# block 1

Fig. 1: block 1, clock network drawn from the DEF
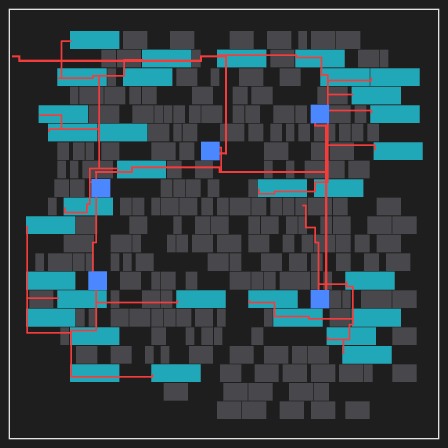

## src/rtl/serdes_align_pkg.sv

```systemverilog
// Shared types and constants for the ADC frame-lane alignment controller.
package serdes_align_pkg;

   localparam int unsigned ADC_WORD_W = 14;
   localparam logic [ADC_WORD_W-1:0] DEFAULT_FRAME_PATTERN = 14'h3F80;

   typedef enum logic [2:0] {
      StIdle,
      StSrst,
      StSettle,
      StCheck,
      StSlip,
      StLocked,
      StFail
   } state_e;

endpackage

```

## src/rtl/serdes_frame_align_ctrl.sv

```systemverilog
// Frame-lane alignment for a 1:14 DDR deserializer: reset, bitslip until the frame word
// matches, then hold lock and watch for loss of lock.
module serdes_frame_align_ctrl
   import serdes_align_pkg::*;
#(
   parameter int unsigned DATA_WIDTH = ADC_WORD_W,
   parameter logic [DATA_WIDTH-1:0] FRAME_PATTERN = DEFAULT_FRAME_PATTERN,
   parameter int unsigned RST_CYCLES = 8,
   parameter int unsigned SETTLE_CYCLES = 4,
   parameter int unsigned MATCH_COUNT = 16,
   parameter int unsigned LOSS_COUNT = 4,
   parameter int unsigned MAX_SLIPS = 28,
   localparam int unsigned SlipW = $clog2(MAX_SLIPS + 1)
) (
   input  logic                  clkdiv,
   input  logic                  rst,
   input  logic                  enable,
   input  logic [DATA_WIDTH-1:0] frame_q,
   output logic                  serdes_rst,
   output logic                  bitslip,
   output logic                  locked,
   output logic                  align_err,
   output logic [SlipW-1:0]      slip_count,
   output logic [7:0]            loss_events
);

   localparam int unsigned TimerMax = (RST_CYCLES > SETTLE_CYCLES) ? RST_CYCLES : SETTLE_CYCLES;
   localparam int unsigned TimerW = $clog2(TimerMax + 1);
   localparam int unsigned MatchW = $clog2(MATCH_COUNT + 1);
   localparam int unsigned LossW = $clog2(LOSS_COUNT + 1);

   state_e            state_q, state_d;
   logic [TimerW-1:0] timer_q, timer_d;
   logic [MatchW-1:0] match_q, match_d;
   logic [LossW-1:0]  loss_q, loss_d;
   logic [SlipW-1:0]  slip_q, slip_d;
   logic [7:0]        loss_ev_q, loss_ev_d;
   logic              serdes_rst_q, bitslip_q, locked_q, align_err_q;
   logic              frame_match;

   assign frame_match = (frame_q == FRAME_PATTERN);

   always_comb begin
      state_d   = state_q;
      timer_d   = timer_q;
      match_d   = match_q;
      loss_d    = loss_q;
      slip_d    = slip_q;
      loss_ev_d = loss_ev_q;
      if (!enable) begin
         state_d = StIdle;
      end else begin
         unique case (state_q)
            StIdle: begin
               state_d = StSrst;
               timer_d = '0;
               slip_d  = '0;
               match_d = '0;
            end
            StSrst: begin
               if (timer_q == TimerW'(RST_CYCLES - 1)) begin
                  state_d = StSettle;
                  timer_d = '0;
               end else begin
                  timer_d = timer_q + 1'b1;
               end
            end
            StSettle: begin
               if (timer_q == TimerW'(SETTLE_CYCLES - 1)) begin
                  state_d = StCheck;
                  timer_d = '0;
               end else begin
                  timer_d = timer_q + 1'b1;
               end
            end
            StCheck: begin
               if (frame_match) begin
                  if (match_q == MatchW'(MATCH_COUNT - 1)) begin
                     state_d = StLocked;
                     match_d = '0;
                     loss_d  = '0;
                  end else begin
                     match_d = match_q + 1'b1;
                  end
               end else begin
                  match_d = '0;
                  if (slip_q == SlipW'(MAX_SLIPS)) begin
                     state_d = StFail;
                  end else begin
                     state_d = StSlip;
                     slip_d  = slip_q + 1'b1;
                  end
               end
            end
            StSlip: begin
               state_d = StSettle;
               timer_d = '0;
            end
            StLocked: begin
               if (frame_match) begin
                  loss_d = '0;
               end else if (loss_q == LossW'(LOSS_COUNT - 1)) begin
                  // Realign by re-checking only; the deserializer keeps its slip position.
                  state_d = StCheck;
                  loss_d  = '0;
                  match_d = '0;
                  slip_d  = '0;
                  if (loss_ev_q != 8'hFF) loss_ev_d = loss_ev_q + 8'd1;
               end else begin
                  loss_d = loss_q + 1'b1;
               end
            end
            StFail: ;
            default: state_d = StIdle;
         endcase
      end
   end

   // Outputs decode the next state so they change on the same edge as the state.
   always_ff @(posedge clkdiv) begin
      if (rst) begin
         state_q      <= StIdle;
         timer_q      <= '0;
         match_q      <= '0;
         loss_q       <= '0;
         slip_q       <= '0;
         loss_ev_q    <= '0;
         serdes_rst_q <= 1'b1;
         bitslip_q    <= 1'b0;
         locked_q     <= 1'b0;
         align_err_q  <= 1'b0;
      end else begin
         state_q      <= state_d;
         timer_q      <= timer_d;
         match_q      <= match_d;
         loss_q       <= loss_d;
         slip_q       <= slip_d;
         loss_ev_q    <= loss_ev_d;
         serdes_rst_q <= (state_d == StIdle) || (state_d == StSrst);
         bitslip_q    <= (state_d == StSlip);
         locked_q     <= (state_d == StLocked);
         align_err_q  <= (state_d == StFail);
      end
   end

   assign serdes_rst  = serdes_rst_q;
   assign bitslip     = bitslip_q;
   assign locked      = locked_q;
   assign align_err   = align_err_q;
   assign slip_count  = slip_q;
   assign loss_events = loss_ev_q;

endmodule

```

## config.mk

```make
export PLATFORM = sky130hd
export DESIGN_NAME = serdes_frame_align_ctrl
export DESIGN_NICKNAME = d
export VERILOG_FILES = /design/src/rtl/serdes_align_pkg.sv /design/src/rtl/serdes_frame_align_ctrl.sv
export SDC_FILE = /design/constraint.sdc
export NUM_CORES = 1
export LEC_CHECK = 0
export CORE_MARGIN = 2
export CORE_UTILIZATION = 50
export DETAILED_ROUTE_END_ITERATION = 10
export MAX_ROUTING_LAYER = met4
export PLACE_DENSITY = 0.78
export SYNTH_ARGS = -nofsm -noshare
export SYNTH_HDL_FRONTEND = slang
export SYNTH_SLANG_ARGS = --single-unit
export TNS_END_PERCENT = 100
```

## constraint.sdc

```tcl
create_clock -name clkdiv -period 4.9 [get_ports clkdiv]
set_clock_uncertainty 0.2 [all_clocks]
set_input_delay 0.735 -clock clkdiv [delete_from_list [all_inputs] [get_ports clkdiv]]
set_output_delay 0.735 -clock clkdiv [all_outputs]
set_load 0.01 [all_outputs]
```

# block 2

$ cat config.mk
export PLATFORM = sky130hd
export DESIGN_NAME = rob_commit_reader
export DESIGN_NICKNAME = d
export VERILOG_FILES = /design/src/rtl/rob_commit_reader.sv
export SDC_FILE = /design/constraint.sdc
export NUM_CORES = 1
export LEC_CHECK = 0
export CORE_ASPECT_RATIO = 1.75
export CORE_MARGIN = 1.5
export CORE_UTILIZATION = 49
export DETAILED_ROUTE_END_ITERATION = 12
export PLACE_DENSITY = 0.76
export SLEW_MARGIN = 20
export SYNTH_ARGS = -nofsm -noshare
export SYNTH_HDL_FRONTEND = slang
export SYNTH_SLANG_ARGS = --single-unit
$ cat constraint.sdc
create_clock -name clk -period 2.9 [get_ports clk]
set_input_delay 0.725 -clock clk [delete_from_list [all_inputs] [get_ports clk]]
set_output_delay 0.725 -clock clk [all_outputs]
set_load 0.02 [all_outputs]
$ cat src/rtl/rob_commit_reader.sv
// Commit reader for a reorder buffer: walks completed entries in index order from head,
// fetches their payload from a registered-read memory and presents them through a 2-entry buffer.
module rob_commit_reader #(
  parameter int ADDR_WIDTH = 4,
  parameter int DATA_WIDTH = 8
) (
  input  logic                  clk,
  input  logic                  rst,
  input  logic                  done_en_i,
  input  logic [ADDR_WIDTH-1:0] done_idx_i,
  input  logic                  flush_i,
  output logic [ADDR_WIDTH-1:0] addr_read_o,
  input  logic [DATA_WIDTH-1:0] data_read_i,
  output logic                  commit_valid_o,
  input  logic                  commit_ready_i,
  output logic [DATA_WIDTH-1:0] commit_data_o,
  output logic [ADDR_WIDTH-1:0] commit_idx_o
);

  localparam int DEPTH = 2 ** ADDR_WIDTH;

  logic [DEPTH-1:0]      done_q, done_d;
  logic [ADDR_WIDTH-1:0] head_q, head_d;
  logic                  in_flight_q, in_flight_d;
  logic [ADDR_WIDTH-1:0] flight_idx_q, flight_idx_d;
  logic [1:0]            count_q, count_d;
  logic                  rd_ptr_q, rd_ptr_d;
  logic [DATA_WIDTH-1:0] slot_data_q [2];
  logic [ADDR_WIDTH-1:0] slot_idx_q  [2];

  logic       pop;
  logic       push;
  logic       issue;
  logic       wr_ptr;
  logic [2:0] occupancy;

  // A push never lands on a full buffer: issue only happens when the slot is guaranteed.
  assign wr_ptr = rd_ptr_q ^ count_q[0];
  assign push   = in_flight_q;
  assign pop    = commit_valid_o && commit_ready_i;

  always_comb begin
    // NOTE: every signal written here gets a default first so no latch is inferred.
    occupancy    = {2'b00, in_flight_q} + {1'b0, count_q} - {2'b00, pop};
    issue        = done_q[head_q] && !flush_i && (occupancy < 3'd2);
    done_d       = done_q;
    head_d       = head_q;
    in_flight_d  = issue;
    flight_idx_d = flight_idx_q;
    count_d      = count_q + {1'b0, push} - {1'b0, pop};
    rd_ptr_d     = rd_ptr_q ^ pop;

    if (issue) begin
      done_d[head_q] = 1'b0;
      head_d         = head_q + 1'b1;
      flight_idx_d   = head_q;
    end
    // A completion on the index being issued this cycle must survive the clear.
    if (done_en_i) begin
      done_d[done_idx_i] = 1'b1;
    end

    if (flush_i) begin
      done_d      = '0;
      head_d      = '0;
      in_flight_d = 1'b0;
      count_d     = 2'd0;
      rd_ptr_d    = 1'b0;
    end
  end

  // NOTE: sequential state uses non-blocking assignments so all flops update together.
  always_ff @(posedge clk) begin
    if (rst) begin
      done_q       <= '0;
      head_q       <= '0;
      in_flight_q  <= 1'b0;
      flight_idx_q <= '0;
      count_q      <= 2'd0;
      rd_ptr_q     <= 1'b0;
    end else begin
      done_q       <= done_d;
      head_q       <= head_d;
      in_flight_q  <= in_flight_d;
      flight_idx_q <= flight_idx_d;
      count_q      <= count_d;
      rd_ptr_q     <= rd_ptr_d;
    end
  end

  // NOTE: payload slots carry no reset; the outputs are masked whenever the buffer is empty.
  always_ff @(posedge clk) begin
    if (push) begin
      slot_data_q[wr_ptr] <= data_read_i;
      slot_idx_q[wr_ptr]  <= flight_idx_q;
    end
  end

  assign addr_read_o    = head_q;
  assign commit_valid_o = (count_q != 2'd0);
  assign commit_data_o  = commit_valid_o ? slot_data_q[rd_ptr_q] : '0;
  assign commit_idx_o   = commit_valid_o ? slot_idx_q[rd_ptr_q]  : '0;

endmodule

# block 3

[config.mk]
export PLATFORM = sky130hd
export DESIGN_NAME = spi_reg_access_ctrl
export DESIGN_NICKNAME = d
export VERILOG_FILES = /design/src/rtl/spi_pkg.sv /design/src/rtl/sync_2ff.sv /design/src/rtl/spi_reg_access_ctrl.sv
export SDC_FILE = /design/constraint.sdc
export NUM_CORES = 1
export LEC_CHECK = 0
export ABC_AREA = 1
export CAP_MARGIN = 10
export CORE_ASPECT_RATIO = 1.5
export CORE_MARGIN = 10
export CORE_UTILIZATION = 51
export CTS_BUF_LIST = sky130_fd_sc_hd__clkbuf_4
export DETAILED_ROUTE_END_ITERATION = 10
export PLACE_DENSITY = 0.88
export SLEW_MARGIN = 20
export SYNTH_ARGS = -nofsm -noshare
export SYNTH_HDL_FRONTEND = slang
export SYNTH_SLANG_ARGS = --single-unit
export TNS_END_PERCENT = 5
[constraint.sdc]
create_clock -name clk -period 3.6 [get_ports clk]
set_clock_uncertainty 0.15 [all_clocks]
set_input_delay 0.9 -clock clk [delete_from_list [all_inputs] [get_ports clk]]
set_output_delay 0.9 -clock clk [all_outputs]
set_load 0.01 [all_outputs]
[src/rtl/spi_pkg.sv]
// Shared types and helpers for the SPI register-access controller.
package spi_pkg;

  // Controller sequencing states.
  typedef enum logic [2:0] {
    ST_IDLE,
    ST_POP,
    ST_WAIT,
    ST_DISPATCH,
    ST_RD_REQ,
    ST_RD_WAIT,
    ST_PUSH
  } ctrl_state_t;

  // How the next RX byte of the current frame is interpreted.
  typedef enum logic [1:0] {
    MODE_CMD,
    MODE_READ,
    MODE_WRITE
  } cmd_mode_t;

  // Command byte layout: bit7 selects read, bits[6:0] give the start address.
  localparam int CMD_RD_BIT = 7;

  function automatic logic [6:0] cmd_addr(input logic [7:0] cmd);
    return cmd[6:0];
  endfunction

endpackage

[src/rtl/sync_2ff.sv]
// Generic two-flop synchroniser with a configurable reset value.
module sync_2ff #(
  parameter int           W       = 1,
  parameter logic [W-1:0] RST_VAL = '0
) (
  input  logic         clk,
  input  logic         rst_n,
  input  logic [W-1:0] d_i,
  output logic [W-1:0] q_o
);

  logic [W-1:0] meta_q;
  logic [W-1:0] sync_q;

  // Two-stage capture of the asynchronous input.
  always_ff @(posedge clk) begin
    if (!rst_n) begin
      meta_q <= RST_VAL;
      sync_q <= RST_VAL;
    end else begin
      // NOTE: non-blocking assignments keep the two stages as separate flops;
      // blocking here would collapse them into one and defeat the synchroniser.
      meta_q <= d_i;
      sync_q <= meta_q;
    end
  end

  assign q_o = sync_q;

endmodule

[src/rtl/spi_reg_access_ctrl.sv]
// Command sequencer between the SPI slave RX/TX FIFOs and the register bus.
// Each frame starts with a command byte (bit7 = read, bits[6:0] = address);
// the following bytes are burst write data or read dummies with auto-increment.
// Optional: define SPI_REG_CTRL_ERR_CNT_EN to add the err_cnt output.
module spi_reg_access_ctrl
  import spi_pkg::*;
#(
  parameter int WIDTH  = 8,
  parameter int ADDR_W = 7,
  parameter int RD_LAT = 1
) (
  input  logic              clk,
  input  logic              rst_n,
  input  logic              cs_n,
  input  logic [WIDTH-1:0]  rx_data,
  input  logic              rx_empty,
  output logic              rx_rd_en,
  output logic [WIDTH-1:0]  tx_data,
  input  logic              tx_full,
  output logic              tx_wr_en,
  output logic [ADDR_W-1:0] reg_addr,
  output logic [WIDTH-1:0]  reg_wdata,
  output logic              reg_we,
  output logic              reg_re,
  input  logic [WIDTH-1:0]  reg_rdata,
  output logic              busy
`ifdef SPI_REG_CTRL_ERR_CNT_EN
  ,
  output logic [7:0]        err_cnt
`endif
);

  localparam int LAT_W = (RD_LAT > 1) ? $clog2(RD_LAT) : 1;

  ctrl_state_t       state_q, state_d;
  cmd_mode_t         mode_q, mode_d;
  logic [ADDR_W-1:0] addr_q, addr_d;
  logic [WIDTH-1:0]  byte_q, byte_d;
  logic [WIDTH-1:0]  tx_q, tx_d;
  logic [LAT_W-1:0]  lat_q, lat_d;
  logic              cs_sync;
  logic              lat_done;
  logic              frame_close;

  sync_2ff #(
    .W       (1),
    .RST_VAL (1'b1)
  ) u_cs_sync (
    .clk   (clk),
    .rst_n (rst_n),
    .d_i   (cs_n),
    .q_o   (cs_sync)
  );

  assign lat_done    = (lat_q == LAT_W'(RD_LAT - 1));
  // A frame end is only honoured once all of its bytes have been consumed.
  assign frame_close = (state_q == ST_IDLE) && rx_empty && cs_sync;

  // State register.
  always_ff @(posedge clk) begin
    if (!rst_n) state_q <= ST_IDLE;
    else        state_q <= state_d;
  end

  // Next-state selection.
  always_comb begin
    // NOTE: default first so every path assigns state_d and no latch is inferred.
    state_d = state_q;
    unique case (state_q)
      ST_IDLE:     if (!rx_empty) state_d = ST_POP;
      ST_POP:      state_d = ST_WAIT;
      ST_WAIT:     if (lat_done) state_d = ST_DISPATCH;
      ST_DISPATCH: begin
        if (mode_q == MODE_CMD)        state_d = byte_q[CMD_RD_BIT] ? ST_RD_REQ : ST_IDLE;
        else if (mode_q == MODE_WRITE) state_d = ST_IDLE;
        else                           state_d = ST_RD_REQ;
      end
      ST_RD_REQ:   state_d = ST_RD_WAIT;
      ST_RD_WAIT:  if (lat_done) state_d = ST_PUSH;
      ST_PUSH:     if (!tx_full) state_d = ST_IDLE;
      default:     state_d = ST_IDLE;
    endcase
  end

  // Datapath next-state: mode, address counter, captured bytes, latency count.
  always_comb begin
    mode_d = mode_q;
    addr_d = addr_q;
    byte_d = byte_q;
    tx_d   = tx_q;
    lat_d  = '0;
    unique case (state_q)
      ST_IDLE: if (frame_close) mode_d = MODE_CMD;
      ST_WAIT: begin
        if (lat_done) byte_d = rx_data;
        else          lat_d  = lat_q + 1'b1;
      end
      ST_DISPATCH: begin
        if (mode_q == MODE_CMD) begin
          addr_d = cmd_addr(byte_q);
          mode_d = byte_q[CMD_RD_BIT] ? MODE_READ : MODE_WRITE;
        end else if (mode_q == MODE_WRITE) begin
          addr_d = addr_q + 1'b1;
        end
      end
      ST_RD_REQ: addr_d = addr_q + 1'b1;
      ST_RD_WAIT: begin
        if (lat_done) tx_d  = reg_rdata;
        else          lat_d = lat_q + 1'b1;
      end
      default: ;
    endcase
  end

  // Datapath registers.
  always_ff @(posedge clk) begin
    if (!rst_n) begin
      mode_q <= MODE_CMD;
      addr_q <= '0;
      byte_q <= '0;
      tx_q   <= '0;
      lat_q  <= '0;
    end else begin
      mode_q <= mode_d;
      addr_q <= addr_d;
      byte_q <= byte_d;
      tx_q   <= tx_d;
      lat_q  <= lat_d;
    end
  end

  // Outputs decoded from the current state; strobes are single-cycle by construction.
  always_comb begin
    rx_rd_en  = (state_q == ST_POP);
    reg_we    = (state_q == ST_DISPATCH) && (mode_q == MODE_WRITE);
    reg_re    = (state_q == ST_RD_REQ);
    tx_wr_en  = (state_q == ST_PUSH) && !tx_full;
    reg_addr  = addr_q;
    reg_wdata = byte_q;
    tx_data   = tx_q;
    busy      = (state_q != ST_IDLE) || !cs_sync || (mode_q != MODE_CMD);
  end

`ifdef SPI_REG_CTRL_ERR_CNT_EN
  logic       push_entry_q;
  logic       data_seen_q;
  logic       stall_evt;
  logic       empty_frame_evt;
  logic [7:0] err_cnt_q;

  assign stall_evt       = (state_q == ST_PUSH) && push_entry_q && tx_full;
  assign empty_frame_evt = frame_close && (mode_q != MODE_CMD) && !data_seen_q;

  // Error bookkeeping: PUSH entry flag, data-byte seen flag, saturating counter.
  always_ff @(posedge clk) begin
    if (!rst_n) begin
      push_entry_q <= 1'b0;
      data_seen_q  <= 1'b0;
      err_cnt_q    <= '0;
    end else begin
      push_entry_q <= (state_d == ST_PUSH) && (state_q != ST_PUSH);
      if (frame_close)
        data_seen_q <= 1'b0;
      else if ((state_q == ST_DISPATCH) && (mode_q != MODE_CMD))
        data_seen_q <= 1'b1;
      if ((stall_evt || empty_frame_evt) && (err_cnt_q != 8'hFF))
        err_cnt_q <= err_cnt_q + 8'd1;
    end
  end

  assign err_cnt = err_cnt_q;
`endif

endmodule
Fig. 2: block 1, register map, names as in the netlist
Bar = 20 um. Other sequential cells in the stronger grey, the rest of the logic in the fainter grey.
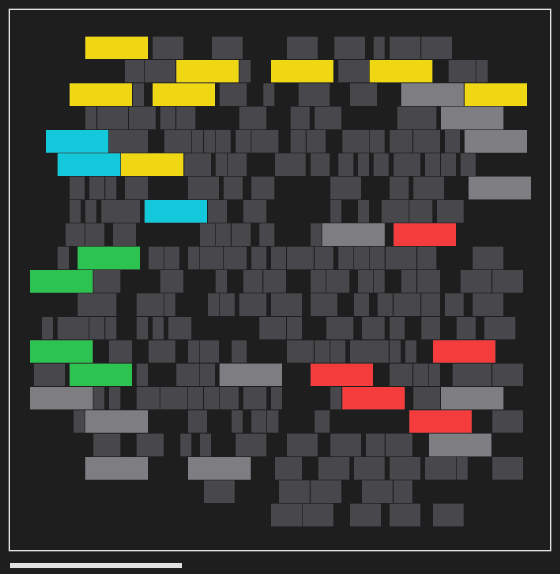
Key: timer_q = green [sequential cells 4, where left middle]; loss_q = cyan [sequential cells 3]; slip_count = red [sequential cells 5]; loss_events = yellow [sequential cells 8]
Register Area: 641 um2
Seq area share: 30.4%

Notes on Fig. 1 above:
Key: clock wires = red [length 396 um]; clock drivers = blue [count 5]; flip-flops = cyan [count 32]
There are 6 routed clock nets.
Clk power: 0.138 mW
Clock Power Share: 32.1%

==> impl_metrics.ini, block 1 <==
; implementation run metrics
[placed_design]
placed_area_um2 = 2060
hpwl_mm = 2.77
io_buffers = 33

[die]
ios = 34
die_h_um = 62.9
rows = 21
dieArea_um2 = 3960
fp.coreArea_um2 = 3340

[sta]
whs_ps = 263
max_freq_mhz = 339

[worst_setup_path]
crit_path_top_delay_cell = nand4_1
startpoint = frame_q[1]
crit_required_ps = 4940
end_kind = register
slowest_delay_ps = 520
critPathArrivalTime_ps = 2980
rr_worst_depth = 5
crit_type = in -> reg
cp-endpoint = slip_count[3]$_SDFFE_PP0P_
critPathBufInv = 1

[cells_and_area]
flop-count = 32
stdcell_count = 281
largest_reg_flops = 8
inv_count = 8
area_share_nonclk_buffers_pct = 15.7
comb_area_share_pct = 47.6
fillers = 306
nNetsFinal = 258

[synth]
yosysWarnings = 0
synthTopCellsByCount = 32 x dfxtp_1, 25 x nor2_1, 17 x a21oi_1
ys_cells = 207

[routing]
postRouteAntennaNets = 0
via_count = 1625
viasPerCell = 5.78
m1WireLength_mm = 1.86
route.detailed.drc = 0

[status]
outcome = completed

[grt]
met1_usage_pct = 28.5
grt_max_degree = 22
grt_pass1_vias = 1359
grt_pass1_wl_mm = 6.36

[pwr]
internal_power_mw = 0.330
power_leader = sequential cells
power_switching_mw = 0.101
swShare_pct = 23.5
p_seq_share_pct = 61.1
p_comb_mw = 0.0292

[clock_tree]
cts_hold_buf = 0
insertion_delay_ps = 330
post_cts.repair.setup_buffers = 0

[worst_hold_path]
min-delay-start = loss_q[1]$_SDFFE_PP0P_
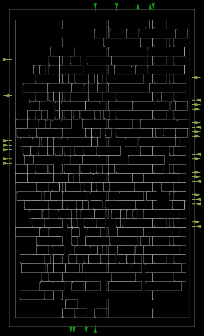
Fig. 3. Placement view (block 2).
fin util: 64.5%
Core Rows: 33
# Taps: 52

==> impl_metrics.ini, block 2 <==
; implementation run metrics
[run]
max_cap_violations = 0
warning_count = 29

[routing]
postRouteAntennaNets = 0
viasPerCell = 5.86
wl_per_cell_um = 17.1
drt-pass1-iter-count = 4
dr.max_layer_used = met4

[worst_hold_path]
hold-path-endpoint = slot_idx_q[1][0]$_DFFE_PP_

[cells_and_area]
stdcell_count = 315
layout.area.comb_um2 = 1110
fillers = 384
areaGrowthSynthToFinish_pct = 26.1

[grt]
grt_util_all_layers_pct = 20.7
grt_pass1_wl_mm = 8.42
grt_max_degree = 23

[synth]
yosys.area.top_type = edfxtp_1
avgSynthCellArea_um2 = 11.0
synthTopCellsByCount = 28 x dfxtp_1, 24 x edfxtp_1, 21 x mux2i_1

[worst_setup_path]
critPathArrivalTime_ps = 3050
reg2reg_from = count_q[1]$_SDFF_PP0_

[pwr]
power_switching_mw = 0.286
pwr-share-clk_pct = 34.4
pg_seq_mw = 0.766

[status]
outcome = completed

[die]
fp-utilization_pct = 51.2

[clock_tree]
cts_hold_buf = 0
post_cts.repair.setup_buffers = 2
Fig. 4: block 3, register map, names as in the netlist
Bar = 20 um. Other sequential cells in the stronger grey, the rest of the logic in the fainter grey.
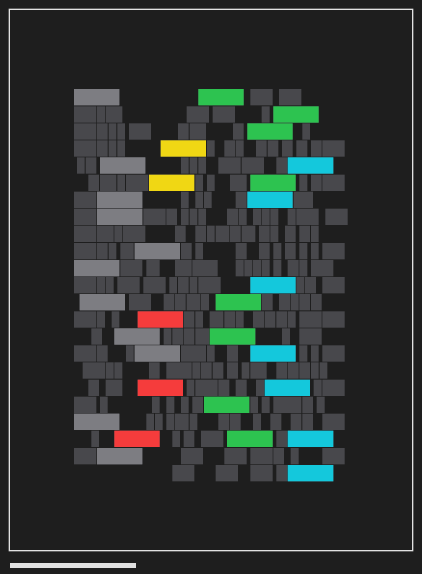
Key: state_q = red [sequential cells 3]; reg_wdata = green [sequential cells 8]; mode_q = yellow [sequential cells 2]; reg_addr = cyan [sequential cells 7]
Flop+latch power: 0.409 mW
Seq area share: 31.2%

==> impl_metrics.ini, block 3 <==
; implementation run metrics
[synth]
mux_share_pct = 0
ys_cells = 208
avgSynthCellArea_um2 = 7.12
yosys.area.top_type = dfxtp_1
ys_sh_simple_pct = 29.2
async_flop_share_pct = 0
synth_xor_xnor_area_share_pct = 0.592
ys_sh_adder_pct = 0.845
ys_area_um2 = 1480
ys_top_logic_family = simple AND/OR/NAND/NOR gates
synth_cell_types = 22

[cells_and_area]
clkbuf_count = 6
areaGrowthSynthToFinish_pct = 34.6
layout.area.comb_um2 = 706
clock_area_share_pct = 2.26
comb_area_share_pct = 35.4
biggestCellCategory = logic gates
fillers = 235
final_cell_area_um2 = 1990
diodes = 0
area_share_nonclk_buffers_pct = 24.5
nMultiInputCombCells = 146
layout-drive-gt1-share_pct = 7.84
inv_count = 23

[routing]
route.detailed.drc = 0
viasPerCell = 5.13
drt-pass1-iter-count = 4
met2_length_mm = 1.95
wl_per_cell_um = 13.0
m1WireLength_mm = 1.40

[die]
dieArea_um2 = 5500
fp.coreArea_um2 = 2730
fp-utilization_pct = 54.1

[sta]
worst_pin_slew_ps = 527
drv_slew = 0
fin_crit_ps = 3100
hold_violations = 0
whs_ps = 282
max_slew_margin_pct = 64.8
grt_setup_unrepaired = no

[clock_tree]
cts_buffers = 5
cts.htree.levels = 2
cts_hold_buf = 0
path_clk_slew_ps = 80
insertion_delay_ps = 330
post_cts.repair.setup_buffers = 0
clk_path_buf_depth = 2

[worst_setup_path]
crit_family = buffers and inverters
reg2reg_to = reg_addr[4]$_SDFFE_PN0P_
crit_type = in -> out
critPathBufInv = 2
reg2reg_from = state_q[2]$_SDFFE_PN0P_
crit_path_top_delay_cell = clkdlybuf4s50_1
end_kind = output pin
path_depth = 3
startpoint_type = input port
crit_top_cell = clkdlybuf4s50_1
cp-endpoint = tx_wr_en
path_max_fanout = 2

[pwr]
p_clk_mw = 0.187
p_comb_mw = 0.260
swShare_pct = 33.5
pwr-share-clk_pct = 21.9
p_per_area_nw_per_um2 = 430
power_switching_mw = 0.287

[worst_hold_path]
whs_path_depth = 1

[status]
outcome = completed

[grt]
global_route.overflow_total = 0
busiest_layer = met2
grt_use_met3_pct = 7.94

==> gallery <==
Wiring heat map.
shot_01.png
The die is cut into 13 by 17 equal tiles; dark blue is low, red is high, scaled to the fullest tile. Values are wire area over tile area, all layers added.
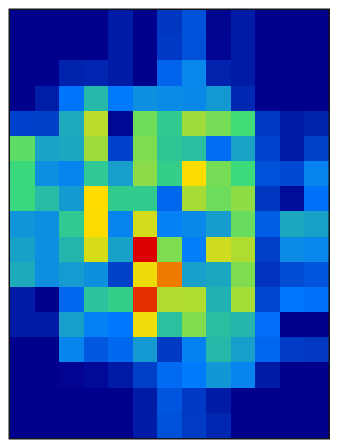
shot_02.png
The die is cut into 11 by 19 equal tiles; dark blue is low, red is high, scaled to the fullest tile. Values are wire area over tile area, all layers added.
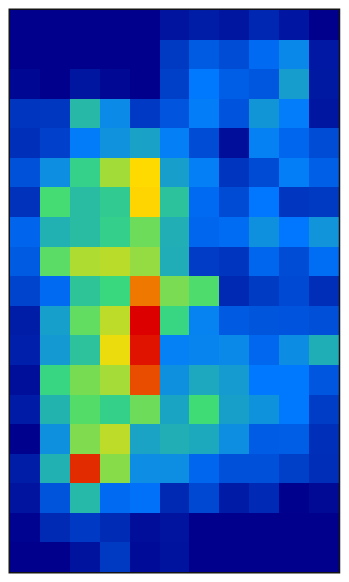
shot_03.png
The die is cut into 13 by 13 equal tiles; dark blue is low, red is high, scaled to the fullest tile. Values are wire area over tile area, all layers added.
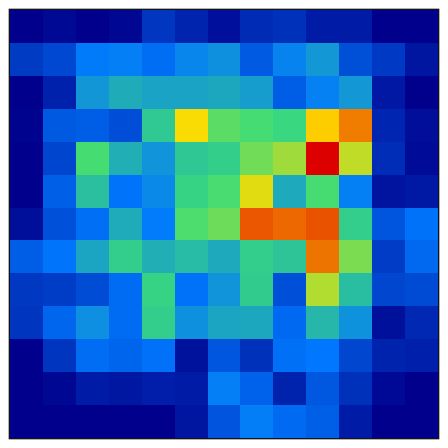
| picture | from |
|---|---|
| shot_02.png | block 2 |
| shot_01.png | block 3 |
| shot_03.png | block 1 |


# block 4

Fig. 5: block 4, placement view
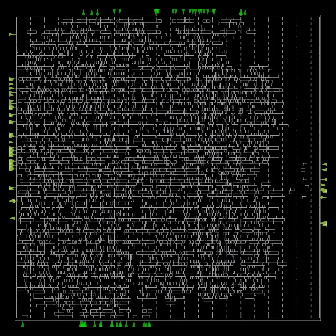

--- src/rtl/pattern_gen.sv ---
// pattern_gen: multi-channel LED blink sequencer with per-channel off/on phase
// timing, repetition count, continuous mode and output polarity.
module pattern_gen #(
    parameter int NCH = 4,
    parameter int CW  = 32,
    parameter int RW  = 8
) (
    input  logic           hwclk,
    input  logic           rstn,
    input  logic [NCH-1:0] start,
    input  logic [NCH-1:0] abort,
    input  logic [CW-1:0]  ontime,
    input  logic [CW-1:0]  offtime,
    input  logic [RW-1:0]  reps,
    input  logic           cont,
    input  logic           invert,
    output logic [NCH-1:0] bright,
    output logic [NCH-1:0] busy,
    output logic [NCH-1:0] done
);
    localparam logic [1:0] S_IDLE = 2'd0;
    localparam logic [1:0] S_OFF  = 2'd1;
    localparam logic [1:0] S_ON   = 2'd2;
    localparam logic [1:0] S_DONE = 2'd3;

    // Release of rstn becomes visible one edge later, so starts are honoured from the second edge on.
    logic run_q;
    always_ff @(posedge hwclk or negedge rstn)
        if (!rstn) run_q <= 1'b0;
        else       run_q <= 1'b1;

    genvar g;
    for (g = 0; g < NCH; g++) begin : g_ch
        logic [1:0]    state_q, state_d, rep_st;
        logic [CW-1:0] cnt_q, cnt_d, on_q, on_d, off_q, off_d;
        logic [RW-1:0] rep_q, rep_d, reps_q, reps_d, rep_inc;
        logic          cont_q, cont_d, inv_q, inv_d, last;
        logic          bright_q, busy_q, done_q;

        assign rep_inc = rep_q + RW'(1);
        assign rep_st  = (!cont_q && rep_inc == reps_q) ? S_DONE : (off_q == '0 ? S_ON : S_OFF);
        assign last    = state_q == S_ON ? cnt_q == on_q - CW'(1) : cnt_q == off_q - CW'(1);

        always_comb begin
            state_d = state_q;
            cnt_d   = cnt_q;
            rep_d   = rep_q;
            on_d    = on_q;
            off_d   = off_q;
            reps_d  = reps_q;
            cont_d  = cont_q;
            inv_d   = inv_q;
            if (abort[g]) begin
                state_d = S_IDLE;
                cnt_d   = '0;
                rep_d   = '0;
            end else if (start[g] && run_q) begin
                on_d    = ontime;
                off_d   = offtime;
                reps_d  = reps;
                cont_d  = cont;
                inv_d   = invert;
                cnt_d   = '0;
                rep_d   = '0;
                state_d = ((reps == '0 && !cont) || (ontime == '0 && offtime == '0)) ? S_DONE :
                          (offtime == '0 ? S_ON : S_OFF);
            end else if (state_q == S_OFF || state_q == S_ON) begin
                if (!last) begin
                    cnt_d = cnt_q + CW'(1);
                end else begin
                    cnt_d = '0;
                    if (state_q == S_OFF && on_q != '0) begin
                        state_d = S_ON;
                    end else begin
                        rep_d   = rep_inc;
                        state_d = rep_st;
                    end
                end
            end
        end

        always_ff @(posedge hwclk or negedge rstn) begin
            if (!rstn) begin
                state_q  <= S_IDLE;
                cnt_q    <= '0;
                rep_q    <= '0;
                on_q     <= '0;
                off_q    <= '0;
                reps_q   <= '0;
                cont_q   <= 1'b0;
                inv_q    <= 1'b0;
                bright_q <= 1'b0;
                busy_q   <= 1'b0;
                done_q   <= 1'b0;
            end else begin
                state_q  <= state_d;
                cnt_q    <= cnt_d;
                rep_q    <= rep_d;
                on_q     <= on_d;
                off_q    <= off_d;
                reps_q   <= reps_d;
                cont_q   <= cont_d;
                inv_q    <= inv_d;
                bright_q <= (state_d == S_ON) ^ inv_d;
                busy_q   <= state_d == S_OFF || state_d == S_ON;
                done_q   <= state_d == S_DONE;
            end
        end

        assign bright[g] = bright_q;
        assign busy[g]   = busy_q;
        assign done[g]   = done_q;
    end
endmodule

--- config.mk ---
export PLATFORM = sky130hd
export DESIGN_NAME = pattern_gen
export DESIGN_NICKNAME = d
export VERILOG_FILES = /design/src/rtl/pattern_gen.sv
export SDC_FILE = /design/constraint.sdc
export NUM_CORES = 1
export LEC_CHECK = 0
export ABC_AREA = 1
export CORE_UTILIZATION = 35
export CTS_CLUSTER_DIAMETER = 60
export DETAILED_ROUTE_END_ITERATION = 10
export GPL_TIMING_DRIVEN = 0
export HOLD_SLACK_MARGIN = 0.1
export PLACE_DENSITY = 0.54
export SLEW_MARGIN = 0
export SYNTH_ARGS = -nofsm -noshare
export SYNTH_HDL_FRONTEND = slang
export SYNTH_SLANG_ARGS = --single-unit
--- constraint.sdc ---
create_clock -name hwclk -period 3.8 [get_ports hwclk]
set_input_delay 0.95 -clock hwclk [delete_from_list [all_inputs] [get_ports hwclk]]
set_output_delay 0.95 -clock hwclk [all_outputs]
set_load 0.01 [all_outputs]
# block 5

**src/rtl/interp_block_ctrl_pkg.sv**
```systemverilog
// Shared definitions for the interpolation block-loop controller.
//   state_t          : controller state encodings (binary)
//   BLK_IDX_W        : width of the block index / count register
//   TMR_W            : width of the inline load timer
//   LOAD_CYCLES_MIN/MAX : legal range of the LOAD_CYCLES parameter
package interp_block_ctrl_pkg;

  localparam int unsigned BLK_IDX_W       = 4;
  localparam int unsigned TMR_W           = 4;
  localparam int unsigned LOAD_CYCLES_MIN = 1;
  localparam int unsigned LOAD_CYCLES_MAX = 15;

  typedef enum logic [2:0] {
    ST_IDLE = 3'd0,
    ST_LOAD = 3'd1,
    ST_FIRE = 3'd2,
    ST_WAIT = 3'd3,
    ST_FIN  = 3'd4
  } state_t;

endpackage

```
**src/rtl/interp_block_ctrl.sv**
```systemverilog
// Sequencing controller for the interpolation block loop.
// For each block index 0..LAST_BLK: hold BUF_LOAD_EN for LOAD_CYCLES cycles,
// pulse DP_START, then wait for DP_DONE. The block index lives in an
// external count register written through CNT_WE/CNT_D and read via CNT_Q.
//   CLK, RST_ASYNC_N : clock (rising edge), async active-low reset
//   START, ABORT     : host run / cancel controls
//   LAST_BLK         : final block index, latched when START is accepted
//   DP_DONE          : datapath finished current block (honoured in WAIT only)
//   CNT_Q            : count register readback
//   CNT_WE, CNT_D    : count register write port (combinational)
//   BUF_LOAD_EN      : reference-buffer load enable
//   DP_START         : one-cycle datapath start pulse
//   BUSY, DONE       : run in progress / normal completion pulse
module interp_block_ctrl
  import interp_block_ctrl_pkg::*;
#(
  parameter int unsigned LOAD_CYCLES = 4
) (
  input  logic                 CLK,
  input  logic                 RST_ASYNC_N,
  input  logic                 START,
  input  logic                 ABORT,
  input  logic [BLK_IDX_W-1:0] LAST_BLK,
  input  logic                 DP_DONE,
  input  logic [BLK_IDX_W-1:0] CNT_Q,
  output logic                 CNT_WE,
  output logic [BLK_IDX_W-1:0] CNT_D,
  output logic                 BUF_LOAD_EN,
  output logic                 DP_START,
  output logic                 BUSY,
  output logic                 DONE
);

  if (LOAD_CYCLES < LOAD_CYCLES_MIN || LOAD_CYCLES > LOAD_CYCLES_MAX) begin : g_bad_load_cycles
    $error("interp_block_ctrl: LOAD_CYCLES out of legal range");
  end

  localparam logic [TMR_W-1:0] LOAD_LAST = TMR_W'(LOAD_CYCLES - 1);

  state_t               state_q;
  state_t               state_n;
  logic [BLK_IDX_W-1:0] last_q;
  logic [TMR_W-1:0]     tmr_q;

  logic start_acc;
  logic blk_next;
  logic abort_clr;

  // Transition qualifiers shared by the register, next-state and write-port logic.
  assign start_acc = (state_q == ST_IDLE) && START && !ABORT;
  assign blk_next  = (state_q == ST_WAIT) && !ABORT && DP_DONE && (CNT_Q != last_q);
  assign abort_clr = (state_q != ST_IDLE) && ABORT;

  always_ff @(posedge CLK or negedge RST_ASYNC_N) begin
    if (!RST_ASYNC_N) begin
      state_q <= ST_IDLE;
      last_q  <= '0;
      tmr_q   <= '0;
    end else begin
      state_q <= state_n;
      if (start_acc) begin
        last_q <= LAST_BLK;
      end
      if (start_acc || blk_next) begin
        tmr_q <= '0;
      end else if (state_q == ST_LOAD) begin
        tmr_q <= tmr_q + 1'b1;
      end
    end
  end

  always_comb begin
    state_n = state_q;
    if (abort_clr) begin
      state_n = ST_IDLE;
    end else begin
      case (state_q)
        ST_IDLE: if (start_acc)           state_n = ST_LOAD;
        ST_LOAD: if (tmr_q == LOAD_LAST)  state_n = ST_FIRE;
        ST_FIRE:                          state_n = ST_WAIT;
        ST_WAIT: if (DP_DONE)             state_n = (CNT_Q == last_q) ? ST_FIN : ST_LOAD;
        ST_FIN:                           state_n = ST_IDLE;
        default:                          state_n = ST_IDLE;
      endcase
    end
  end

  // The write port is combinational from inputs, so it is gated by reset to
  // keep every output low while RST_ASYNC_N is asserted.
  always_comb begin
    BUF_LOAD_EN = (state_q == ST_LOAD);
    DP_START    = (state_q == ST_FIRE);
    BUSY        = (state_q != ST_IDLE);
    DONE        = (state_q == ST_FIN);
    CNT_WE      = RST_ASYNC_N && (start_acc || blk_next || abort_clr);
    CNT_D       = '0;
    if (RST_ASYNC_N && blk_next) begin
      CNT_D = CNT_Q + 1'b1;
    end
  end

endmodule

```
**config.mk**
```make
export PLATFORM = sky130hd
export DESIGN_NAME = interp_block_ctrl
export DESIGN_NICKNAME = d
export VERILOG_FILES = /design/src/rtl/interp_block_ctrl_pkg.sv /design/src/rtl/interp_block_ctrl.sv
export SDC_FILE = /design/constraint.sdc
export NUM_CORES = 1
export LEC_CHECK = 0
export CORE_MARGIN = 3
export CORE_UTILIZATION = 45
export CTS_BUF_LIST = sky130_fd_sc_hd__clkbuf_8
export CTS_CLUSTER_DIAMETER = 40
export DETAILED_ROUTE_END_ITERATION = 12
export GPL_TIMING_DRIVEN = 0
export PLACE_DENSITY = 0.79
export SETUP_SLACK_MARGIN = 0.3
export SLEW_MARGIN = 25
export SYNTH_ARGS = -nofsm -noshare
export SYNTH_HDL_FRONTEND = slang
export SYNTH_SLANG_ARGS = --single-unit
```
**constraint.sdc**
```tcl
create_clock -name CLK -period 1.6 [get_ports CLK]
set_input_delay 0.16 -clock CLK [delete_from_list [all_inputs] [get_ports CLK]]
set_output_delay 0.16 -clock CLK [all_outputs]
set_load 0.05 [all_outputs]
```
# block 6

[src/rtl/deserializer_pkg.sv]
// Shared message-path definitions: default word size, counter width helper
// and the fill/full state encoding used by the deserializer and serializer.
package deserializer_pkg;

   localparam int MSG_SIZE_DEFAULT = 64;

   // One extra bit so that a count equal to the full message size fits.
   function automatic int cnt_width(input int msg_size);
      return $clog2(msg_size) + 1;
   endfunction

   typedef enum logic {
      ST_FILL = 1'b0,
      ST_FULL = 1'b1
   } deser_state_t;

endpackage

[src/rtl/deserializer_if.sv]
// Bus between the serial source / downstream serializer and the deserializer.
interface deserializer_if
   import deserializer_pkg::*;
#(
   parameter int MSG_SIZE = MSG_SIZE_DEFAULT
) ();

   localparam int CW = cnt_width(MSG_SIZE);

   logic                ena;
   logic                iData_in;
   logic                iData_valid;
   logic                iClear;
   logic [MSG_SIZE-1:0] oData_out;
   logic [CW-1:0]       oCounter;
   logic                oFull;
   logic                oOverrun;

   modport master (
      output ena, iData_in, iData_valid, iClear,
      input  oData_out, oCounter, oFull, oOverrun
   );

   modport slave (
      input  ena, iData_in, iData_valid, iClear,
      output oData_out, oCounter, oFull, oOverrun
   );

endinterface

[src/rtl/deserializer.sv]
// Serial-to-parallel front end: shifts in MSB-first bits until MSG_SIZE are held,
// then freezes word and count until an explicit clear.
module deserializer
   import deserializer_pkg::*;
#(
   parameter int MSG_SIZE = MSG_SIZE_DEFAULT
) (
   input  logic          clk,
   input  logic          rst_n,
   deserializer_if.slave bus
);

   localparam int CW = cnt_width(MSG_SIZE);
   localparam logic [CW-1:0] FULL_COUNT = CW'(MSG_SIZE);

   deser_state_t        r_state;
   logic [MSG_SIZE-1:0] r_data;
   logic [CW-1:0]       r_cnt;
   logic                r_ovr;

   deser_state_t        w_state_next;
   logic [MSG_SIZE-1:0] w_data_next;
   logic [CW-1:0]       w_cnt_next;
   logic                w_ovr_next;
   logic [CW-1:0]       w_cnt_inc;

   assign w_cnt_inc = r_cnt + 1'b1;

   always_comb begin
      w_state_next = r_state;
      w_data_next  = r_data;
      w_cnt_next   = r_cnt;
      w_ovr_next   = r_ovr;
      if (bus.ena) begin
         // Clear wins over a simultaneous strobe; that bit is simply dropped.
         if (bus.iClear) begin
            w_state_next = ST_FILL;
            w_data_next  = '0;
            w_cnt_next   = '0;
            w_ovr_next   = 1'b0;
         end else if (bus.iData_valid) begin
            case (r_state)
               ST_FILL: begin
                  w_data_next = {r_data[MSG_SIZE-2:0], bus.iData_in};
                  w_cnt_next  = w_cnt_inc;
                  if (w_cnt_inc == FULL_COUNT) begin
                     w_state_next = ST_FULL;
                  end
               end
               ST_FULL: begin
                  w_ovr_next = 1'b1;
               end
               default: begin
                  w_state_next = ST_FILL;
               end
            endcase
         end
      end
   end

   always_ff @(posedge clk or negedge rst_n) begin
      if (!rst_n) begin
         r_state <= ST_FILL;
         r_data  <= '0;
         r_cnt   <= '0;
         r_ovr   <= 1'b0;
      end else begin
         r_state <= w_state_next;
         r_data  <= w_data_next;
         r_cnt   <= w_cnt_next;
         r_ovr   <= w_ovr_next;
      end
   end

   // Full flag comes straight from the state register, so it tracks the count exactly.
   assign bus.oData_out = r_data;
   assign bus.oCounter  = r_cnt;
   assign bus.oFull     = (r_state == ST_FULL);
   assign bus.oOverrun  = r_ovr;

endmodule

[src/flat_wrapper.sv]
// flat-port wrapper written by rule: the top's interface ports become plain ports
module deserializer_flat import deserializer_pkg::*;
#(
   parameter int MSG_SIZE = MSG_SIZE_DEFAULT
)
  (clk, rst_n, bus_ena, bus_iData_in, bus_iData_valid, bus_iClear, bus_oData_out, bus_oCounter, bus_oFull, bus_oOverrun);
  deserializer_if #(.MSG_SIZE(MSG_SIZE)) bus_i ();
  input  logic clk;
  input  logic rst_n;
  input wire logic [$bits(bus_i.ena)-1:0] bus_ena;
  input wire logic [$bits(bus_i.iData_in)-1:0] bus_iData_in;
  input wire logic [$bits(bus_i.iData_valid)-1:0] bus_iData_valid;
  input wire logic [$bits(bus_i.iClear)-1:0] bus_iClear;
  output wire logic [$bits(bus_i.oData_out)-1:0] bus_oData_out;
  output wire logic [$bits(bus_i.oCounter)-1:0] bus_oCounter;
  output wire logic [$bits(bus_i.oFull)-1:0] bus_oFull;
  output wire logic [$bits(bus_i.oOverrun)-1:0] bus_oOverrun;
  assign bus_i.ena = bus_ena;
  assign bus_i.iData_in = bus_iData_in;
  assign bus_i.iData_valid = bus_iData_valid;
  assign bus_i.iClear = bus_iClear;
  assign bus_oData_out = bus_i.oData_out;
  assign bus_oCounter = bus_i.oCounter;
  assign bus_oFull = bus_i.oFull;
  assign bus_oOverrun = bus_i.oOverrun;
  deserializer #(.MSG_SIZE(MSG_SIZE)) u_core (.clk(clk), .rst_n(rst_n), .bus(bus_i));
endmodule
[config.mk]
export PLATFORM = sky130hd
export DESIGN_NAME = deserializer_flat
export DESIGN_NICKNAME = d
export VERILOG_FILES = /design/src/rtl/deserializer_pkg.sv /design/src/rtl/deserializer_if.sv /design/src/rtl/deserializer.sv /design/src/flat_wrapper.sv
export SDC_FILE = /design/constraint.sdc
export NUM_CORES = 1
export LEC_CHECK = 0
export CAP_MARGIN = 15
export CORE_ASPECT_RATIO = 0.8
export CORE_MARGIN = 2
export CORE_UTILIZATION = 35
export DETAILED_ROUTE_END_ITERATION = 7
export PLACE_DENSITY = 0.59
export SKIP_CTS_REPAIR_TIMING = 1
export SLEW_MARGIN = 20
export SYNTH_ARGS = -nofsm -noshare
export SYNTH_HDL_FRONTEND = slang
export SYNTH_SLANG_ARGS = --single-unit
[constraint.sdc]
create_clock -name clk -period 1.52 [get_ports clk]
set_clock_uncertainty 0.15 [all_clocks]
set_input_delay 0.304 -clock clk [delete_from_list [all_inputs] [get_ports clk]]
set_output_delay 0.304 -clock clk [all_outputs]
set_load 0.01 [all_outputs]
# block 7

**config.mk**
```make
export PLATFORM = sky130hd
export DESIGN_NAME = riscv_v_elastic_stage
export DESIGN_NICKNAME = d
export VERILOG_FILES = /design/src/rtl/riscv_v_pkg.sv /design/src/rtl/riscv_v_elastic_slot.sv /design/src/rtl/riscv_v_elastic_stage.sv
export SDC_FILE = /design/constraint.sdc
export NUM_CORES = 1
export LEC_CHECK = 0
export ABC_AREA = 1
export CORE_AREA = 2 2 89 91
export DETAILED_ROUTE_END_ITERATION = 8
export DIE_AREA = 0 0 91 93
export PLACE_DENSITY = 0.71
export SYNTH_ARGS = -nofsm -noshare
export SYNTH_HDL_FRONTEND = slang
export SYNTH_SLANG_ARGS = --single-unit
```
**constraint.sdc**
```tcl
create_clock -name clk -period 2.6 [get_ports clk]
set_input_delay 0.26 -clock clk [delete_from_list [all_inputs] [get_ports clk]]
set_output_delay 0.26 -clock clk [all_outputs]
set_load 0.05 [all_outputs]
```
**src/rtl/riscv_v_pkg.sv**
```systemverilog
// Shared constants for the vector-unit pipeline blocks.
package riscv_v_pkg;

  localparam int unsigned RISCV_V_ELASTIC_MAX_STAGES = 8;

endpackage

```
**src/rtl/riscv_v_elastic_slot.sv**
```systemverilog
// One valid/data register pair of the elastic pipeline.
// adv is the advance term of the stage downstream (out_ready for the head).
module riscv_v_elastic_slot #(
  parameter int unsigned DATA_W = 32
) (
  input  logic              clk,
  input  logic              rst,
  input  logic              flush,
  input  logic              adv,
  input  logic              prev_v,
  input  logic [DATA_W-1:0] prev_d,
  output logic              v,
  output logic [DATA_W-1:0] d,
  output logic              adv_up
);

  // This slot can take a new item when it is empty or its occupant moves on.
  assign adv_up = adv | ~v;

  always_ff @(posedge clk or posedge rst) begin
    if (rst) begin
      v <= 1'b0;
      d <= '0;
    end else if (flush) begin
      v <= 1'b0;
    end else if (adv_up) begin
      v <= prev_v;
      if (prev_v) begin
        d <= prev_d;
      end
    end
  end

endmodule

```
**src/rtl/riscv_v_elastic_stage.sv**
```systemverilog
// Valid/ready pipeline of NUM_STAGES registers with flush, backpressure and
// bubble collapsing; the consumer throttles the flow through out_ready.
module riscv_v_elastic_stage
  import riscv_v_pkg::*;
#(
  parameter int unsigned DATA_W     = 32,
  parameter int unsigned NUM_STAGES = 2,
  parameter int unsigned OCC_W      = $clog2(NUM_STAGES + 1)
) (
  input  logic              clk,
  input  logic              rst,
  input  logic              flush,
  input  logic              in_valid,
  output logic              in_ready,
  input  logic [DATA_W-1:0] in_data,
  output logic              out_valid,
  input  logic              out_ready,
  output logic [DATA_W-1:0] out_data,
  output logic [OCC_W-1:0]  occupancy
);

  if (NUM_STAGES < 1 || NUM_STAGES > RISCV_V_ELASTIC_MAX_STAGES) begin : g_bad_stages
    $error("riscv_v_elastic_stage: NUM_STAGES must be within 1..%0d", RISCV_V_ELASTIC_MAX_STAGES);
  end

  // Index 0 is the upstream input; index NUM_STAGES is the output register.
  logic [NUM_STAGES:0]   v_chain;
  logic [DATA_W-1:0]     d_chain [NUM_STAGES+1];
  logic [NUM_STAGES+1:1] adv_chain;

  assign v_chain[0]              = in_valid & ~flush;
  assign d_chain[0]              = in_data;
  assign adv_chain[NUM_STAGES+1] = out_ready;

  for (genvar i = 1; i <= NUM_STAGES; i++) begin : g_slot
    riscv_v_elastic_slot #(
      .DATA_W(DATA_W)
    ) u_slot (
      .clk    (clk),
      .rst    (rst),
      .flush  (flush),
      .adv    (adv_chain[i+1]),
      .prev_v (v_chain[i-1]),
      .prev_d (d_chain[i-1]),
      .v      (v_chain[i]),
      .d      (d_chain[i]),
      .adv_up (adv_chain[i])
    );
  end

  // Combinational path from out_ready to in_ready is deliberate.
  assign in_ready  = adv_chain[1] & ~flush;
  assign out_valid = v_chain[NUM_STAGES];
  assign out_data  = d_chain[NUM_STAGES];

  always_comb begin
    occupancy = '0;
    for (int unsigned i = 1; i <= NUM_STAGES; i++) begin
      occupancy = occupancy + OCC_W'(v_chain[i]);
    end
  end

endmodule
```
Fig. 6: block 7, wiring heat map
The die is cut into 18 by 19 equal tiles; dark blue is low, red is high, scaled to the fullest tile. Values are wire area over tile area, all layers added.
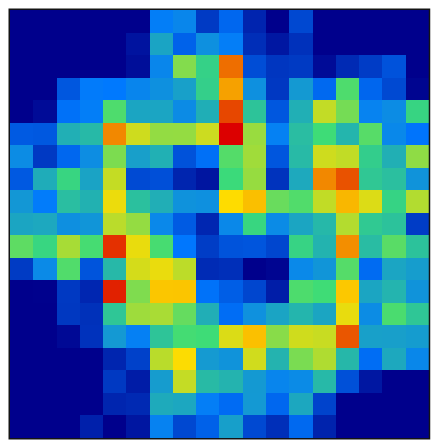
The emptiest ninth of the die: bottom left. The mean over all tiles is 0.11. 23% of the tiles are over half the peak. 20% of the tiles are nearly empty.
wire per inst: 12.7 um
final WL: 5.98 mm
total vias in the final route: 2171

==> impl_metrics.ini, block 7 <==
; implementation run metrics
[worst_hold_path]
min_path_type = in -> async

[sta]
max_freq_mhz = 476

[routing]
dr.max_layer_used = met4
met2_length_mm = 3.09
viasPerCell = 4.63
drt_iter0_markers = 85
postRouteAntennaNets = 0

[die]
fp.dieW_um = 91
tap_cells = 102
fp-utilization_pct = 39.1

[cells_and_area]
comb_area_share_pct = 23.9
n_all_buffers = 77
sh_seq_area_pct = 44.5
regMostFlops = g_slot.u_slot.d
layout.area.comb_um2 = 886

[worst_setup_path]
crit_required_ps = 2340
critPathArrivalTime_ps = 1840
path_max_fanout = 4
end_kind = output pin
critPathBufInv = 1
reg2reg_to = g_slot[2].u_slot.d[12]$_DFFE_PP0P_
rr_worst_depth = 5

[pwr]
p_per_area_nw_per_um2 = 876
power_mw = 3.25
pwr-share-clk_pct = 32.8
combPwrFrac_pct = 27.2
p_seq_share_pct = 39.9
ir_drop_mv = 0.328

[synth]
ys_sh_simple_pct = 29.3

[placed_design]
placed_cells = 453

[status]
outcome = completed

[run]
max_cap_violations = 0
Fig. 7: block 6, register map, names as in the netlist
Bar = 20 um. Other sequential cells in the stronger grey, the rest of the logic in the fainter grey.
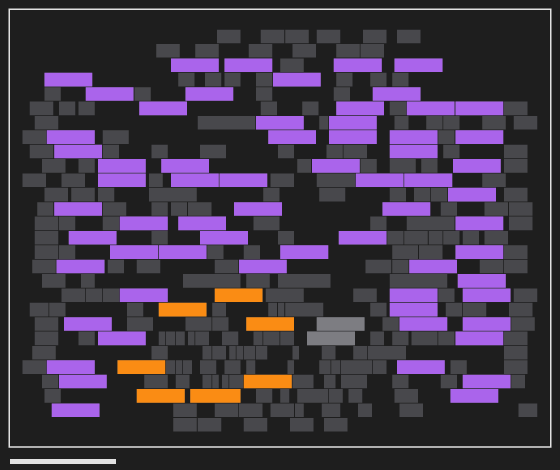
Key: u_core.bus.oCounter = orange [sequential cells 7]; u_core.bus.oData_out = purple [sequential cells 64]
Another 2 sequential cells are not coloured.
fin util: 57.5%
Flop+latch power: 1.96 mW
Seq area share: 42.8%
Register Area: 1830 um2

==> impl_metrics.ini, block 6 <==
; implementation run metrics
[worst_setup_path]
crit_top_cell = buf_12
critPathBufInv = 3
rr_worst_depth = 6
slowest_delay_ps = 400
crit_type = reg -> reg
cp-endpoint = u_core.bus.oCounter[2]$_DFFE_PN0P_
reg2reg_to = u_core.bus.oCounter[2]$_DFFE_PN0P_
critPathArrivalTime_ps = 1590
path_max_fanout = 16

[clock_tree]
cts_tree = yes
root_buffer = clkbuf_8
clk_path_buf_depth = 2
path_clk_slew_ps = 80
cts_buffers = 9
clock_sinks = 73

[synth]
synth_cells = 189
top_cells_by_area = dfrtp_1 68%, a22o_1 21%, xor2_1 1.6%
synth_nets = 196
most_common_cell = dfrtp_1
ys_area_um2 = 2700
synth.top_cell.area_share_pct = 67.7
synthTopCellsByCount = 73 x dfrtp_1, 66 x a22o_1, 9 x nand2_1
mux_share_pct = 0
ys_cells = 189
yosysWarnings = 0
synth-edff-count = 0
ys_sh_aoi_pct = 23.6
synth_cell_types = 22
ys_sh_simple_pct = 3.76
seq_area_frac_synth_pct = 67.7

[routing]
route.detailed.drc = 0
via_count = 2015
dr.max_layer_used = met4
wl_per_cell_um = 15.8
m1WireLength_mm = 3.15
wirelength_mm = 6.28
postRouteAntennaNets = 0

[status]
outcome = completed

[die]
dieArea_um2 = 8430
rows = 28
fp.dieW_um = 102
ios = 79

[placed_design]
post-place-ws_ps = -369
gp_congestion = 0.738
hpwl_mm = 3.81

[cells_and_area]
nMultiInputCombCells = 102
layout-drive-gt1-share_pct = 15.7
clock_area_share_pct = 5.65
nNetsFinal = 296
flop-count = 73
layout.area.comb_um2 = 817
final_cell_mix = 74 x dlymetal6s2s_1, 72 x dfrtp_1, 66 x a22o_1
fillers = 610
largest_reg_flops = 64
final_cell_area_um2 = 4270
n_all_buffers = 103
lay_top_count = dlymetal6s2s_1

[sta]
whs_ps = 239
setup-tns-final_ps = 0
worst_pin_slew_ps = 334
period_used_pct = 97.3
drv_slew = 0
max_freq_mhz = 676

[grt]
grt_use_met3_pct = 5.81
grt_pass1_wl_mm = 9.67
global_route.overflow_total = 0
met2_usage_pct = 21.1

[pwr]
power_leader = sequential cells

[run]
max_cap_violations = 0
warning_count = 26
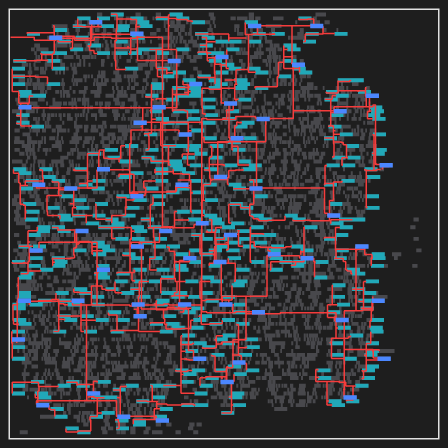
Fig. 8. Clock network drawn from the DEF (block 4).
Key: clock wires = red [length 7610 um]; clock drivers = blue [count 58]; flip-flops = cyan [count 477]
There are 59 routed clock nets. Position of the flops: all over the die.
Clk Latency, worst-skew pair: 670 ps
Clk power: 6.34 mW

Notes on Fig. 5 above:
fin util: 41.2%
Core Rows: 109
registers: 477
# Taps: 1165
Fillers: 9254

==> impl_metrics.ini, block 4 <==
; implementation run metrics
[pwr]
power_switching_mw = 5.37
internal_power_mw = 10.6
p_comb_mw = 3.62

[sta]
worst_pin_slew_ps = 1050
period_used_pct = 94.6
setup-tns-final_ps = 0

[synth]
most_common_cell = nand2_1
ys_sh_simple_pct = 36.0
ys_sh_adder_pct = 1.12
yosys.area.top_type = dfrtp_1
syn-cell-area_um2 = 31300
ys_seq_elements = 477
ys_sh_aoi_pct = 8.06
synth-edff-count = 0

[worst_setup_path]
end_kind = register
path_depth = 24
reg2reg_from = g_ch[1].state_q[0]$_DFF_PN0_

[clock_tree]
cts.htree.levels = 2
root_buffer = clkbuf_16
cts_hold_buf = 0
clock_sinks = 477

[status]
outcome = completed

[die]
fp-utilization_pct = 35.4

[cells_and_area]
comb_area_share_pct = 45.2
n_all_buffers = 263
areaGrowthSynthToFinish_pct = 16.5
final_cell_area_um2 = 36500

[routing]
viasPerCell = 5.04
dr.max_layer_used = met4

[worst_hold_path]
min_path_type = in -> async
Fig. 9: block 5, placement view
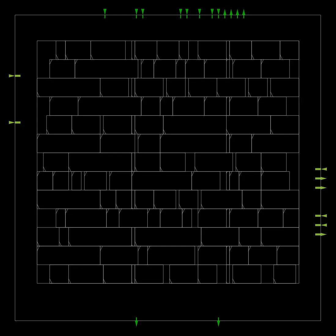
fin util: 92.4%
Core Rows: 13
Seq area share: 22.3%

==> impl_metrics.ini, block 5 <==
; implementation run metrics
[cells_and_area]
area_share_nonclk_buffers_pct = 31.6
nMultiInputCombCells = 53
layout-drive-gt1-share_pct = 54.6
final_cell_area_um2 = 1250
clock_area_share_pct = 3.61
nNetsFinal = 124
reg_top3 = last_q (4), tmr_q (4), state_q (3)

[worst_setup_path]
rr_worst_depth = 6
critPathArrivalTime_ps = 1780
crit_family = AND-OR/OR-AND gates
path_max_fanout = 3
crit_type = reg -> out
critPathBufInv = 1

[pwr]
p_seq_share_pct = 34.2
power_mw = 1.23
internal_power_mw = 0.799
p_clk_mw = 0.283
power_leader = combinational logic
p_comb_mw = 0.530

[grt]
grt_pass1_vias = 648
antenna_found_initial = 0

[sta]
setup_ws_ps = -345
clock_skew_ps = 6.20
worst_pin_slew_ps = 620
fin_crit_ps = 1940
setup_violations = 10
drv_slew = 0

[clock_tree]
insertion_delay_ps = 240
path_clk_slew_ps = 50
cts_buffers = 3

[synth]
ys_sh_simple_pct = 25.8
synth_cell_types = 28
ys_cells = 66
seq_area_frac_synth_pct = 41.1
ys_area_um2 = 669
synth_xor_xnor_area_share_pct = 11.8
mux_share_pct = 8.22

[run]
max_cap_violations = 0

[routing]
wl_per_cell_um = 19.5
drt-pass1-iter-count = 4

[placed_design]
hpwl_mm = 1.08

[status]
violations = setup timing
outcome = complete, but fails checks

[die]
fp-utilization_pct = 49.6
die_h_um = 44.6

# block 8

Fig. 10: block 8, wiring heat map
The die is cut into 31 by 32 equal tiles; dark blue is low, red is high, scaled to the fullest tile. Values are wire area over tile area, all layers added.
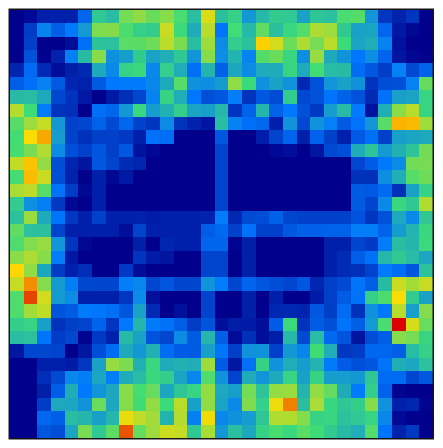

### config.mk
export PLATFORM = sky130hd
export DESIGN_NAME = mem_to_wb
export DESIGN_NICKNAME = d
export VERILOG_FILES = /design/src/rtl/mem_to_wb.sv
export SDC_FILE = /design/constraint.sdc
export NUM_CORES = 1
export LEC_CHECK = 0
export CORE_AREA = 2 2 155 157
export CTS_BUF_LIST = sky130_fd_sc_hd__clkbuf_4 sky130_fd_sc_hd__clkbuf_8
export CTS_CLUSTER_DIAMETER = 40
export CTS_CLUSTER_SIZE = 10
export DETAILED_ROUTE_END_ITERATION = 7
export DIE_AREA = 0 0 157 159
export HOLD_SLACK_MARGIN = 0.02
export SYNTH_ARGS = -nofsm -noshare
export SYNTH_HDL_FRONTEND = slang
export SYNTH_SLANG_ARGS = --single-unit
### constraint.sdc
create_clock -name clk -period 1.6 [get_ports clk]
set_input_delay 0.48 -clock clk [delete_from_list [all_inputs] [get_ports clk]]
set_output_delay 0.48 -clock clk [all_outputs]
set_load 0.02 [all_outputs]
### src/rtl/mem_to_wb.sv
// MEM/WB pipeline register: every MEM-stage field is registered once per clock and
// presented to writeback; a synchronous active-high reset clears the whole stage.
package mem_to_wb_pkg;
  typedef enum logic [1:0] {
    WB_NONE = 2'd0,
    WB_ALU  = 2'd1,
    WB_MEM  = 2'd2,
    WB_PC4  = 2'd3
  } wb_sel_e;
endpackage

module mem_to_wb
  import mem_to_wb_pkg::*;
#(
  parameter int DATA_WIDTH = 32
) (
  input  logic                  clk,
  input  logic                  rst_n,
  input  wb_sel_e               MEM_WBSel_i,
  input  logic                  MEM_RegWrite_i,
  input  logic                  MEM_MemWrite_i,
  input  logic [DATA_WIDTH-1:0] MEM_alu_result_i,
  input  logic [DATA_WIDTH-1:0] MEM_instruction_i,
  input  logic [DATA_WIDTH-1:0] MEM_rd_data_i,
  input  logic [DATA_WIDTH-1:0] MEM_pc_plus4_i,
  input  logic [DATA_WIDTH-1:0] MEM_addr_i,
  input  logic [DATA_WIDTH-1:0] MEM_wr_data_i,
  output wb_sel_e               WB_WBSel_o,
  output logic                  WB_RegWrite_o,
  output logic                  WB_MemWrite_o,
  output logic [DATA_WIDTH-1:0] WB_alu_result_o,
  output logic [DATA_WIDTH-1:0] WB_instruction_o,
  output logic [DATA_WIDTH-1:0] WB_rd_data_o,
  output logic [DATA_WIDTH-1:0] WB_pc_plus4_o,
  output logic [DATA_WIDTH-1:0] WB_addr_o,
  output logic [DATA_WIDTH-1:0] WB_wr_data_o
);

  typedef struct packed {
    wb_sel_e               wb_sel;
    logic                  reg_write;
    logic                  mem_write;
    logic [DATA_WIDTH-1:0] alu_result;
    logic [DATA_WIDTH-1:0] instruction;
    logic [DATA_WIDTH-1:0] rd_data;
    logic [DATA_WIDTH-1:0] pc_plus4;
    logic [DATA_WIDTH-1:0] addr;
    logic [DATA_WIDTH-1:0] wr_data;
  } stage_t;

  stage_t stage_d, stage_q;

  always_comb begin
    stage_d             = '0;
    stage_d.wb_sel      = MEM_WBSel_i;
    stage_d.reg_write   = MEM_RegWrite_i;
    stage_d.mem_write   = MEM_MemWrite_i;
    stage_d.alu_result  = MEM_alu_result_i;
    stage_d.instruction = MEM_instruction_i;
    stage_d.rd_data     = MEM_rd_data_i;
    stage_d.pc_plus4    = MEM_pc_plus4_i;
    stage_d.addr        = MEM_addr_i;
    stage_d.wr_data     = MEM_wr_data_i;
  end

  // rst_n is active-high despite its name; reset wins over capture.
  always_ff @(posedge clk) begin
    if (rst_n) begin
      stage_q        <= '0;
      stage_q.wb_sel <= WB_NONE;
    end else begin
      stage_q <= stage_d;
    end
  end

  assign WB_WBSel_o       = stage_q.wb_sel;
  assign WB_RegWrite_o    = stage_q.reg_write;
  assign WB_MemWrite_o    = stage_q.mem_write;
  assign WB_alu_result_o  = stage_q.alu_result;
  assign WB_instruction_o = stage_q.instruction;
  assign WB_rd_data_o     = stage_q.rd_data;
  assign WB_pc_plus4_o    = stage_q.pc_plus4;
  assign WB_addr_o        = stage_q.addr;
  assign WB_wr_data_o     = stage_q.wr_data;

endmodule

# block 9

`config.mk`:
```
export PLATFORM = sky130hd
export DESIGN_NAME = snake_game_ctrl
export DESIGN_NICKNAME = d
export VERILOG_FILES = /design/src/rtl/snake_pkg.sv /design/src/rtl/snake_speed_timer.sv /design/src/rtl/snake_game_ctrl.sv
export SDC_FILE = /design/constraint.sdc
export NUM_CORES = 1
export LEC_CHECK = 0
export CORE_MARGIN = 5
export CORE_UTILIZATION = 48
export DETAILED_ROUTE_END_ITERATION = 7
export GPL_ROUTABILITY_DRIVEN = 0
export PLACE_DENSITY_LB_ADDON = 0.08
export SLEW_MARGIN = 20
export SYNTH_ARGS = -nofsm -noshare
export SYNTH_HDL_FRONTEND = slang
export SYNTH_SLANG_ARGS = --single-unit
```
`constraint.sdc`:
```
create_clock -name clk -period 2.6 [get_ports clk]
set_input_delay 0.65 -clock clk [delete_from_list [all_inputs] [get_ports clk]]
set_output_delay 0.65 -clock clk [all_outputs]
set_load 0.02 [all_outputs]
```
`src/rtl/snake_pkg.sv`:
```
// Shared definitions for the snake game controller: game states, collision
// codes, direction button bit positions and the update-period helper.
package snake_pkg;

    // Game states, encoded exactly as presented on state_o
    typedef enum logic [1:0] {
        IDLE      = 2'b00,
        PLAY      = 2'b01,
        PAUSE     = 2'b10,
        GAME_OVER = 2'b11
    } game_state_t;

    // Collision codes from the collision unit (2'b11 behaves like COLLISION)
    localparam logic [1:0] NONE            = 2'b00;
    localparam logic [1:0] COLLISION       = 2'b01;
    localparam logic [1:0] APPLE_COLLECTED = 2'b10;

    // Bit positions inside btn_dir = {up, down, left, right}
    localparam int BTN_UP    = 3;
    localparam int BTN_DOWN  = 2;
    localparam int BTN_LEFT  = 1;
    localparam int BTN_RIGHT = 0;

    // Frames per snake update at a given level; signed 32-bit arithmetic so
    // a large level*step cannot wrap below the floor.
    function automatic int speed_period(input int level_v, input int base,
                                        input int step, input int min_p);
        int dec;
        dec = level_v * step;
        if (base - dec > min_p) begin
            return base - dec;
        end
        return min_p;
    endfunction

endpackage

```
`src/rtl/snake_speed_timer.sv`:
```
// Frame counter that turns the per-frame strobe into the snake update tick.
// The period shrinks with the speed level down to a fixed floor.
module snake_speed_timer
    import snake_pkg::*;
#(
    parameter int LEVEL_W     = 3,
    parameter int BASE_PERIOD = 8,
    parameter int PERIOD_STEP = 1,
    parameter int MIN_PERIOD  = 2
) (
    input  logic               clk,
    input  logic               reset,
    input  logic               clear,
    input  logic               enable,
    input  logic [LEVEL_W-1:0] level,
    input  logic               frame_start,
    output logic               update
);

    localparam int MAX_P = (BASE_PERIOD > MIN_PERIOD) ? BASE_PERIOD : MIN_PERIOD;
    localparam int CNT_W = $clog2(MAX_P) + 1;

    logic [CNT_W-1:0] frame_cnt_reg, frame_cnt_next;
    logic [CNT_W-1:0] period_last;
    logic             update_reg, update_next;

    // Last frame index of the current period (period - 1)
    always_comb begin
        period_last = CNT_W'(speed_period(int'(level), BASE_PERIOD, PERIOD_STEP, MIN_PERIOD) - 1);
    end

    // Count frames while enabled; wrap and fire the tick at the period end.
    // ">=" keeps the counter sane if the period shrinks below the count.
    always_comb begin
        frame_cnt_next = frame_cnt_reg;
        update_next    = 1'b0;
        if (clear) begin
            frame_cnt_next = '0;
        end else if (enable && frame_start) begin
            if (frame_cnt_reg >= period_last) begin
                frame_cnt_next = '0;
                update_next    = 1'b1;
            end else begin
                frame_cnt_next = frame_cnt_reg + CNT_W'(1);
            end
        end
    end

    // Counter and tick registers
    always_ff @(posedge clk) begin
        if (reset) begin
            frame_cnt_reg <= '0;
            update_reg    <= 1'b0;
        end else begin
            frame_cnt_reg <= frame_cnt_next;
            update_reg    <= update_next;
        end
    end

    assign update = update_reg;

endmodule

```
`src/rtl/snake_game_ctrl.sv`:
```
// Snake game controller: IDLE/PLAY/PAUSE/GAME_OVER state machine with score,
// length and level counters, apple lock, timed game-over hold and win detect.
// Optional macro HIGH_SCORE_EN adds a best-score register kept across games.
module snake_game_ctrl
    import snake_pkg::*;
#(
    parameter int SCORE_W          = 8,
    parameter int LEN_W            = 6,
    parameter int START_LEN        = 3,
    parameter int MAX_LEN          = 32,
    parameter int LEVEL_W          = 3,
    parameter int MAX_LEVEL        = 7,
    parameter int APPLES_PER_LEVEL = 4,
    parameter int BASE_PERIOD      = 8,
    parameter int PERIOD_STEP      = 1,
    parameter int MIN_PERIOD       = 2,
    parameter int GAMEOVER_FRAMES  = 120
) (
    input  logic               clk,
    input  logic               reset,
    input  logic               frame_start,
    input  logic [3:0]         btn_dir,
    input  logic               btn_pause,
    input  logic [1:0]         collision_i,
    output logic [1:0]         state_o,
    output logic               update_o,
    output logic               apple_trigger_o,
    output logic [SCORE_W-1:0] score_o,
    output logic [LEN_W-1:0]   length_o,
    output logic [LEVEL_W-1:0] level_o,
    output logic               win_o,
    output logic [SCORE_W-1:0] high_score_o
);

    localparam int APL_W = $clog2(APPLES_PER_LEVEL) + 1;
    localparam int GO_W  = $clog2(GAMEOVER_FRAMES) + 1;

    game_state_t        state_reg, state_next;
    logic [SCORE_W-1:0] score_reg, score_next;
    logic [LEN_W-1:0]   len_reg, len_next;
    logic [LEVEL_W-1:0] level_reg, level_next;
    logic [APL_W-1:0]   apple_cnt_reg, apple_cnt_next;
    logic [GO_W-1:0]    go_cnt_reg, go_cnt_next;
    logic               win_reg, win_next;
    logic               lock_reg, lock_next;
    logic               trigger_reg, trigger_next;
    logic               pause_prev_reg;

    logic               pause_edge, dir_any, hit, apple_hit;
    logic               timer_clear, timer_enable, update;
    logic [LEN_W-1:0]   len_inc;

    assign pause_edge = btn_pause & ~pause_prev_reg;
    assign dir_any    = btn_dir[BTN_UP] | btn_dir[BTN_DOWN] | btn_dir[BTN_LEFT] | btn_dir[BTN_RIGHT];
    // Codes 01 and 11 are both fatal, so only the low bit matters
    assign hit        = collision_i[0];
    assign apple_hit  = (collision_i == APPLE_COLLECTED);
    assign len_inc    = (len_reg < LEN_W'(MAX_LEN)) ? len_reg + LEN_W'(1) : len_reg;

    snake_speed_timer #(
        .LEVEL_W    (LEVEL_W),
        .BASE_PERIOD(BASE_PERIOD),
        .PERIOD_STEP(PERIOD_STEP),
        .MIN_PERIOD (MIN_PERIOD)
    ) u_timer (
        .clk        (clk),
        .reset      (reset),
        .clear      (timer_clear),
        .enable     (timer_enable),
        .level      (level_reg),
        .frame_start(frame_start),
        .update     (update)
    );

    // Next-state and counter logic; PLAY priorities: collision, pause edge, normal
    always_comb begin
        state_next     = state_reg;
        score_next     = score_reg;
        len_next       = len_reg;
        level_next     = level_reg;
        apple_cnt_next = apple_cnt_reg;
        win_next       = win_reg;
        lock_next      = lock_reg & ~update;
        go_cnt_next    = go_cnt_reg;
        trigger_next   = 1'b0;
        timer_clear    = 1'b0;
        timer_enable   = 1'b0;
        case (state_reg)
            IDLE: begin
                if (dir_any) begin
                    state_next     = PLAY;
                    score_next     = '0;
                    len_next       = LEN_W'(START_LEN);
                    level_next     = '0;
                    apple_cnt_next = '0;
                    win_next       = 1'b0;
                    lock_next      = 1'b0;
                    timer_clear    = 1'b1;
                end
            end
            PLAY: begin
                if (hit) begin
                    state_next  = GAME_OVER;
                    win_next    = 1'b0;
                    go_cnt_next = '0;
                end else if (pause_edge) begin
                    state_next = PAUSE;
                end else begin
                    timer_enable = 1'b1;
                    if (apple_hit && !lock_reg) begin
                        score_next   = (score_reg == '1) ? score_reg : score_reg + SCORE_W'(1);
                        len_next     = len_inc;
                        lock_next    = 1'b1;
                        trigger_next = 1'b1;
                        if (apple_cnt_reg == APL_W'(APPLES_PER_LEVEL - 1)) begin
                            apple_cnt_next = '0;
                            if (level_reg < LEVEL_W'(MAX_LEVEL)) begin
                                level_next = level_reg + LEVEL_W'(1);
                            end
                        end else begin
                            apple_cnt_next = apple_cnt_reg + APL_W'(1);
                        end
                        if (len_inc == LEN_W'(MAX_LEN)) begin
                            state_next  = GAME_OVER;
                            win_next    = 1'b1;
                            go_cnt_next = '0;
                        end
                    end
                end
            end
            PAUSE: begin
                if (pause_edge) begin
                    state_next = PLAY;
                end
            end
            GAME_OVER: begin
                if (frame_start) begin
                    if (go_cnt_reg == GO_W'(GAMEOVER_FRAMES - 1)) begin
                        state_next  = IDLE;
                        go_cnt_next = '0;
                    end else begin
                        go_cnt_next = go_cnt_reg + GO_W'(1);
                    end
                end
            end
            default: state_next = IDLE;
        endcase
    end

    // State and counter registers
    always_ff @(posedge clk) begin
        if (reset) begin
            state_reg      <= IDLE;
            score_reg      <= '0;
            len_reg        <= LEN_W'(START_LEN);
            level_reg      <= '0;
            apple_cnt_reg  <= '0;
            go_cnt_reg     <= '0;
            win_reg        <= 1'b0;
            lock_reg       <= 1'b0;
            trigger_reg    <= 1'b0;
            pause_prev_reg <= 1'b0;
        end else begin
            state_reg      <= state_next;
            score_reg      <= score_next;
            len_reg        <= len_next;
            level_reg      <= level_next;
            apple_cnt_reg  <= apple_cnt_next;
            go_cnt_reg     <= go_cnt_next;
            win_reg        <= win_next;
            lock_reg       <= lock_next;
            trigger_reg    <= trigger_next;
            pause_prev_reg <= btn_pause;
        end
    end

`ifdef HIGH_SCORE_EN
    logic [SCORE_W-1:0] high_reg;
    logic               enter_over;

    // Only a game ending from PLAY can set a new best (covers win and crash)
    assign enter_over = (state_reg == PLAY) && (state_next == GAME_OVER);

    // Best-score register, cleared only by reset
    always_ff @(posedge clk) begin
        if (reset) begin
            high_reg <= '0;
        end else if (enter_over && (score_next > high_reg)) begin
            high_reg <= score_next;
        end
    end

    assign high_score_o = high_reg;
`else
    assign high_score_o = '0;
`endif

    assign state_o         = state_reg;
    assign update_o        = update;
    assign apple_trigger_o = trigger_reg;
    assign score_o         = score_reg;
    assign length_o        = len_reg;
    assign level_o         = level_reg;
    assign win_o           = win_reg;

endmodule

```
# block 10

--- config.mk ---
export PLATFORM = sky130hd
export DESIGN_NAME = ra_builder
export DESIGN_NICKNAME = d
export VERILOG_FILES = /design/src/rtl/pvr_ra_pkg.sv /design/src/rtl/ra_ol_ptr_gen.sv /design/src/rtl/ra_builder.sv
export SDC_FILE = /design/constraint.sdc
export NUM_CORES = 1
export LEC_CHECK = 0
export CAP_MARGIN = 25
export CORE_MARGIN = 2
export CORE_UTILIZATION = 40
export DETAILED_ROUTE_END_ITERATION = 10
export HOLD_SLACK_MARGIN = 0.06
export PLACE_DENSITY_LB_ADDON = 0.2
export SYNTH_ARGS = -nofsm -noshare
export SYNTH_HDL_FRONTEND = slang
export SYNTH_SLANG_ARGS = --single-unit
--- constraint.sdc ---
create_clock -name clock -period 8.15 [get_ports clock]
set_input_delay 1.63 -clock clock [delete_from_list [all_inputs] [get_ports clock]]
set_output_delay 1.63 -clock clock [all_outputs]
set_load 0.005 [all_outputs]
--- src/rtl/pvr_ra_pkg.sv ---
// pvr_ra_pkg: Region Array definitions shared by ra_builder and ra_parser.
// Contents: the empty-list marker, control-word bit positions, the
// TA_ALLOC_CTRL size-code layout, the list type order and the OPB size decode.
package pvr_ra_pkg;
  localparam int NUM_TYPES = 5;
  localparam logic [31:0] EMPTY_PTR = 32'h8000_0000;
  localparam int CTL_LAST = 31;
  localparam int CTL_ZCLEAR = 30;
  localparam int CTL_FLUSH = 28;
  localparam int CTL_Y_LSB = 8;
  localparam int CTL_X_LSB = 2;
  localparam int OPB_STRIDE = 4;
  localparam int CFG_V2_BIT = 21;
  typedef enum logic [2:0] {LT_O, LT_OM, LT_T, LT_TM, LT_PT} list_type_e;
  function automatic logic [23:0] opb_size(input logic [1:0] code);
    return code == 2'd0 ? 24'd0 : 24'd16 << code;
  endfunction
endpackage

--- src/rtl/ra_ol_ptr_gen.sv ---
// ra_ol_ptr_gen: running Object List pointers, one per list type.
// Ports: opb/ol_base/tiles are the frame's latched setup; setup loads the base
// of type sel, step advances every pointer by its per-tile block size, and
// ptr_word is the RA word for type sel (EMPTY_PTR when that list is unused).
module ra_ol_ptr_gen
  import pvr_ra_pkg::*;
(
  input  logic                       clock,
  input  logic                       reset,
  input  logic [NUM_TYPES-1:0][1:0]  opb,
  input  logic [23:0]                ol_base,
  input  logic [10:0]                tiles,
  input  logic                       setup,
  input  logic                       step,
  input  logic [2:0]                 sel,
  output logic [31:0]                ptr_word
);
  logic [NUM_TYPES-1:0][23:0] ptr;
  logic [23:0] acc, cur, blk;
  // acc carries the end of the previous type's area into the next setup cycle
  assign cur = sel == 3'd0 ? ol_base : acc;
  assign blk = opb[sel] == 2'd0 ? 24'd0 : {13'd0, tiles} << (3'd4 + {1'b0, opb[sel]});
  assign ptr_word = opb_size(opb[sel]) == 24'd0 ? EMPTY_PTR : {8'd0, ptr[sel]};
  always_ff @(posedge clock) begin
    if (reset) begin
      ptr <= '0;
      acc <= '0;
    end else if (setup) begin
      ptr[sel] <= cur;
      acc <= cur + blk;
    end else if (step) begin
      for (int i = 0; i < NUM_TYPES; i++) ptr[i] <= ptr[i] + opb_size(opb[i]);
    end
  end
endmodule

--- src/rtl/ra_builder.sv ---
// ra_builder: writes one Region Array entry per tile into VRAM.
// Ports: clock/reset; ra_build_trig starts a build, sampling all config inputs
// (FPU_PARAM_CFG, TA_ALLOC_CTRL, REGION_BASE, TA_OL_BASE, TA_GLOB_TILE_CLIP,
// cfg_zclear, cfg_flush); ra_vram_* is the stallable write port;
// ra_build_busy / ra_build_done report progress.
module ra_builder
  import pvr_ra_pkg::*;
(
  input  logic        clock,
  input  logic        reset,
  input  logic        ra_build_trig,
  input  logic [31:0] FPU_PARAM_CFG,
  input  logic [31:0] TA_ALLOC_CTRL,
  input  logic [31:0] REGION_BASE,
  input  logic [31:0] TA_OL_BASE,
  input  logic [31:0] TA_GLOB_TILE_CLIP,
  input  logic        cfg_zclear,
  input  logic        cfg_flush,
  output logic        ra_vram_wr,
  output logic [23:0] ra_vram_addr,
  output logic [31:0] ra_vram_dout,
  input  logic        ra_vram_wait,
  output logic        ra_build_busy,
  output logic        ra_build_done
);
  typedef enum logic [2:0] {IDLE, SETUP, CTRL, LIST, NEXT, DONE} state_e;
  state_e state, state_n;
  logic [2:0] k, k_n;
  logic [5:0] x, tx;
  logic [3:0] y, ty;
  logic v2, zclear, flush;
  logic [NUM_TYPES-1:0][1:0] opb;
  logic [23:0] ol_base, addr;
  logic [10:0] tiles;
  logic [31:0] ctrl, ptr_word;
  logic start, accept, last_x, last_tile, last_k, unused;
  assign start = state == IDLE && ra_build_trig;
  assign accept = ra_vram_wr && !ra_vram_wait;
  assign last_x = x == tx;
  assign last_tile = last_x && y == ty;
  // PT is only part of the entry in the 6-word format
  assign last_k = v2 ? k == LT_PT : k == LT_TM;
  assign tiles = ({5'd0, tx} + 11'd1) * ({7'd0, ty} + 11'd1);
  assign ctrl = 32'(last_tile) << CTL_LAST | 32'(zclear) << CTL_ZCLEAR | 32'(flush) << CTL_FLUSH
              | 32'(y) << CTL_Y_LSB | 32'(x) << CTL_X_LSB;
  assign ra_vram_wr = state == CTRL || state == LIST;
  assign ra_vram_addr = addr;
  assign ra_vram_dout = state == CTRL ? ctrl : state == LIST ? ptr_word : 32'd0;
  assign ra_build_busy = state != IDLE && state != DONE;
  assign ra_build_done = state == DONE;
  assign unused = ^{FPU_PARAM_CFG, TA_ALLOC_CTRL, REGION_BASE, TA_OL_BASE, TA_GLOB_TILE_CLIP};
  always_comb begin
    state_n = state;
    k_n = k;
    case (state)
      IDLE:  if (ra_build_trig) begin state_n = SETUP; k_n = '0; end
      SETUP: begin k_n = k == LT_PT ? 3'd0 : k + 3'd1; state_n = k == LT_PT ? CTRL : SETUP; end
      CTRL:  if (accept) begin state_n = LIST; k_n = '0; end
      LIST:  if (accept) begin k_n = k + 3'd1; state_n = last_k ? NEXT : LIST; end
      NEXT:  state_n = last_tile ? DONE : CTRL;
      DONE:  state_n = IDLE;
      default: state_n = IDLE;
    endcase
  end
  always_ff @(posedge clock) begin
    if (reset) begin
      state <= IDLE;
      k <= '0;
      x <= '0;
      y <= '0;
      tx <= '0;
      ty <= '0;
      v2 <= 1'b0;
      zclear <= 1'b0;
      flush <= 1'b0;
      opb <= '0;
      ol_base <= '0;
      addr <= '0;
    end else begin
      state <= state_n;
      k <= k_n;
      if (start) begin
        v2 <= FPU_PARAM_CFG[CFG_V2_BIT];
        tx <= TA_GLOB_TILE_CLIP[5:0];
        ty <= TA_GLOB_TILE_CLIP[19:16];
        zclear <= cfg_zclear;
        flush <= cfg_flush;
        for (int i = 0; i < NUM_TYPES; i++) opb[i] <= TA_ALLOC_CTRL[i*OPB_STRIDE +: 2];
        ol_base <= TA_OL_BASE[23:0];
        addr <= {1'b0, REGION_BASE[22:0]};
        x <= '0;
        y <= '0;
      end
      if (accept) addr <= addr + 24'd4;
      if (state == NEXT) begin
        x <= last_x ? 6'd0 : x + 6'd1;
        y <= last_x ? y + 4'd1 : y;
      end
    end
  end
  ra_ol_ptr_gen u_ptr (
    .clock    (clock),
    .reset    (reset),
    .opb      (opb),
    .ol_base  (ol_base),
    .tiles    (tiles),
    .setup    (state == SETUP),
    .step     (state == NEXT),
    .sel      (k),
    .ptr_word (ptr_word)
  );
endmodule

# block 11

<file path="config.mk">
export PLATFORM = sky130hd
export DESIGN_NAME = mul_unit_rr_controller
export DESIGN_NICKNAME = d
export VERILOG_FILES = /design/src/rtl/mul_unit_rr_controller.sv
export SDC_FILE = /design/constraint.sdc
export NUM_CORES = 1
export LEC_CHECK = 0
export CORE_AREA = 2 2 74 76
export CTS_CLUSTER_DIAMETER = 150
export DETAILED_ROUTE_END_ITERATION = 16
export DIE_AREA = 0 0 76 78
export PLACE_DENSITY = 0.83
export SYNTH_ARGS = -nofsm -noshare
export SYNTH_HDL_FRONTEND = slang
export SYNTH_SLANG_ARGS = --single-unit
</file>
<file path="constraint.sdc">
create_clock -name clk -period 1.9 [get_ports clk]
set_input_delay 0.57 -clock clk [delete_from_list [all_inputs] [get_ports clk]]
set_output_delay 0.57 -clock clk [all_outputs]
set_load 0.05 [all_outputs]
</file>
<file path="src/rtl/mul_unit_rr_controller.sv">
// Round-robin arbiter and sequencer sharing one registered 8x8 multiply unit
// between two valid/ready requesters, returning the truncated product per channel.
module mul_unit_rr_controller #(
    parameter int unsigned MUL_LATENCY = 1
) (
    input  logic       clk,
    input  logic       rst,
    input  logic       req0_valid,
    input  logic [7:0] req0_a,
    input  logic [7:0] req0_b,
    output logic       req0_ready,
    output logic       rsp0_valid,
    output logic [7:0] rsp0_data,
    input  logic       rsp0_ready,
    input  logic       req1_valid,
    input  logic [7:0] req1_a,
    input  logic [7:0] req1_b,
    output logic       req1_ready,
    output logic       rsp1_valid,
    output logic [7:0] rsp1_data,
    input  logic       rsp1_ready,
    output logic [7:0] mul_a,
    output logic [7:0] mul_b,
    output logic       mul_init,
    input  logic [7:0] mul_out,
    output logic       busy,
    output logic       grant_id,
    output logic [7:0] done_count
);

    typedef enum logic [1:0] {IDLE, ISSUE, CAPTURE, RESP} state_t;

    localparam logic [3:0] LAST_CNT = 4'(MUL_LATENCY - 1);

    state_t     state_q, state_d;
    logic [7:0] opA_q, opA_d;
    logic [7:0] opB_q, opB_d;
    logic [7:0] result_q, result_d;
    logic       grantId_q, grantId_d;
    logic [7:0] doneCount_q, doneCount_d;
    logic       prefer1_q, prefer1_d;
    logic [3:0] cnt_q, cnt_d;

    logic winner1;
    logic anyValid;
    logic rspHandshake;

    // Channel 1 wins when it is the only requester or when the pointer favours it.
    assign winner1      = req1_valid && (!req0_valid || prefer1_q);
    assign anyValid     = req0_valid || req1_valid;
    assign rspHandshake = grantId_q ? rsp1_ready : rsp0_ready;

    always_ff @(posedge clk) begin
        if (rst) begin
            state_q     <= IDLE;
            opA_q       <= 8'd0;
            opB_q       <= 8'd0;
            result_q    <= 8'd0;
            grantId_q   <= 1'b0;
            doneCount_q <= 8'd0;
            prefer1_q   <= 1'b0;
            cnt_q       <= 4'd0;
        end else begin
            state_q     <= state_d;
            opA_q       <= opA_d;
            opB_q       <= opB_d;
            result_q    <= result_d;
            grantId_q   <= grantId_d;
            doneCount_q <= doneCount_d;
            prefer1_q   <= prefer1_d;
            cnt_q       <= cnt_d;
        end
    end

    always_comb begin
        state_d     = state_q;
        opA_d       = opA_q;
        opB_d       = opB_q;
        result_d    = result_q;
        grantId_d   = grantId_q;
        doneCount_d = doneCount_q;
        prefer1_d   = prefer1_q;
        cnt_d       = cnt_q;
        case (state_q)
            IDLE: begin
                if (anyValid) begin
                    opA_d     = winner1 ? req1_a : req0_a;
                    opB_d     = winner1 ? req1_b : req0_b;
                    grantId_d = winner1;
                    prefer1_d = !winner1;
                    cnt_d     = 4'd0;
                    state_d   = ISSUE;
                end
            end
            ISSUE: begin
                cnt_d = cnt_q + 4'd1;
                if (cnt_q == LAST_CNT) begin
                    state_d = CAPTURE;
                end
            end
            CAPTURE: begin
                result_d = mul_out;
                state_d  = RESP;
            end
            RESP: begin
                if (rspHandshake) begin
                    doneCount_d = doneCount_q + 8'd1;
                    state_d     = IDLE;
                end
            end
            default: state_d = IDLE;
        endcase
    end

    // Operands stay on the unit from ISSUE through RESP; init only clears it in IDLE.
    always_comb begin
        req0_ready = 1'b0;
        req1_ready = 1'b0;
        rsp0_valid = 1'b0;
        rsp0_data  = 8'd0;
        rsp1_valid = 1'b0;
        rsp1_data  = 8'd0;
        mul_a      = 8'd0;
        mul_b      = 8'd0;
        mul_init   = 1'b0;
        case (state_q)
            IDLE: begin
                mul_init   = 1'b1;
                req0_ready = !rst && req0_valid && !winner1;
                req1_ready = !rst && winner1;
            end
            ISSUE, CAPTURE: begin
                mul_a = opA_q;
                mul_b = opB_q;
            end
            RESP: begin
                mul_a = opA_q;
                mul_b = opB_q;
                if (grantId_q) begin
                    rsp1_valid = 1'b1;
                    rsp1_data  = result_q;
                end else begin
                    rsp0_valid = 1'b1;
                    rsp0_data  = result_q;
                end
            end
            default: mul_init = 1'b1;
        endcase
    end

    assign busy       = (state_q != IDLE);
    assign grant_id   = grantId_q;
    assign done_count = doneCount_q;

endmodule

</file>
Fig. 11: block 8, cell sizes after repair
Bar = 50 um.
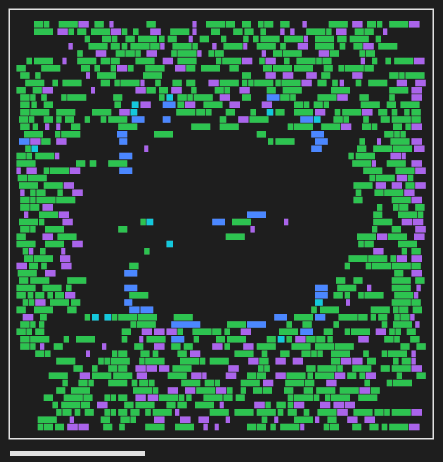
Key: _2 cells = purple [cells 191, most used clkdlybuf4s15_2]; _0 and _1 cells = green [cells 594]; _6 and larger = blue [cells 28, most used clkbuf_8]; _3 and _4 cells = cyan [cells 12, most used buf_4]
worst setup margin: 61.9 ps
Area growth, synth to finish: 86.5%

Fig. 12: block 8, metal 3
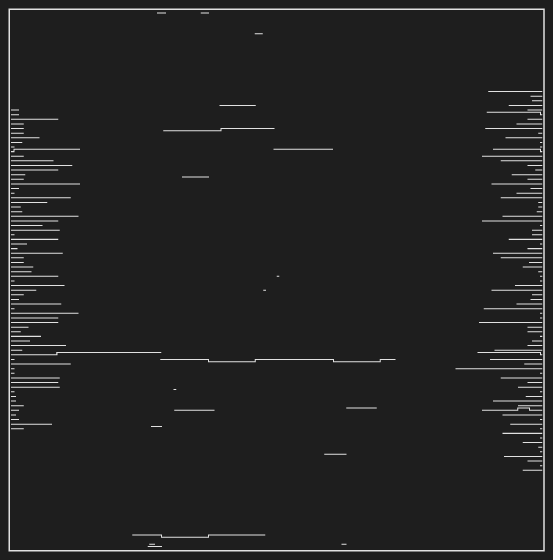
The layer holds 8.0% of the routed length. The wires run mostly horizontal. The layer carries 1360 um of wire. The longest straight run is 30.6 um.
final WL: 16.9 mm
total vias in the final route: 4018
M3 GR Usage: 4.63%

Notes on Fig. 10 above:
17% of the tiles are nearly empty. 15% of the tiles are over half the peak. The fullest tile reaches 0.42. The emptiest ninth of the die: middle.
Overall Global Routing Usage: 13.3%
wire per inst: 14.8 um

==> impl_metrics.ini, block 8 <==
; implementation run metrics
[worst_hold_path]
min_path_type = in -> reg
hold-path-endpoint = WB_instruction_o[26]$_SDFF_PP0_
min-delay-start = rst_n

[routing]
route.detailed.drc = 0
dr.max_layer_used = met4
met3WireLength_mm = 1.36
drt_iter0_markers = 98

[pwr]
power_mw = 9.85
internal_power_mw = 7.29
swShare_pct = 26.0
pg_seq_mw = 5.20
power_leader = sequential cells

[clock_tree]
cts_buffers = 17

[synth]
ys_sh_aoi_pct = 0
synth_cell_types = 6
most_common_cell = dfxtp_1
yosysWarnings = 0
async_flop_share_pct = 0
synth-edff-count = 0
yosys.area.top_type = dfxtp_1
mux_share_pct = 0
avgSynthCellArea_um2 = 12.8
ys_top_logic_family = simple AND/OR/NAND/NOR gates
synth.top_cell.area_share_pct = 74.3
top_cells_by_area = dfxtp_1 74%, nor2b_1 23%, buf_4 1.4%
synth_nets = 611

[cells_and_area]
n_all_buffers = 402
biggestCellCategory = registers
flop-count = 196
clkbuf_count = 18
post-route-util_pct = 42.5
diodes = 0
nNetsFinal = 1011

[status]
outcome = completed

[run]
warning_count = 26

[die]
dieArea_um2 = 25000
rows = 56
fp-utilization_pct = 22.8
fp.dieW_um = 157

[placed_design]
placed_area_um2 = 9580
hpwl_mm = 13.2
placed_cells = 1113

[worst_setup_path]
path_depth = 1
cp-endpoint = WB_pc_plus4_o[19]
cp_cell_sequence = clkdlybuf4s15_1
critPathBufInv = 1
startpoint = WB_pc_plus4_o[19]$_SDFF_PP0_

[sta]
setup_violations = 0
worst_pin_slew_ps = 283
setup-tns-final_ps = 0
drv_slew = 0
grt_setup_unrepaired = no
whs_ps = 368

[grt]
met2_usage_pct = 23.5
global_route.overflow_total = 0
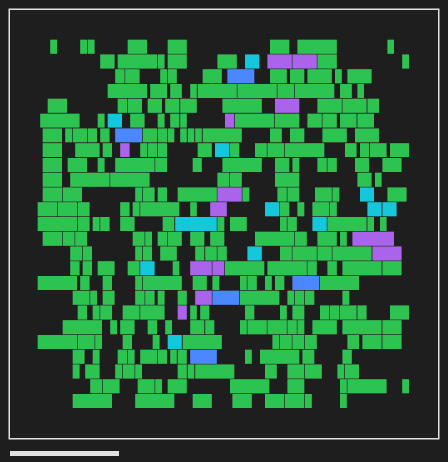
Fig. 13. Cell sizes after repair (block 9).
Bar = 20 um.
Key: _6 and larger = blue [cells 5, most used clkbuf_8]; _0 and _1 cells = green [cells 291, most used dfxtp_1]; _2 cells = purple [cells 13]; _3 and _4 cells = cyan [cells 12, most used buf_4]
Area growth, synth to finish: 21.7%
worst setup margin: 189 ps
Non-clk bufs: 42

==> impl_metrics.ini, block 9 <==
; implementation run metrics
[status]
outcome = completed

[clock_tree]
post_cts_resized = 0
cts_buffers = 5
cts.htree.levels = 2
cts_hold_buf = 0

[grt]
antenna_found_initial = 0
grt_use_met3_pct = 4.08

[worst_setup_path]
critPathArrivalTime_ps = 2620
cp_cell_sequence = inv_1, ha_2, nor2b_1, o21ai_1, ha_1, ha_1, a21o_1, a21o_1, a21o_1, a211oi_2
startpoint = level_o[0]$_SDFFE_PP0P_
reg2reg_from = level_o[0]$_SDFFE_PP0P_
crit_type = reg -> reg
critPathBufInv = 1
cp-endpoint = u_timer.frame_cnt_reg[3]$_SDFFE_PP0P_

[sta]
setup-tns-final_ps = 0
setup_violations = 0

[cells_and_area]
ff_latch_area_um2 = 782
lay_top_count = dfxtp_1
inv_count = 16
layout-drive-gt1-share_pct = 9.35

[synth]
yosysWarnings = 0
ys_area_um2 = 2280
most_common_cell = dfxtp_1
avgSynthCellArea_um2 = 8.10
mux_share_pct = 0.440

[placed_design]
io_buffers = 31

[pwr]
p_per_area_nw_per_um2 = 477
swShare_pct = 31.0

[routing]
viasPerCell = 5.73
wl_per_cell_um = 14.4
met2_length_mm = 2.45

[worst_hold_path]
whs_path_depth = 2
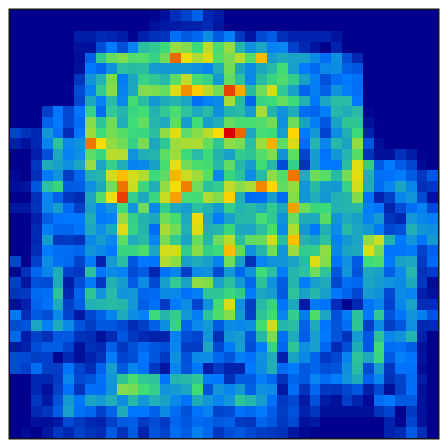
Fig. 14. Wiring heat map (block 10).
The die is cut into 40 by 40 equal tiles; dark blue is low, red is high, scaled to the fullest tile. Values are wire area over tile area, all layers added.
16% of the tiles are nearly empty. The mean over all tiles is 0.22. The densest ninth of the die: middle. The emptiest ninth of the die: top right. The fullest tile reaches 0.82. 13% of the tiles are over half the peak.
wire per inst: 20.1 um
Overall Global Routing Usage: 26.1%
total vias in the final route: 15400
final WL: 52.1 mm

==> impl_metrics.ini, block 10 <==
; implementation run metrics
[synth]
synthTopCellsByCount = 266 x nand2_1, 231 x dfxtp_1, 216 x a21oi_1
synth-edff-count = 0
ys_seq_elements = 231
most_common_cell = nand2_1
ys_sh_aoi_pct = 24.3
syn-cell-area_um2 = 15200
ys_top_logic_family = AND-OR/OR-AND gates
synth_xor_xnor_area_share_pct = 3.39
async_flop_share_pct = 0
seq_area_frac_synth_pct = 30.4

[clock_tree]
root_buffer = clkbuf_16
cts.htree.levels = 1
clk_path_buf_depth = 3
path_clk_slew_ps = 60

[status]
outcome = completed

[die]
tap_cells = 511
fp.coreArea_um2 = 37600
fp-utilization_pct = 40.5
ios = 225
fp.dieW_um = 199
dieArea_um2 = 39600
rows = 71

[worst_setup_path]
slowest_delay_ps = 660
crit_family = adder cells
reg2reg_from = ty[0]$_SDFFE_PP0P_
path_depth = 20
reg2reg_to = u_ptr.acc[23]$_SDFFE_PP0P_
critPathArrivalTime_ps = 7110
startpoint_type = register
critPathBufInv = 1
startpoint = ty[0]$_SDFFE_PP0P_
cp-endpoint = u_ptr.acc[23]$_SDFFE_PP0P_

[routing]
drt-pass1-iter-count = 7
postRouteAntennaNets = 0
met2_length_mm = 23.1
dr.max_layer_used = met4
m1WireLength_mm = 23.5
viasPerCell = 5.93

[sta]
max_freq_mhz = 151
whs_ps = 449
grt_setup_unrepaired = no
setup_ws_ps = 1510

[pwr]
ir_drop_mv = 0.148
power_switching_mw = 0.865
combPwrFrac_pct = 14.6

[placed_design]
placed_cells = 2542
io_buffers = 127

[cells_and_area]
biggestCellCategory = logic gates
nNetsFinal = 2308
post-route-util_pct = 47.7
regMostFlops = u_ptr.ptr
comb_area_share_pct = 54.8
clock_area_share_pct = 6.03
n_all_buffers = 154

[worst_hold_path]
whs_path_depth = 2

[grt]
met2_usage_pct = 41.8
global_route.overflow_total = 0
grt_max_degree = 93
Fig. 15: block 11, clock network drawn from the DEF
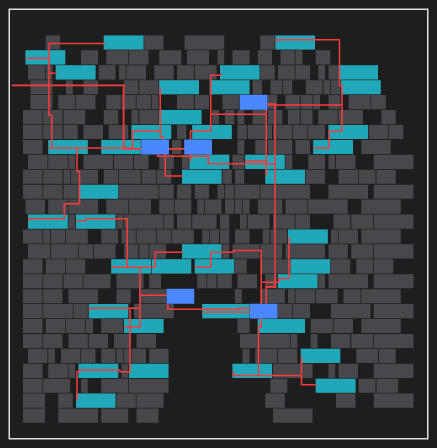
Key: clock drivers = blue [count 5]; clock wires = red [length 517 um]; flip-flops = cyan [count 40]
There are 6 routed clock nets.
Clk Latency, worst-skew pair: 290 ps
Worst Clk Skew: 3.93 ps

==> impl_metrics.ini, block 11 <==
; implementation run metrics
[status]
outcome = complete, but fails checks
violations = setup timing

[cells_and_area]
diodes = 0
comb_area_share_pct = 36.2
layout-drive-gt1-share_pct = 39.4
ff_latch_area_um2 = 810
fillers = 334
final_cell_mix = 42 x clkdlybuf4s50_1, 37 x dfxtp_1, 35 x nor2_1
layout.area.comb_um2 = 1380
sh_seq_area_pct = 21.2
nNetsFinal = 401
n_all_buffers = 120

[pwr]
pwr-share-clk_pct = 14.5
ir_drop_mv = 0.896
pg_seq_mw = 1.16
internal_power_mw = 2.46
p_per_area_nw_per_um2 = 1110
swShare_pct = 42.2

[clock_tree]
root_buffer = clkbuf_8
clock_sinks = 40
path_clk_slew_ps = 70

[worst_setup_path]
cp-endpoint = mul_a[5]
reg2reg_to = cnt_q[3]$_SDFFE_PP0P_
end_kind = output pin
regToRegSetupSlack_ps = 120
startpoint_type = register
startpoint = state_q[1]$_SDFFE_PP0P_
slowest_delay_ps = 390

[synth]
yosysWarnings = 0
synth_cells = 239
avgSynthCellArea_um2 = 8.77
yosys.area.top_type = dfxtp_1
ys_sh_simple_pct = 24.8
most_common_cell = dfxtp_1
ys_sh_adder_pct = 4.18
ys_top_logic_family = simple AND/OR/NAND/NOR gates
ys_area_um2 = 2100
top_cells_by_area = dfxtp_1 38%, a32o_1 7.6%, nor2_1 6.6%
async_flop_share_pct = 0
seq_area_frac_synth_pct = 38.2
synth_xor_xnor_area_share_pct = 2.51
ys_sh_aoi_pct = 18.9

[run]
max_cap_violations = 0

[grt]
busiest_layer = met2
grt_pass1_wl_mm = 10.1
antenna_found_initial = 0
grt_max_degree = 41
global_route.overflow_total = 0
met2_usage_pct = 37.4

[placed_design]
io_buffers = 92
placed_area_um2 = 3390
hpwl_mm = 4.04

[worst_hold_path]
min-delay-start = done_count[7]$_SDFFE_PP0P_
min_path_type = reg -> reg

[routing]
met3WireLength_um = 437
dr.max_layer_used = met4
via_count = 2190
wl_per_cell_um = 14.3
viasPerCell = 5.24

[sta]
setup-tns-final_ps = -1430
setup_ws_ps = -79.6
setup_violations = 28

[die]
fp.coreArea_um2 = 5040

==> screenshots <==
Placement view.
panel A
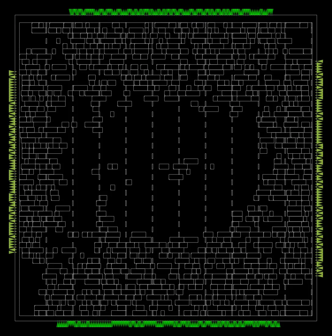
panel B
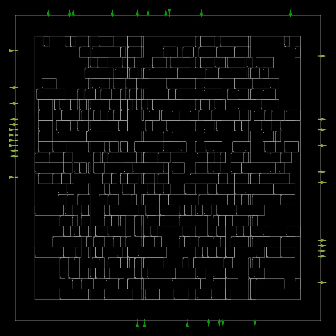
panel C
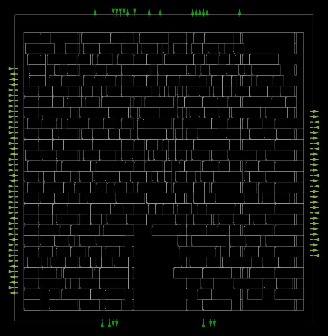
panel D
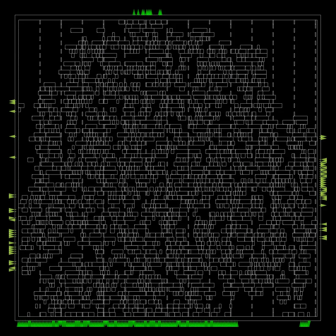
panel D: block 10
panel C: block 11
panel A: block 8
panel B: block 9
Of these, most cells: panel D



==> screenshots <==
Cell sizes after repair.
picture 1
Bar = 20 um.
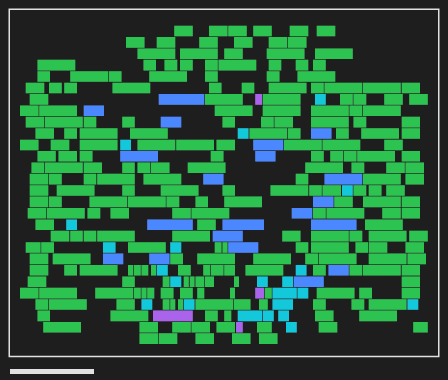
picture 2
Bar = 20 um.
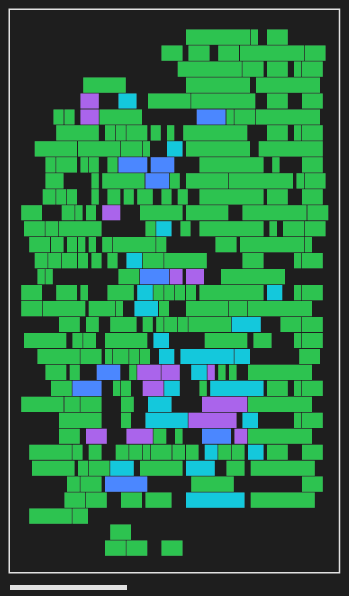
picture 3
Bar = 10 um.
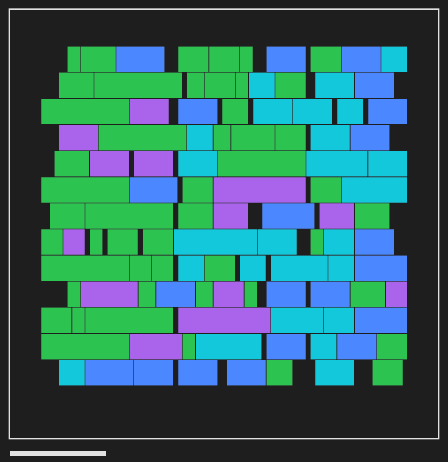
picture 4
Bar = 50 um.
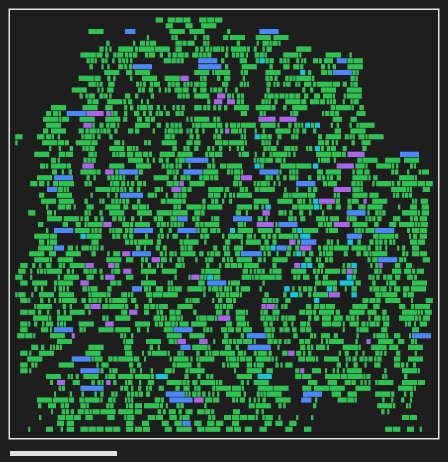
picture 5
Bar = 20 um.
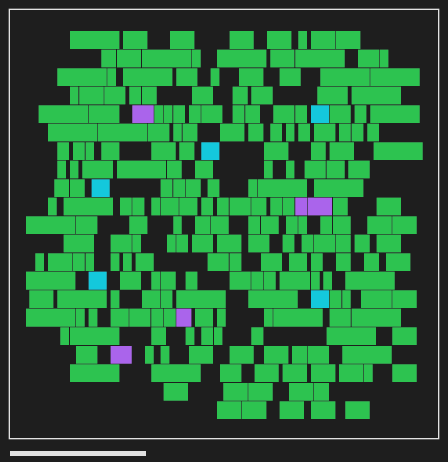
picture 6
Bar = 20 um.
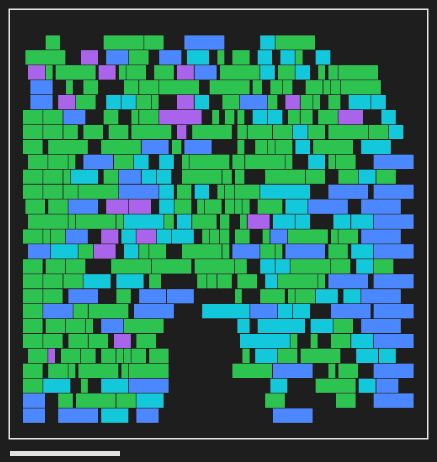
Picture 4 comes from block 10.
Picture 5 comes from block 1.
Picture 1 comes from block 6.
Picture 3 comes from block 5.
Picture 2 comes from block 2.
Picture 6 comes from block 11.
The one with the smallest die is picture 3.
The one with the fewest cells is picture 3.

Key to picture 1:
Key: _0 and _1 cells = green [cells 247, most used dlymetal6s2s_1]; _2 cells = purple [cells 4]; _6 and larger = blue [cells 20, most used clkbuf_8]; _3 and _4 cells = cyan [cells 22, most used buf_4]


## Gallery

Clock network drawn from the DEF.
image #1
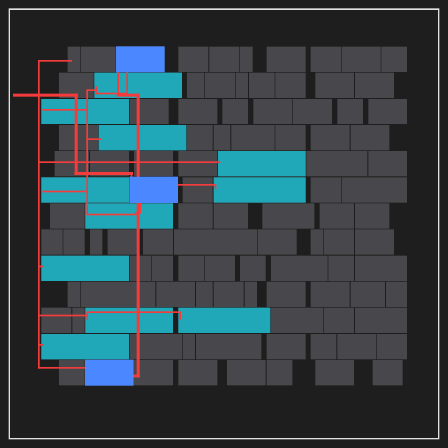
image #2
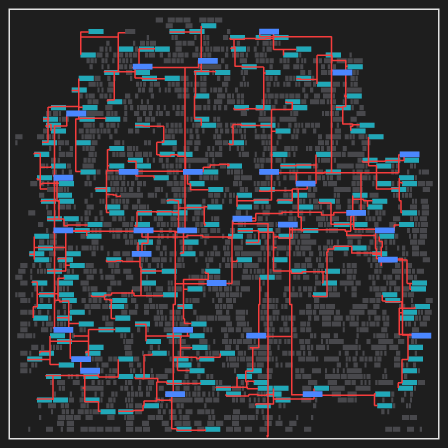
image #3
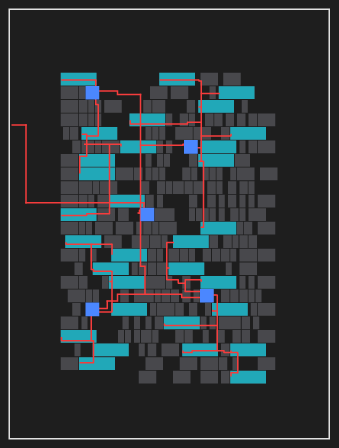
image #4
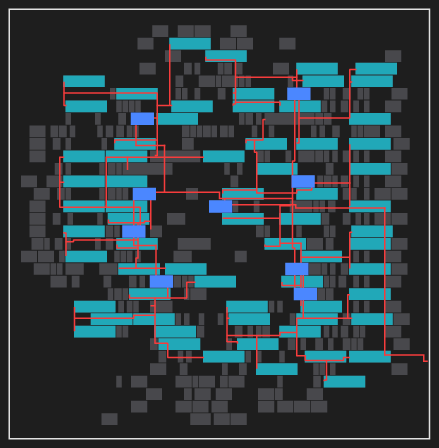
image #5
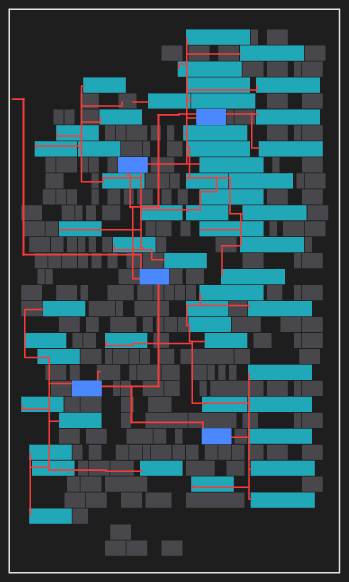
image #6
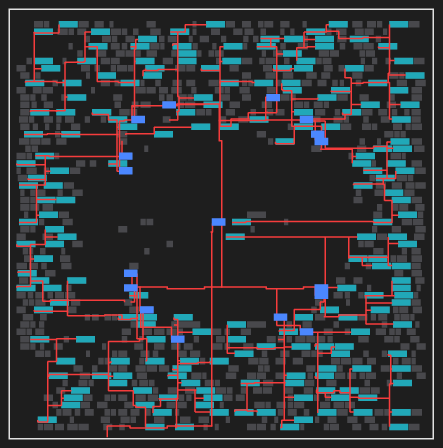
The one with the fewest sequential cells is image #1.
The one with the most sequential cells is image #2.
block 8 -> image #6
block 10 -> image #2
block 7 -> image #4
block 5 -> image #1
block 3 -> image #3
block 2 -> image #5

Key to image #2:
Key: flip-flops = cyan [count 231]; clock drivers = blue [count 29]; clock wires = red [length 3570 um]
There are 30 routed clock nets.

No activity file was given, so power comes from the tool's default toggle rates.
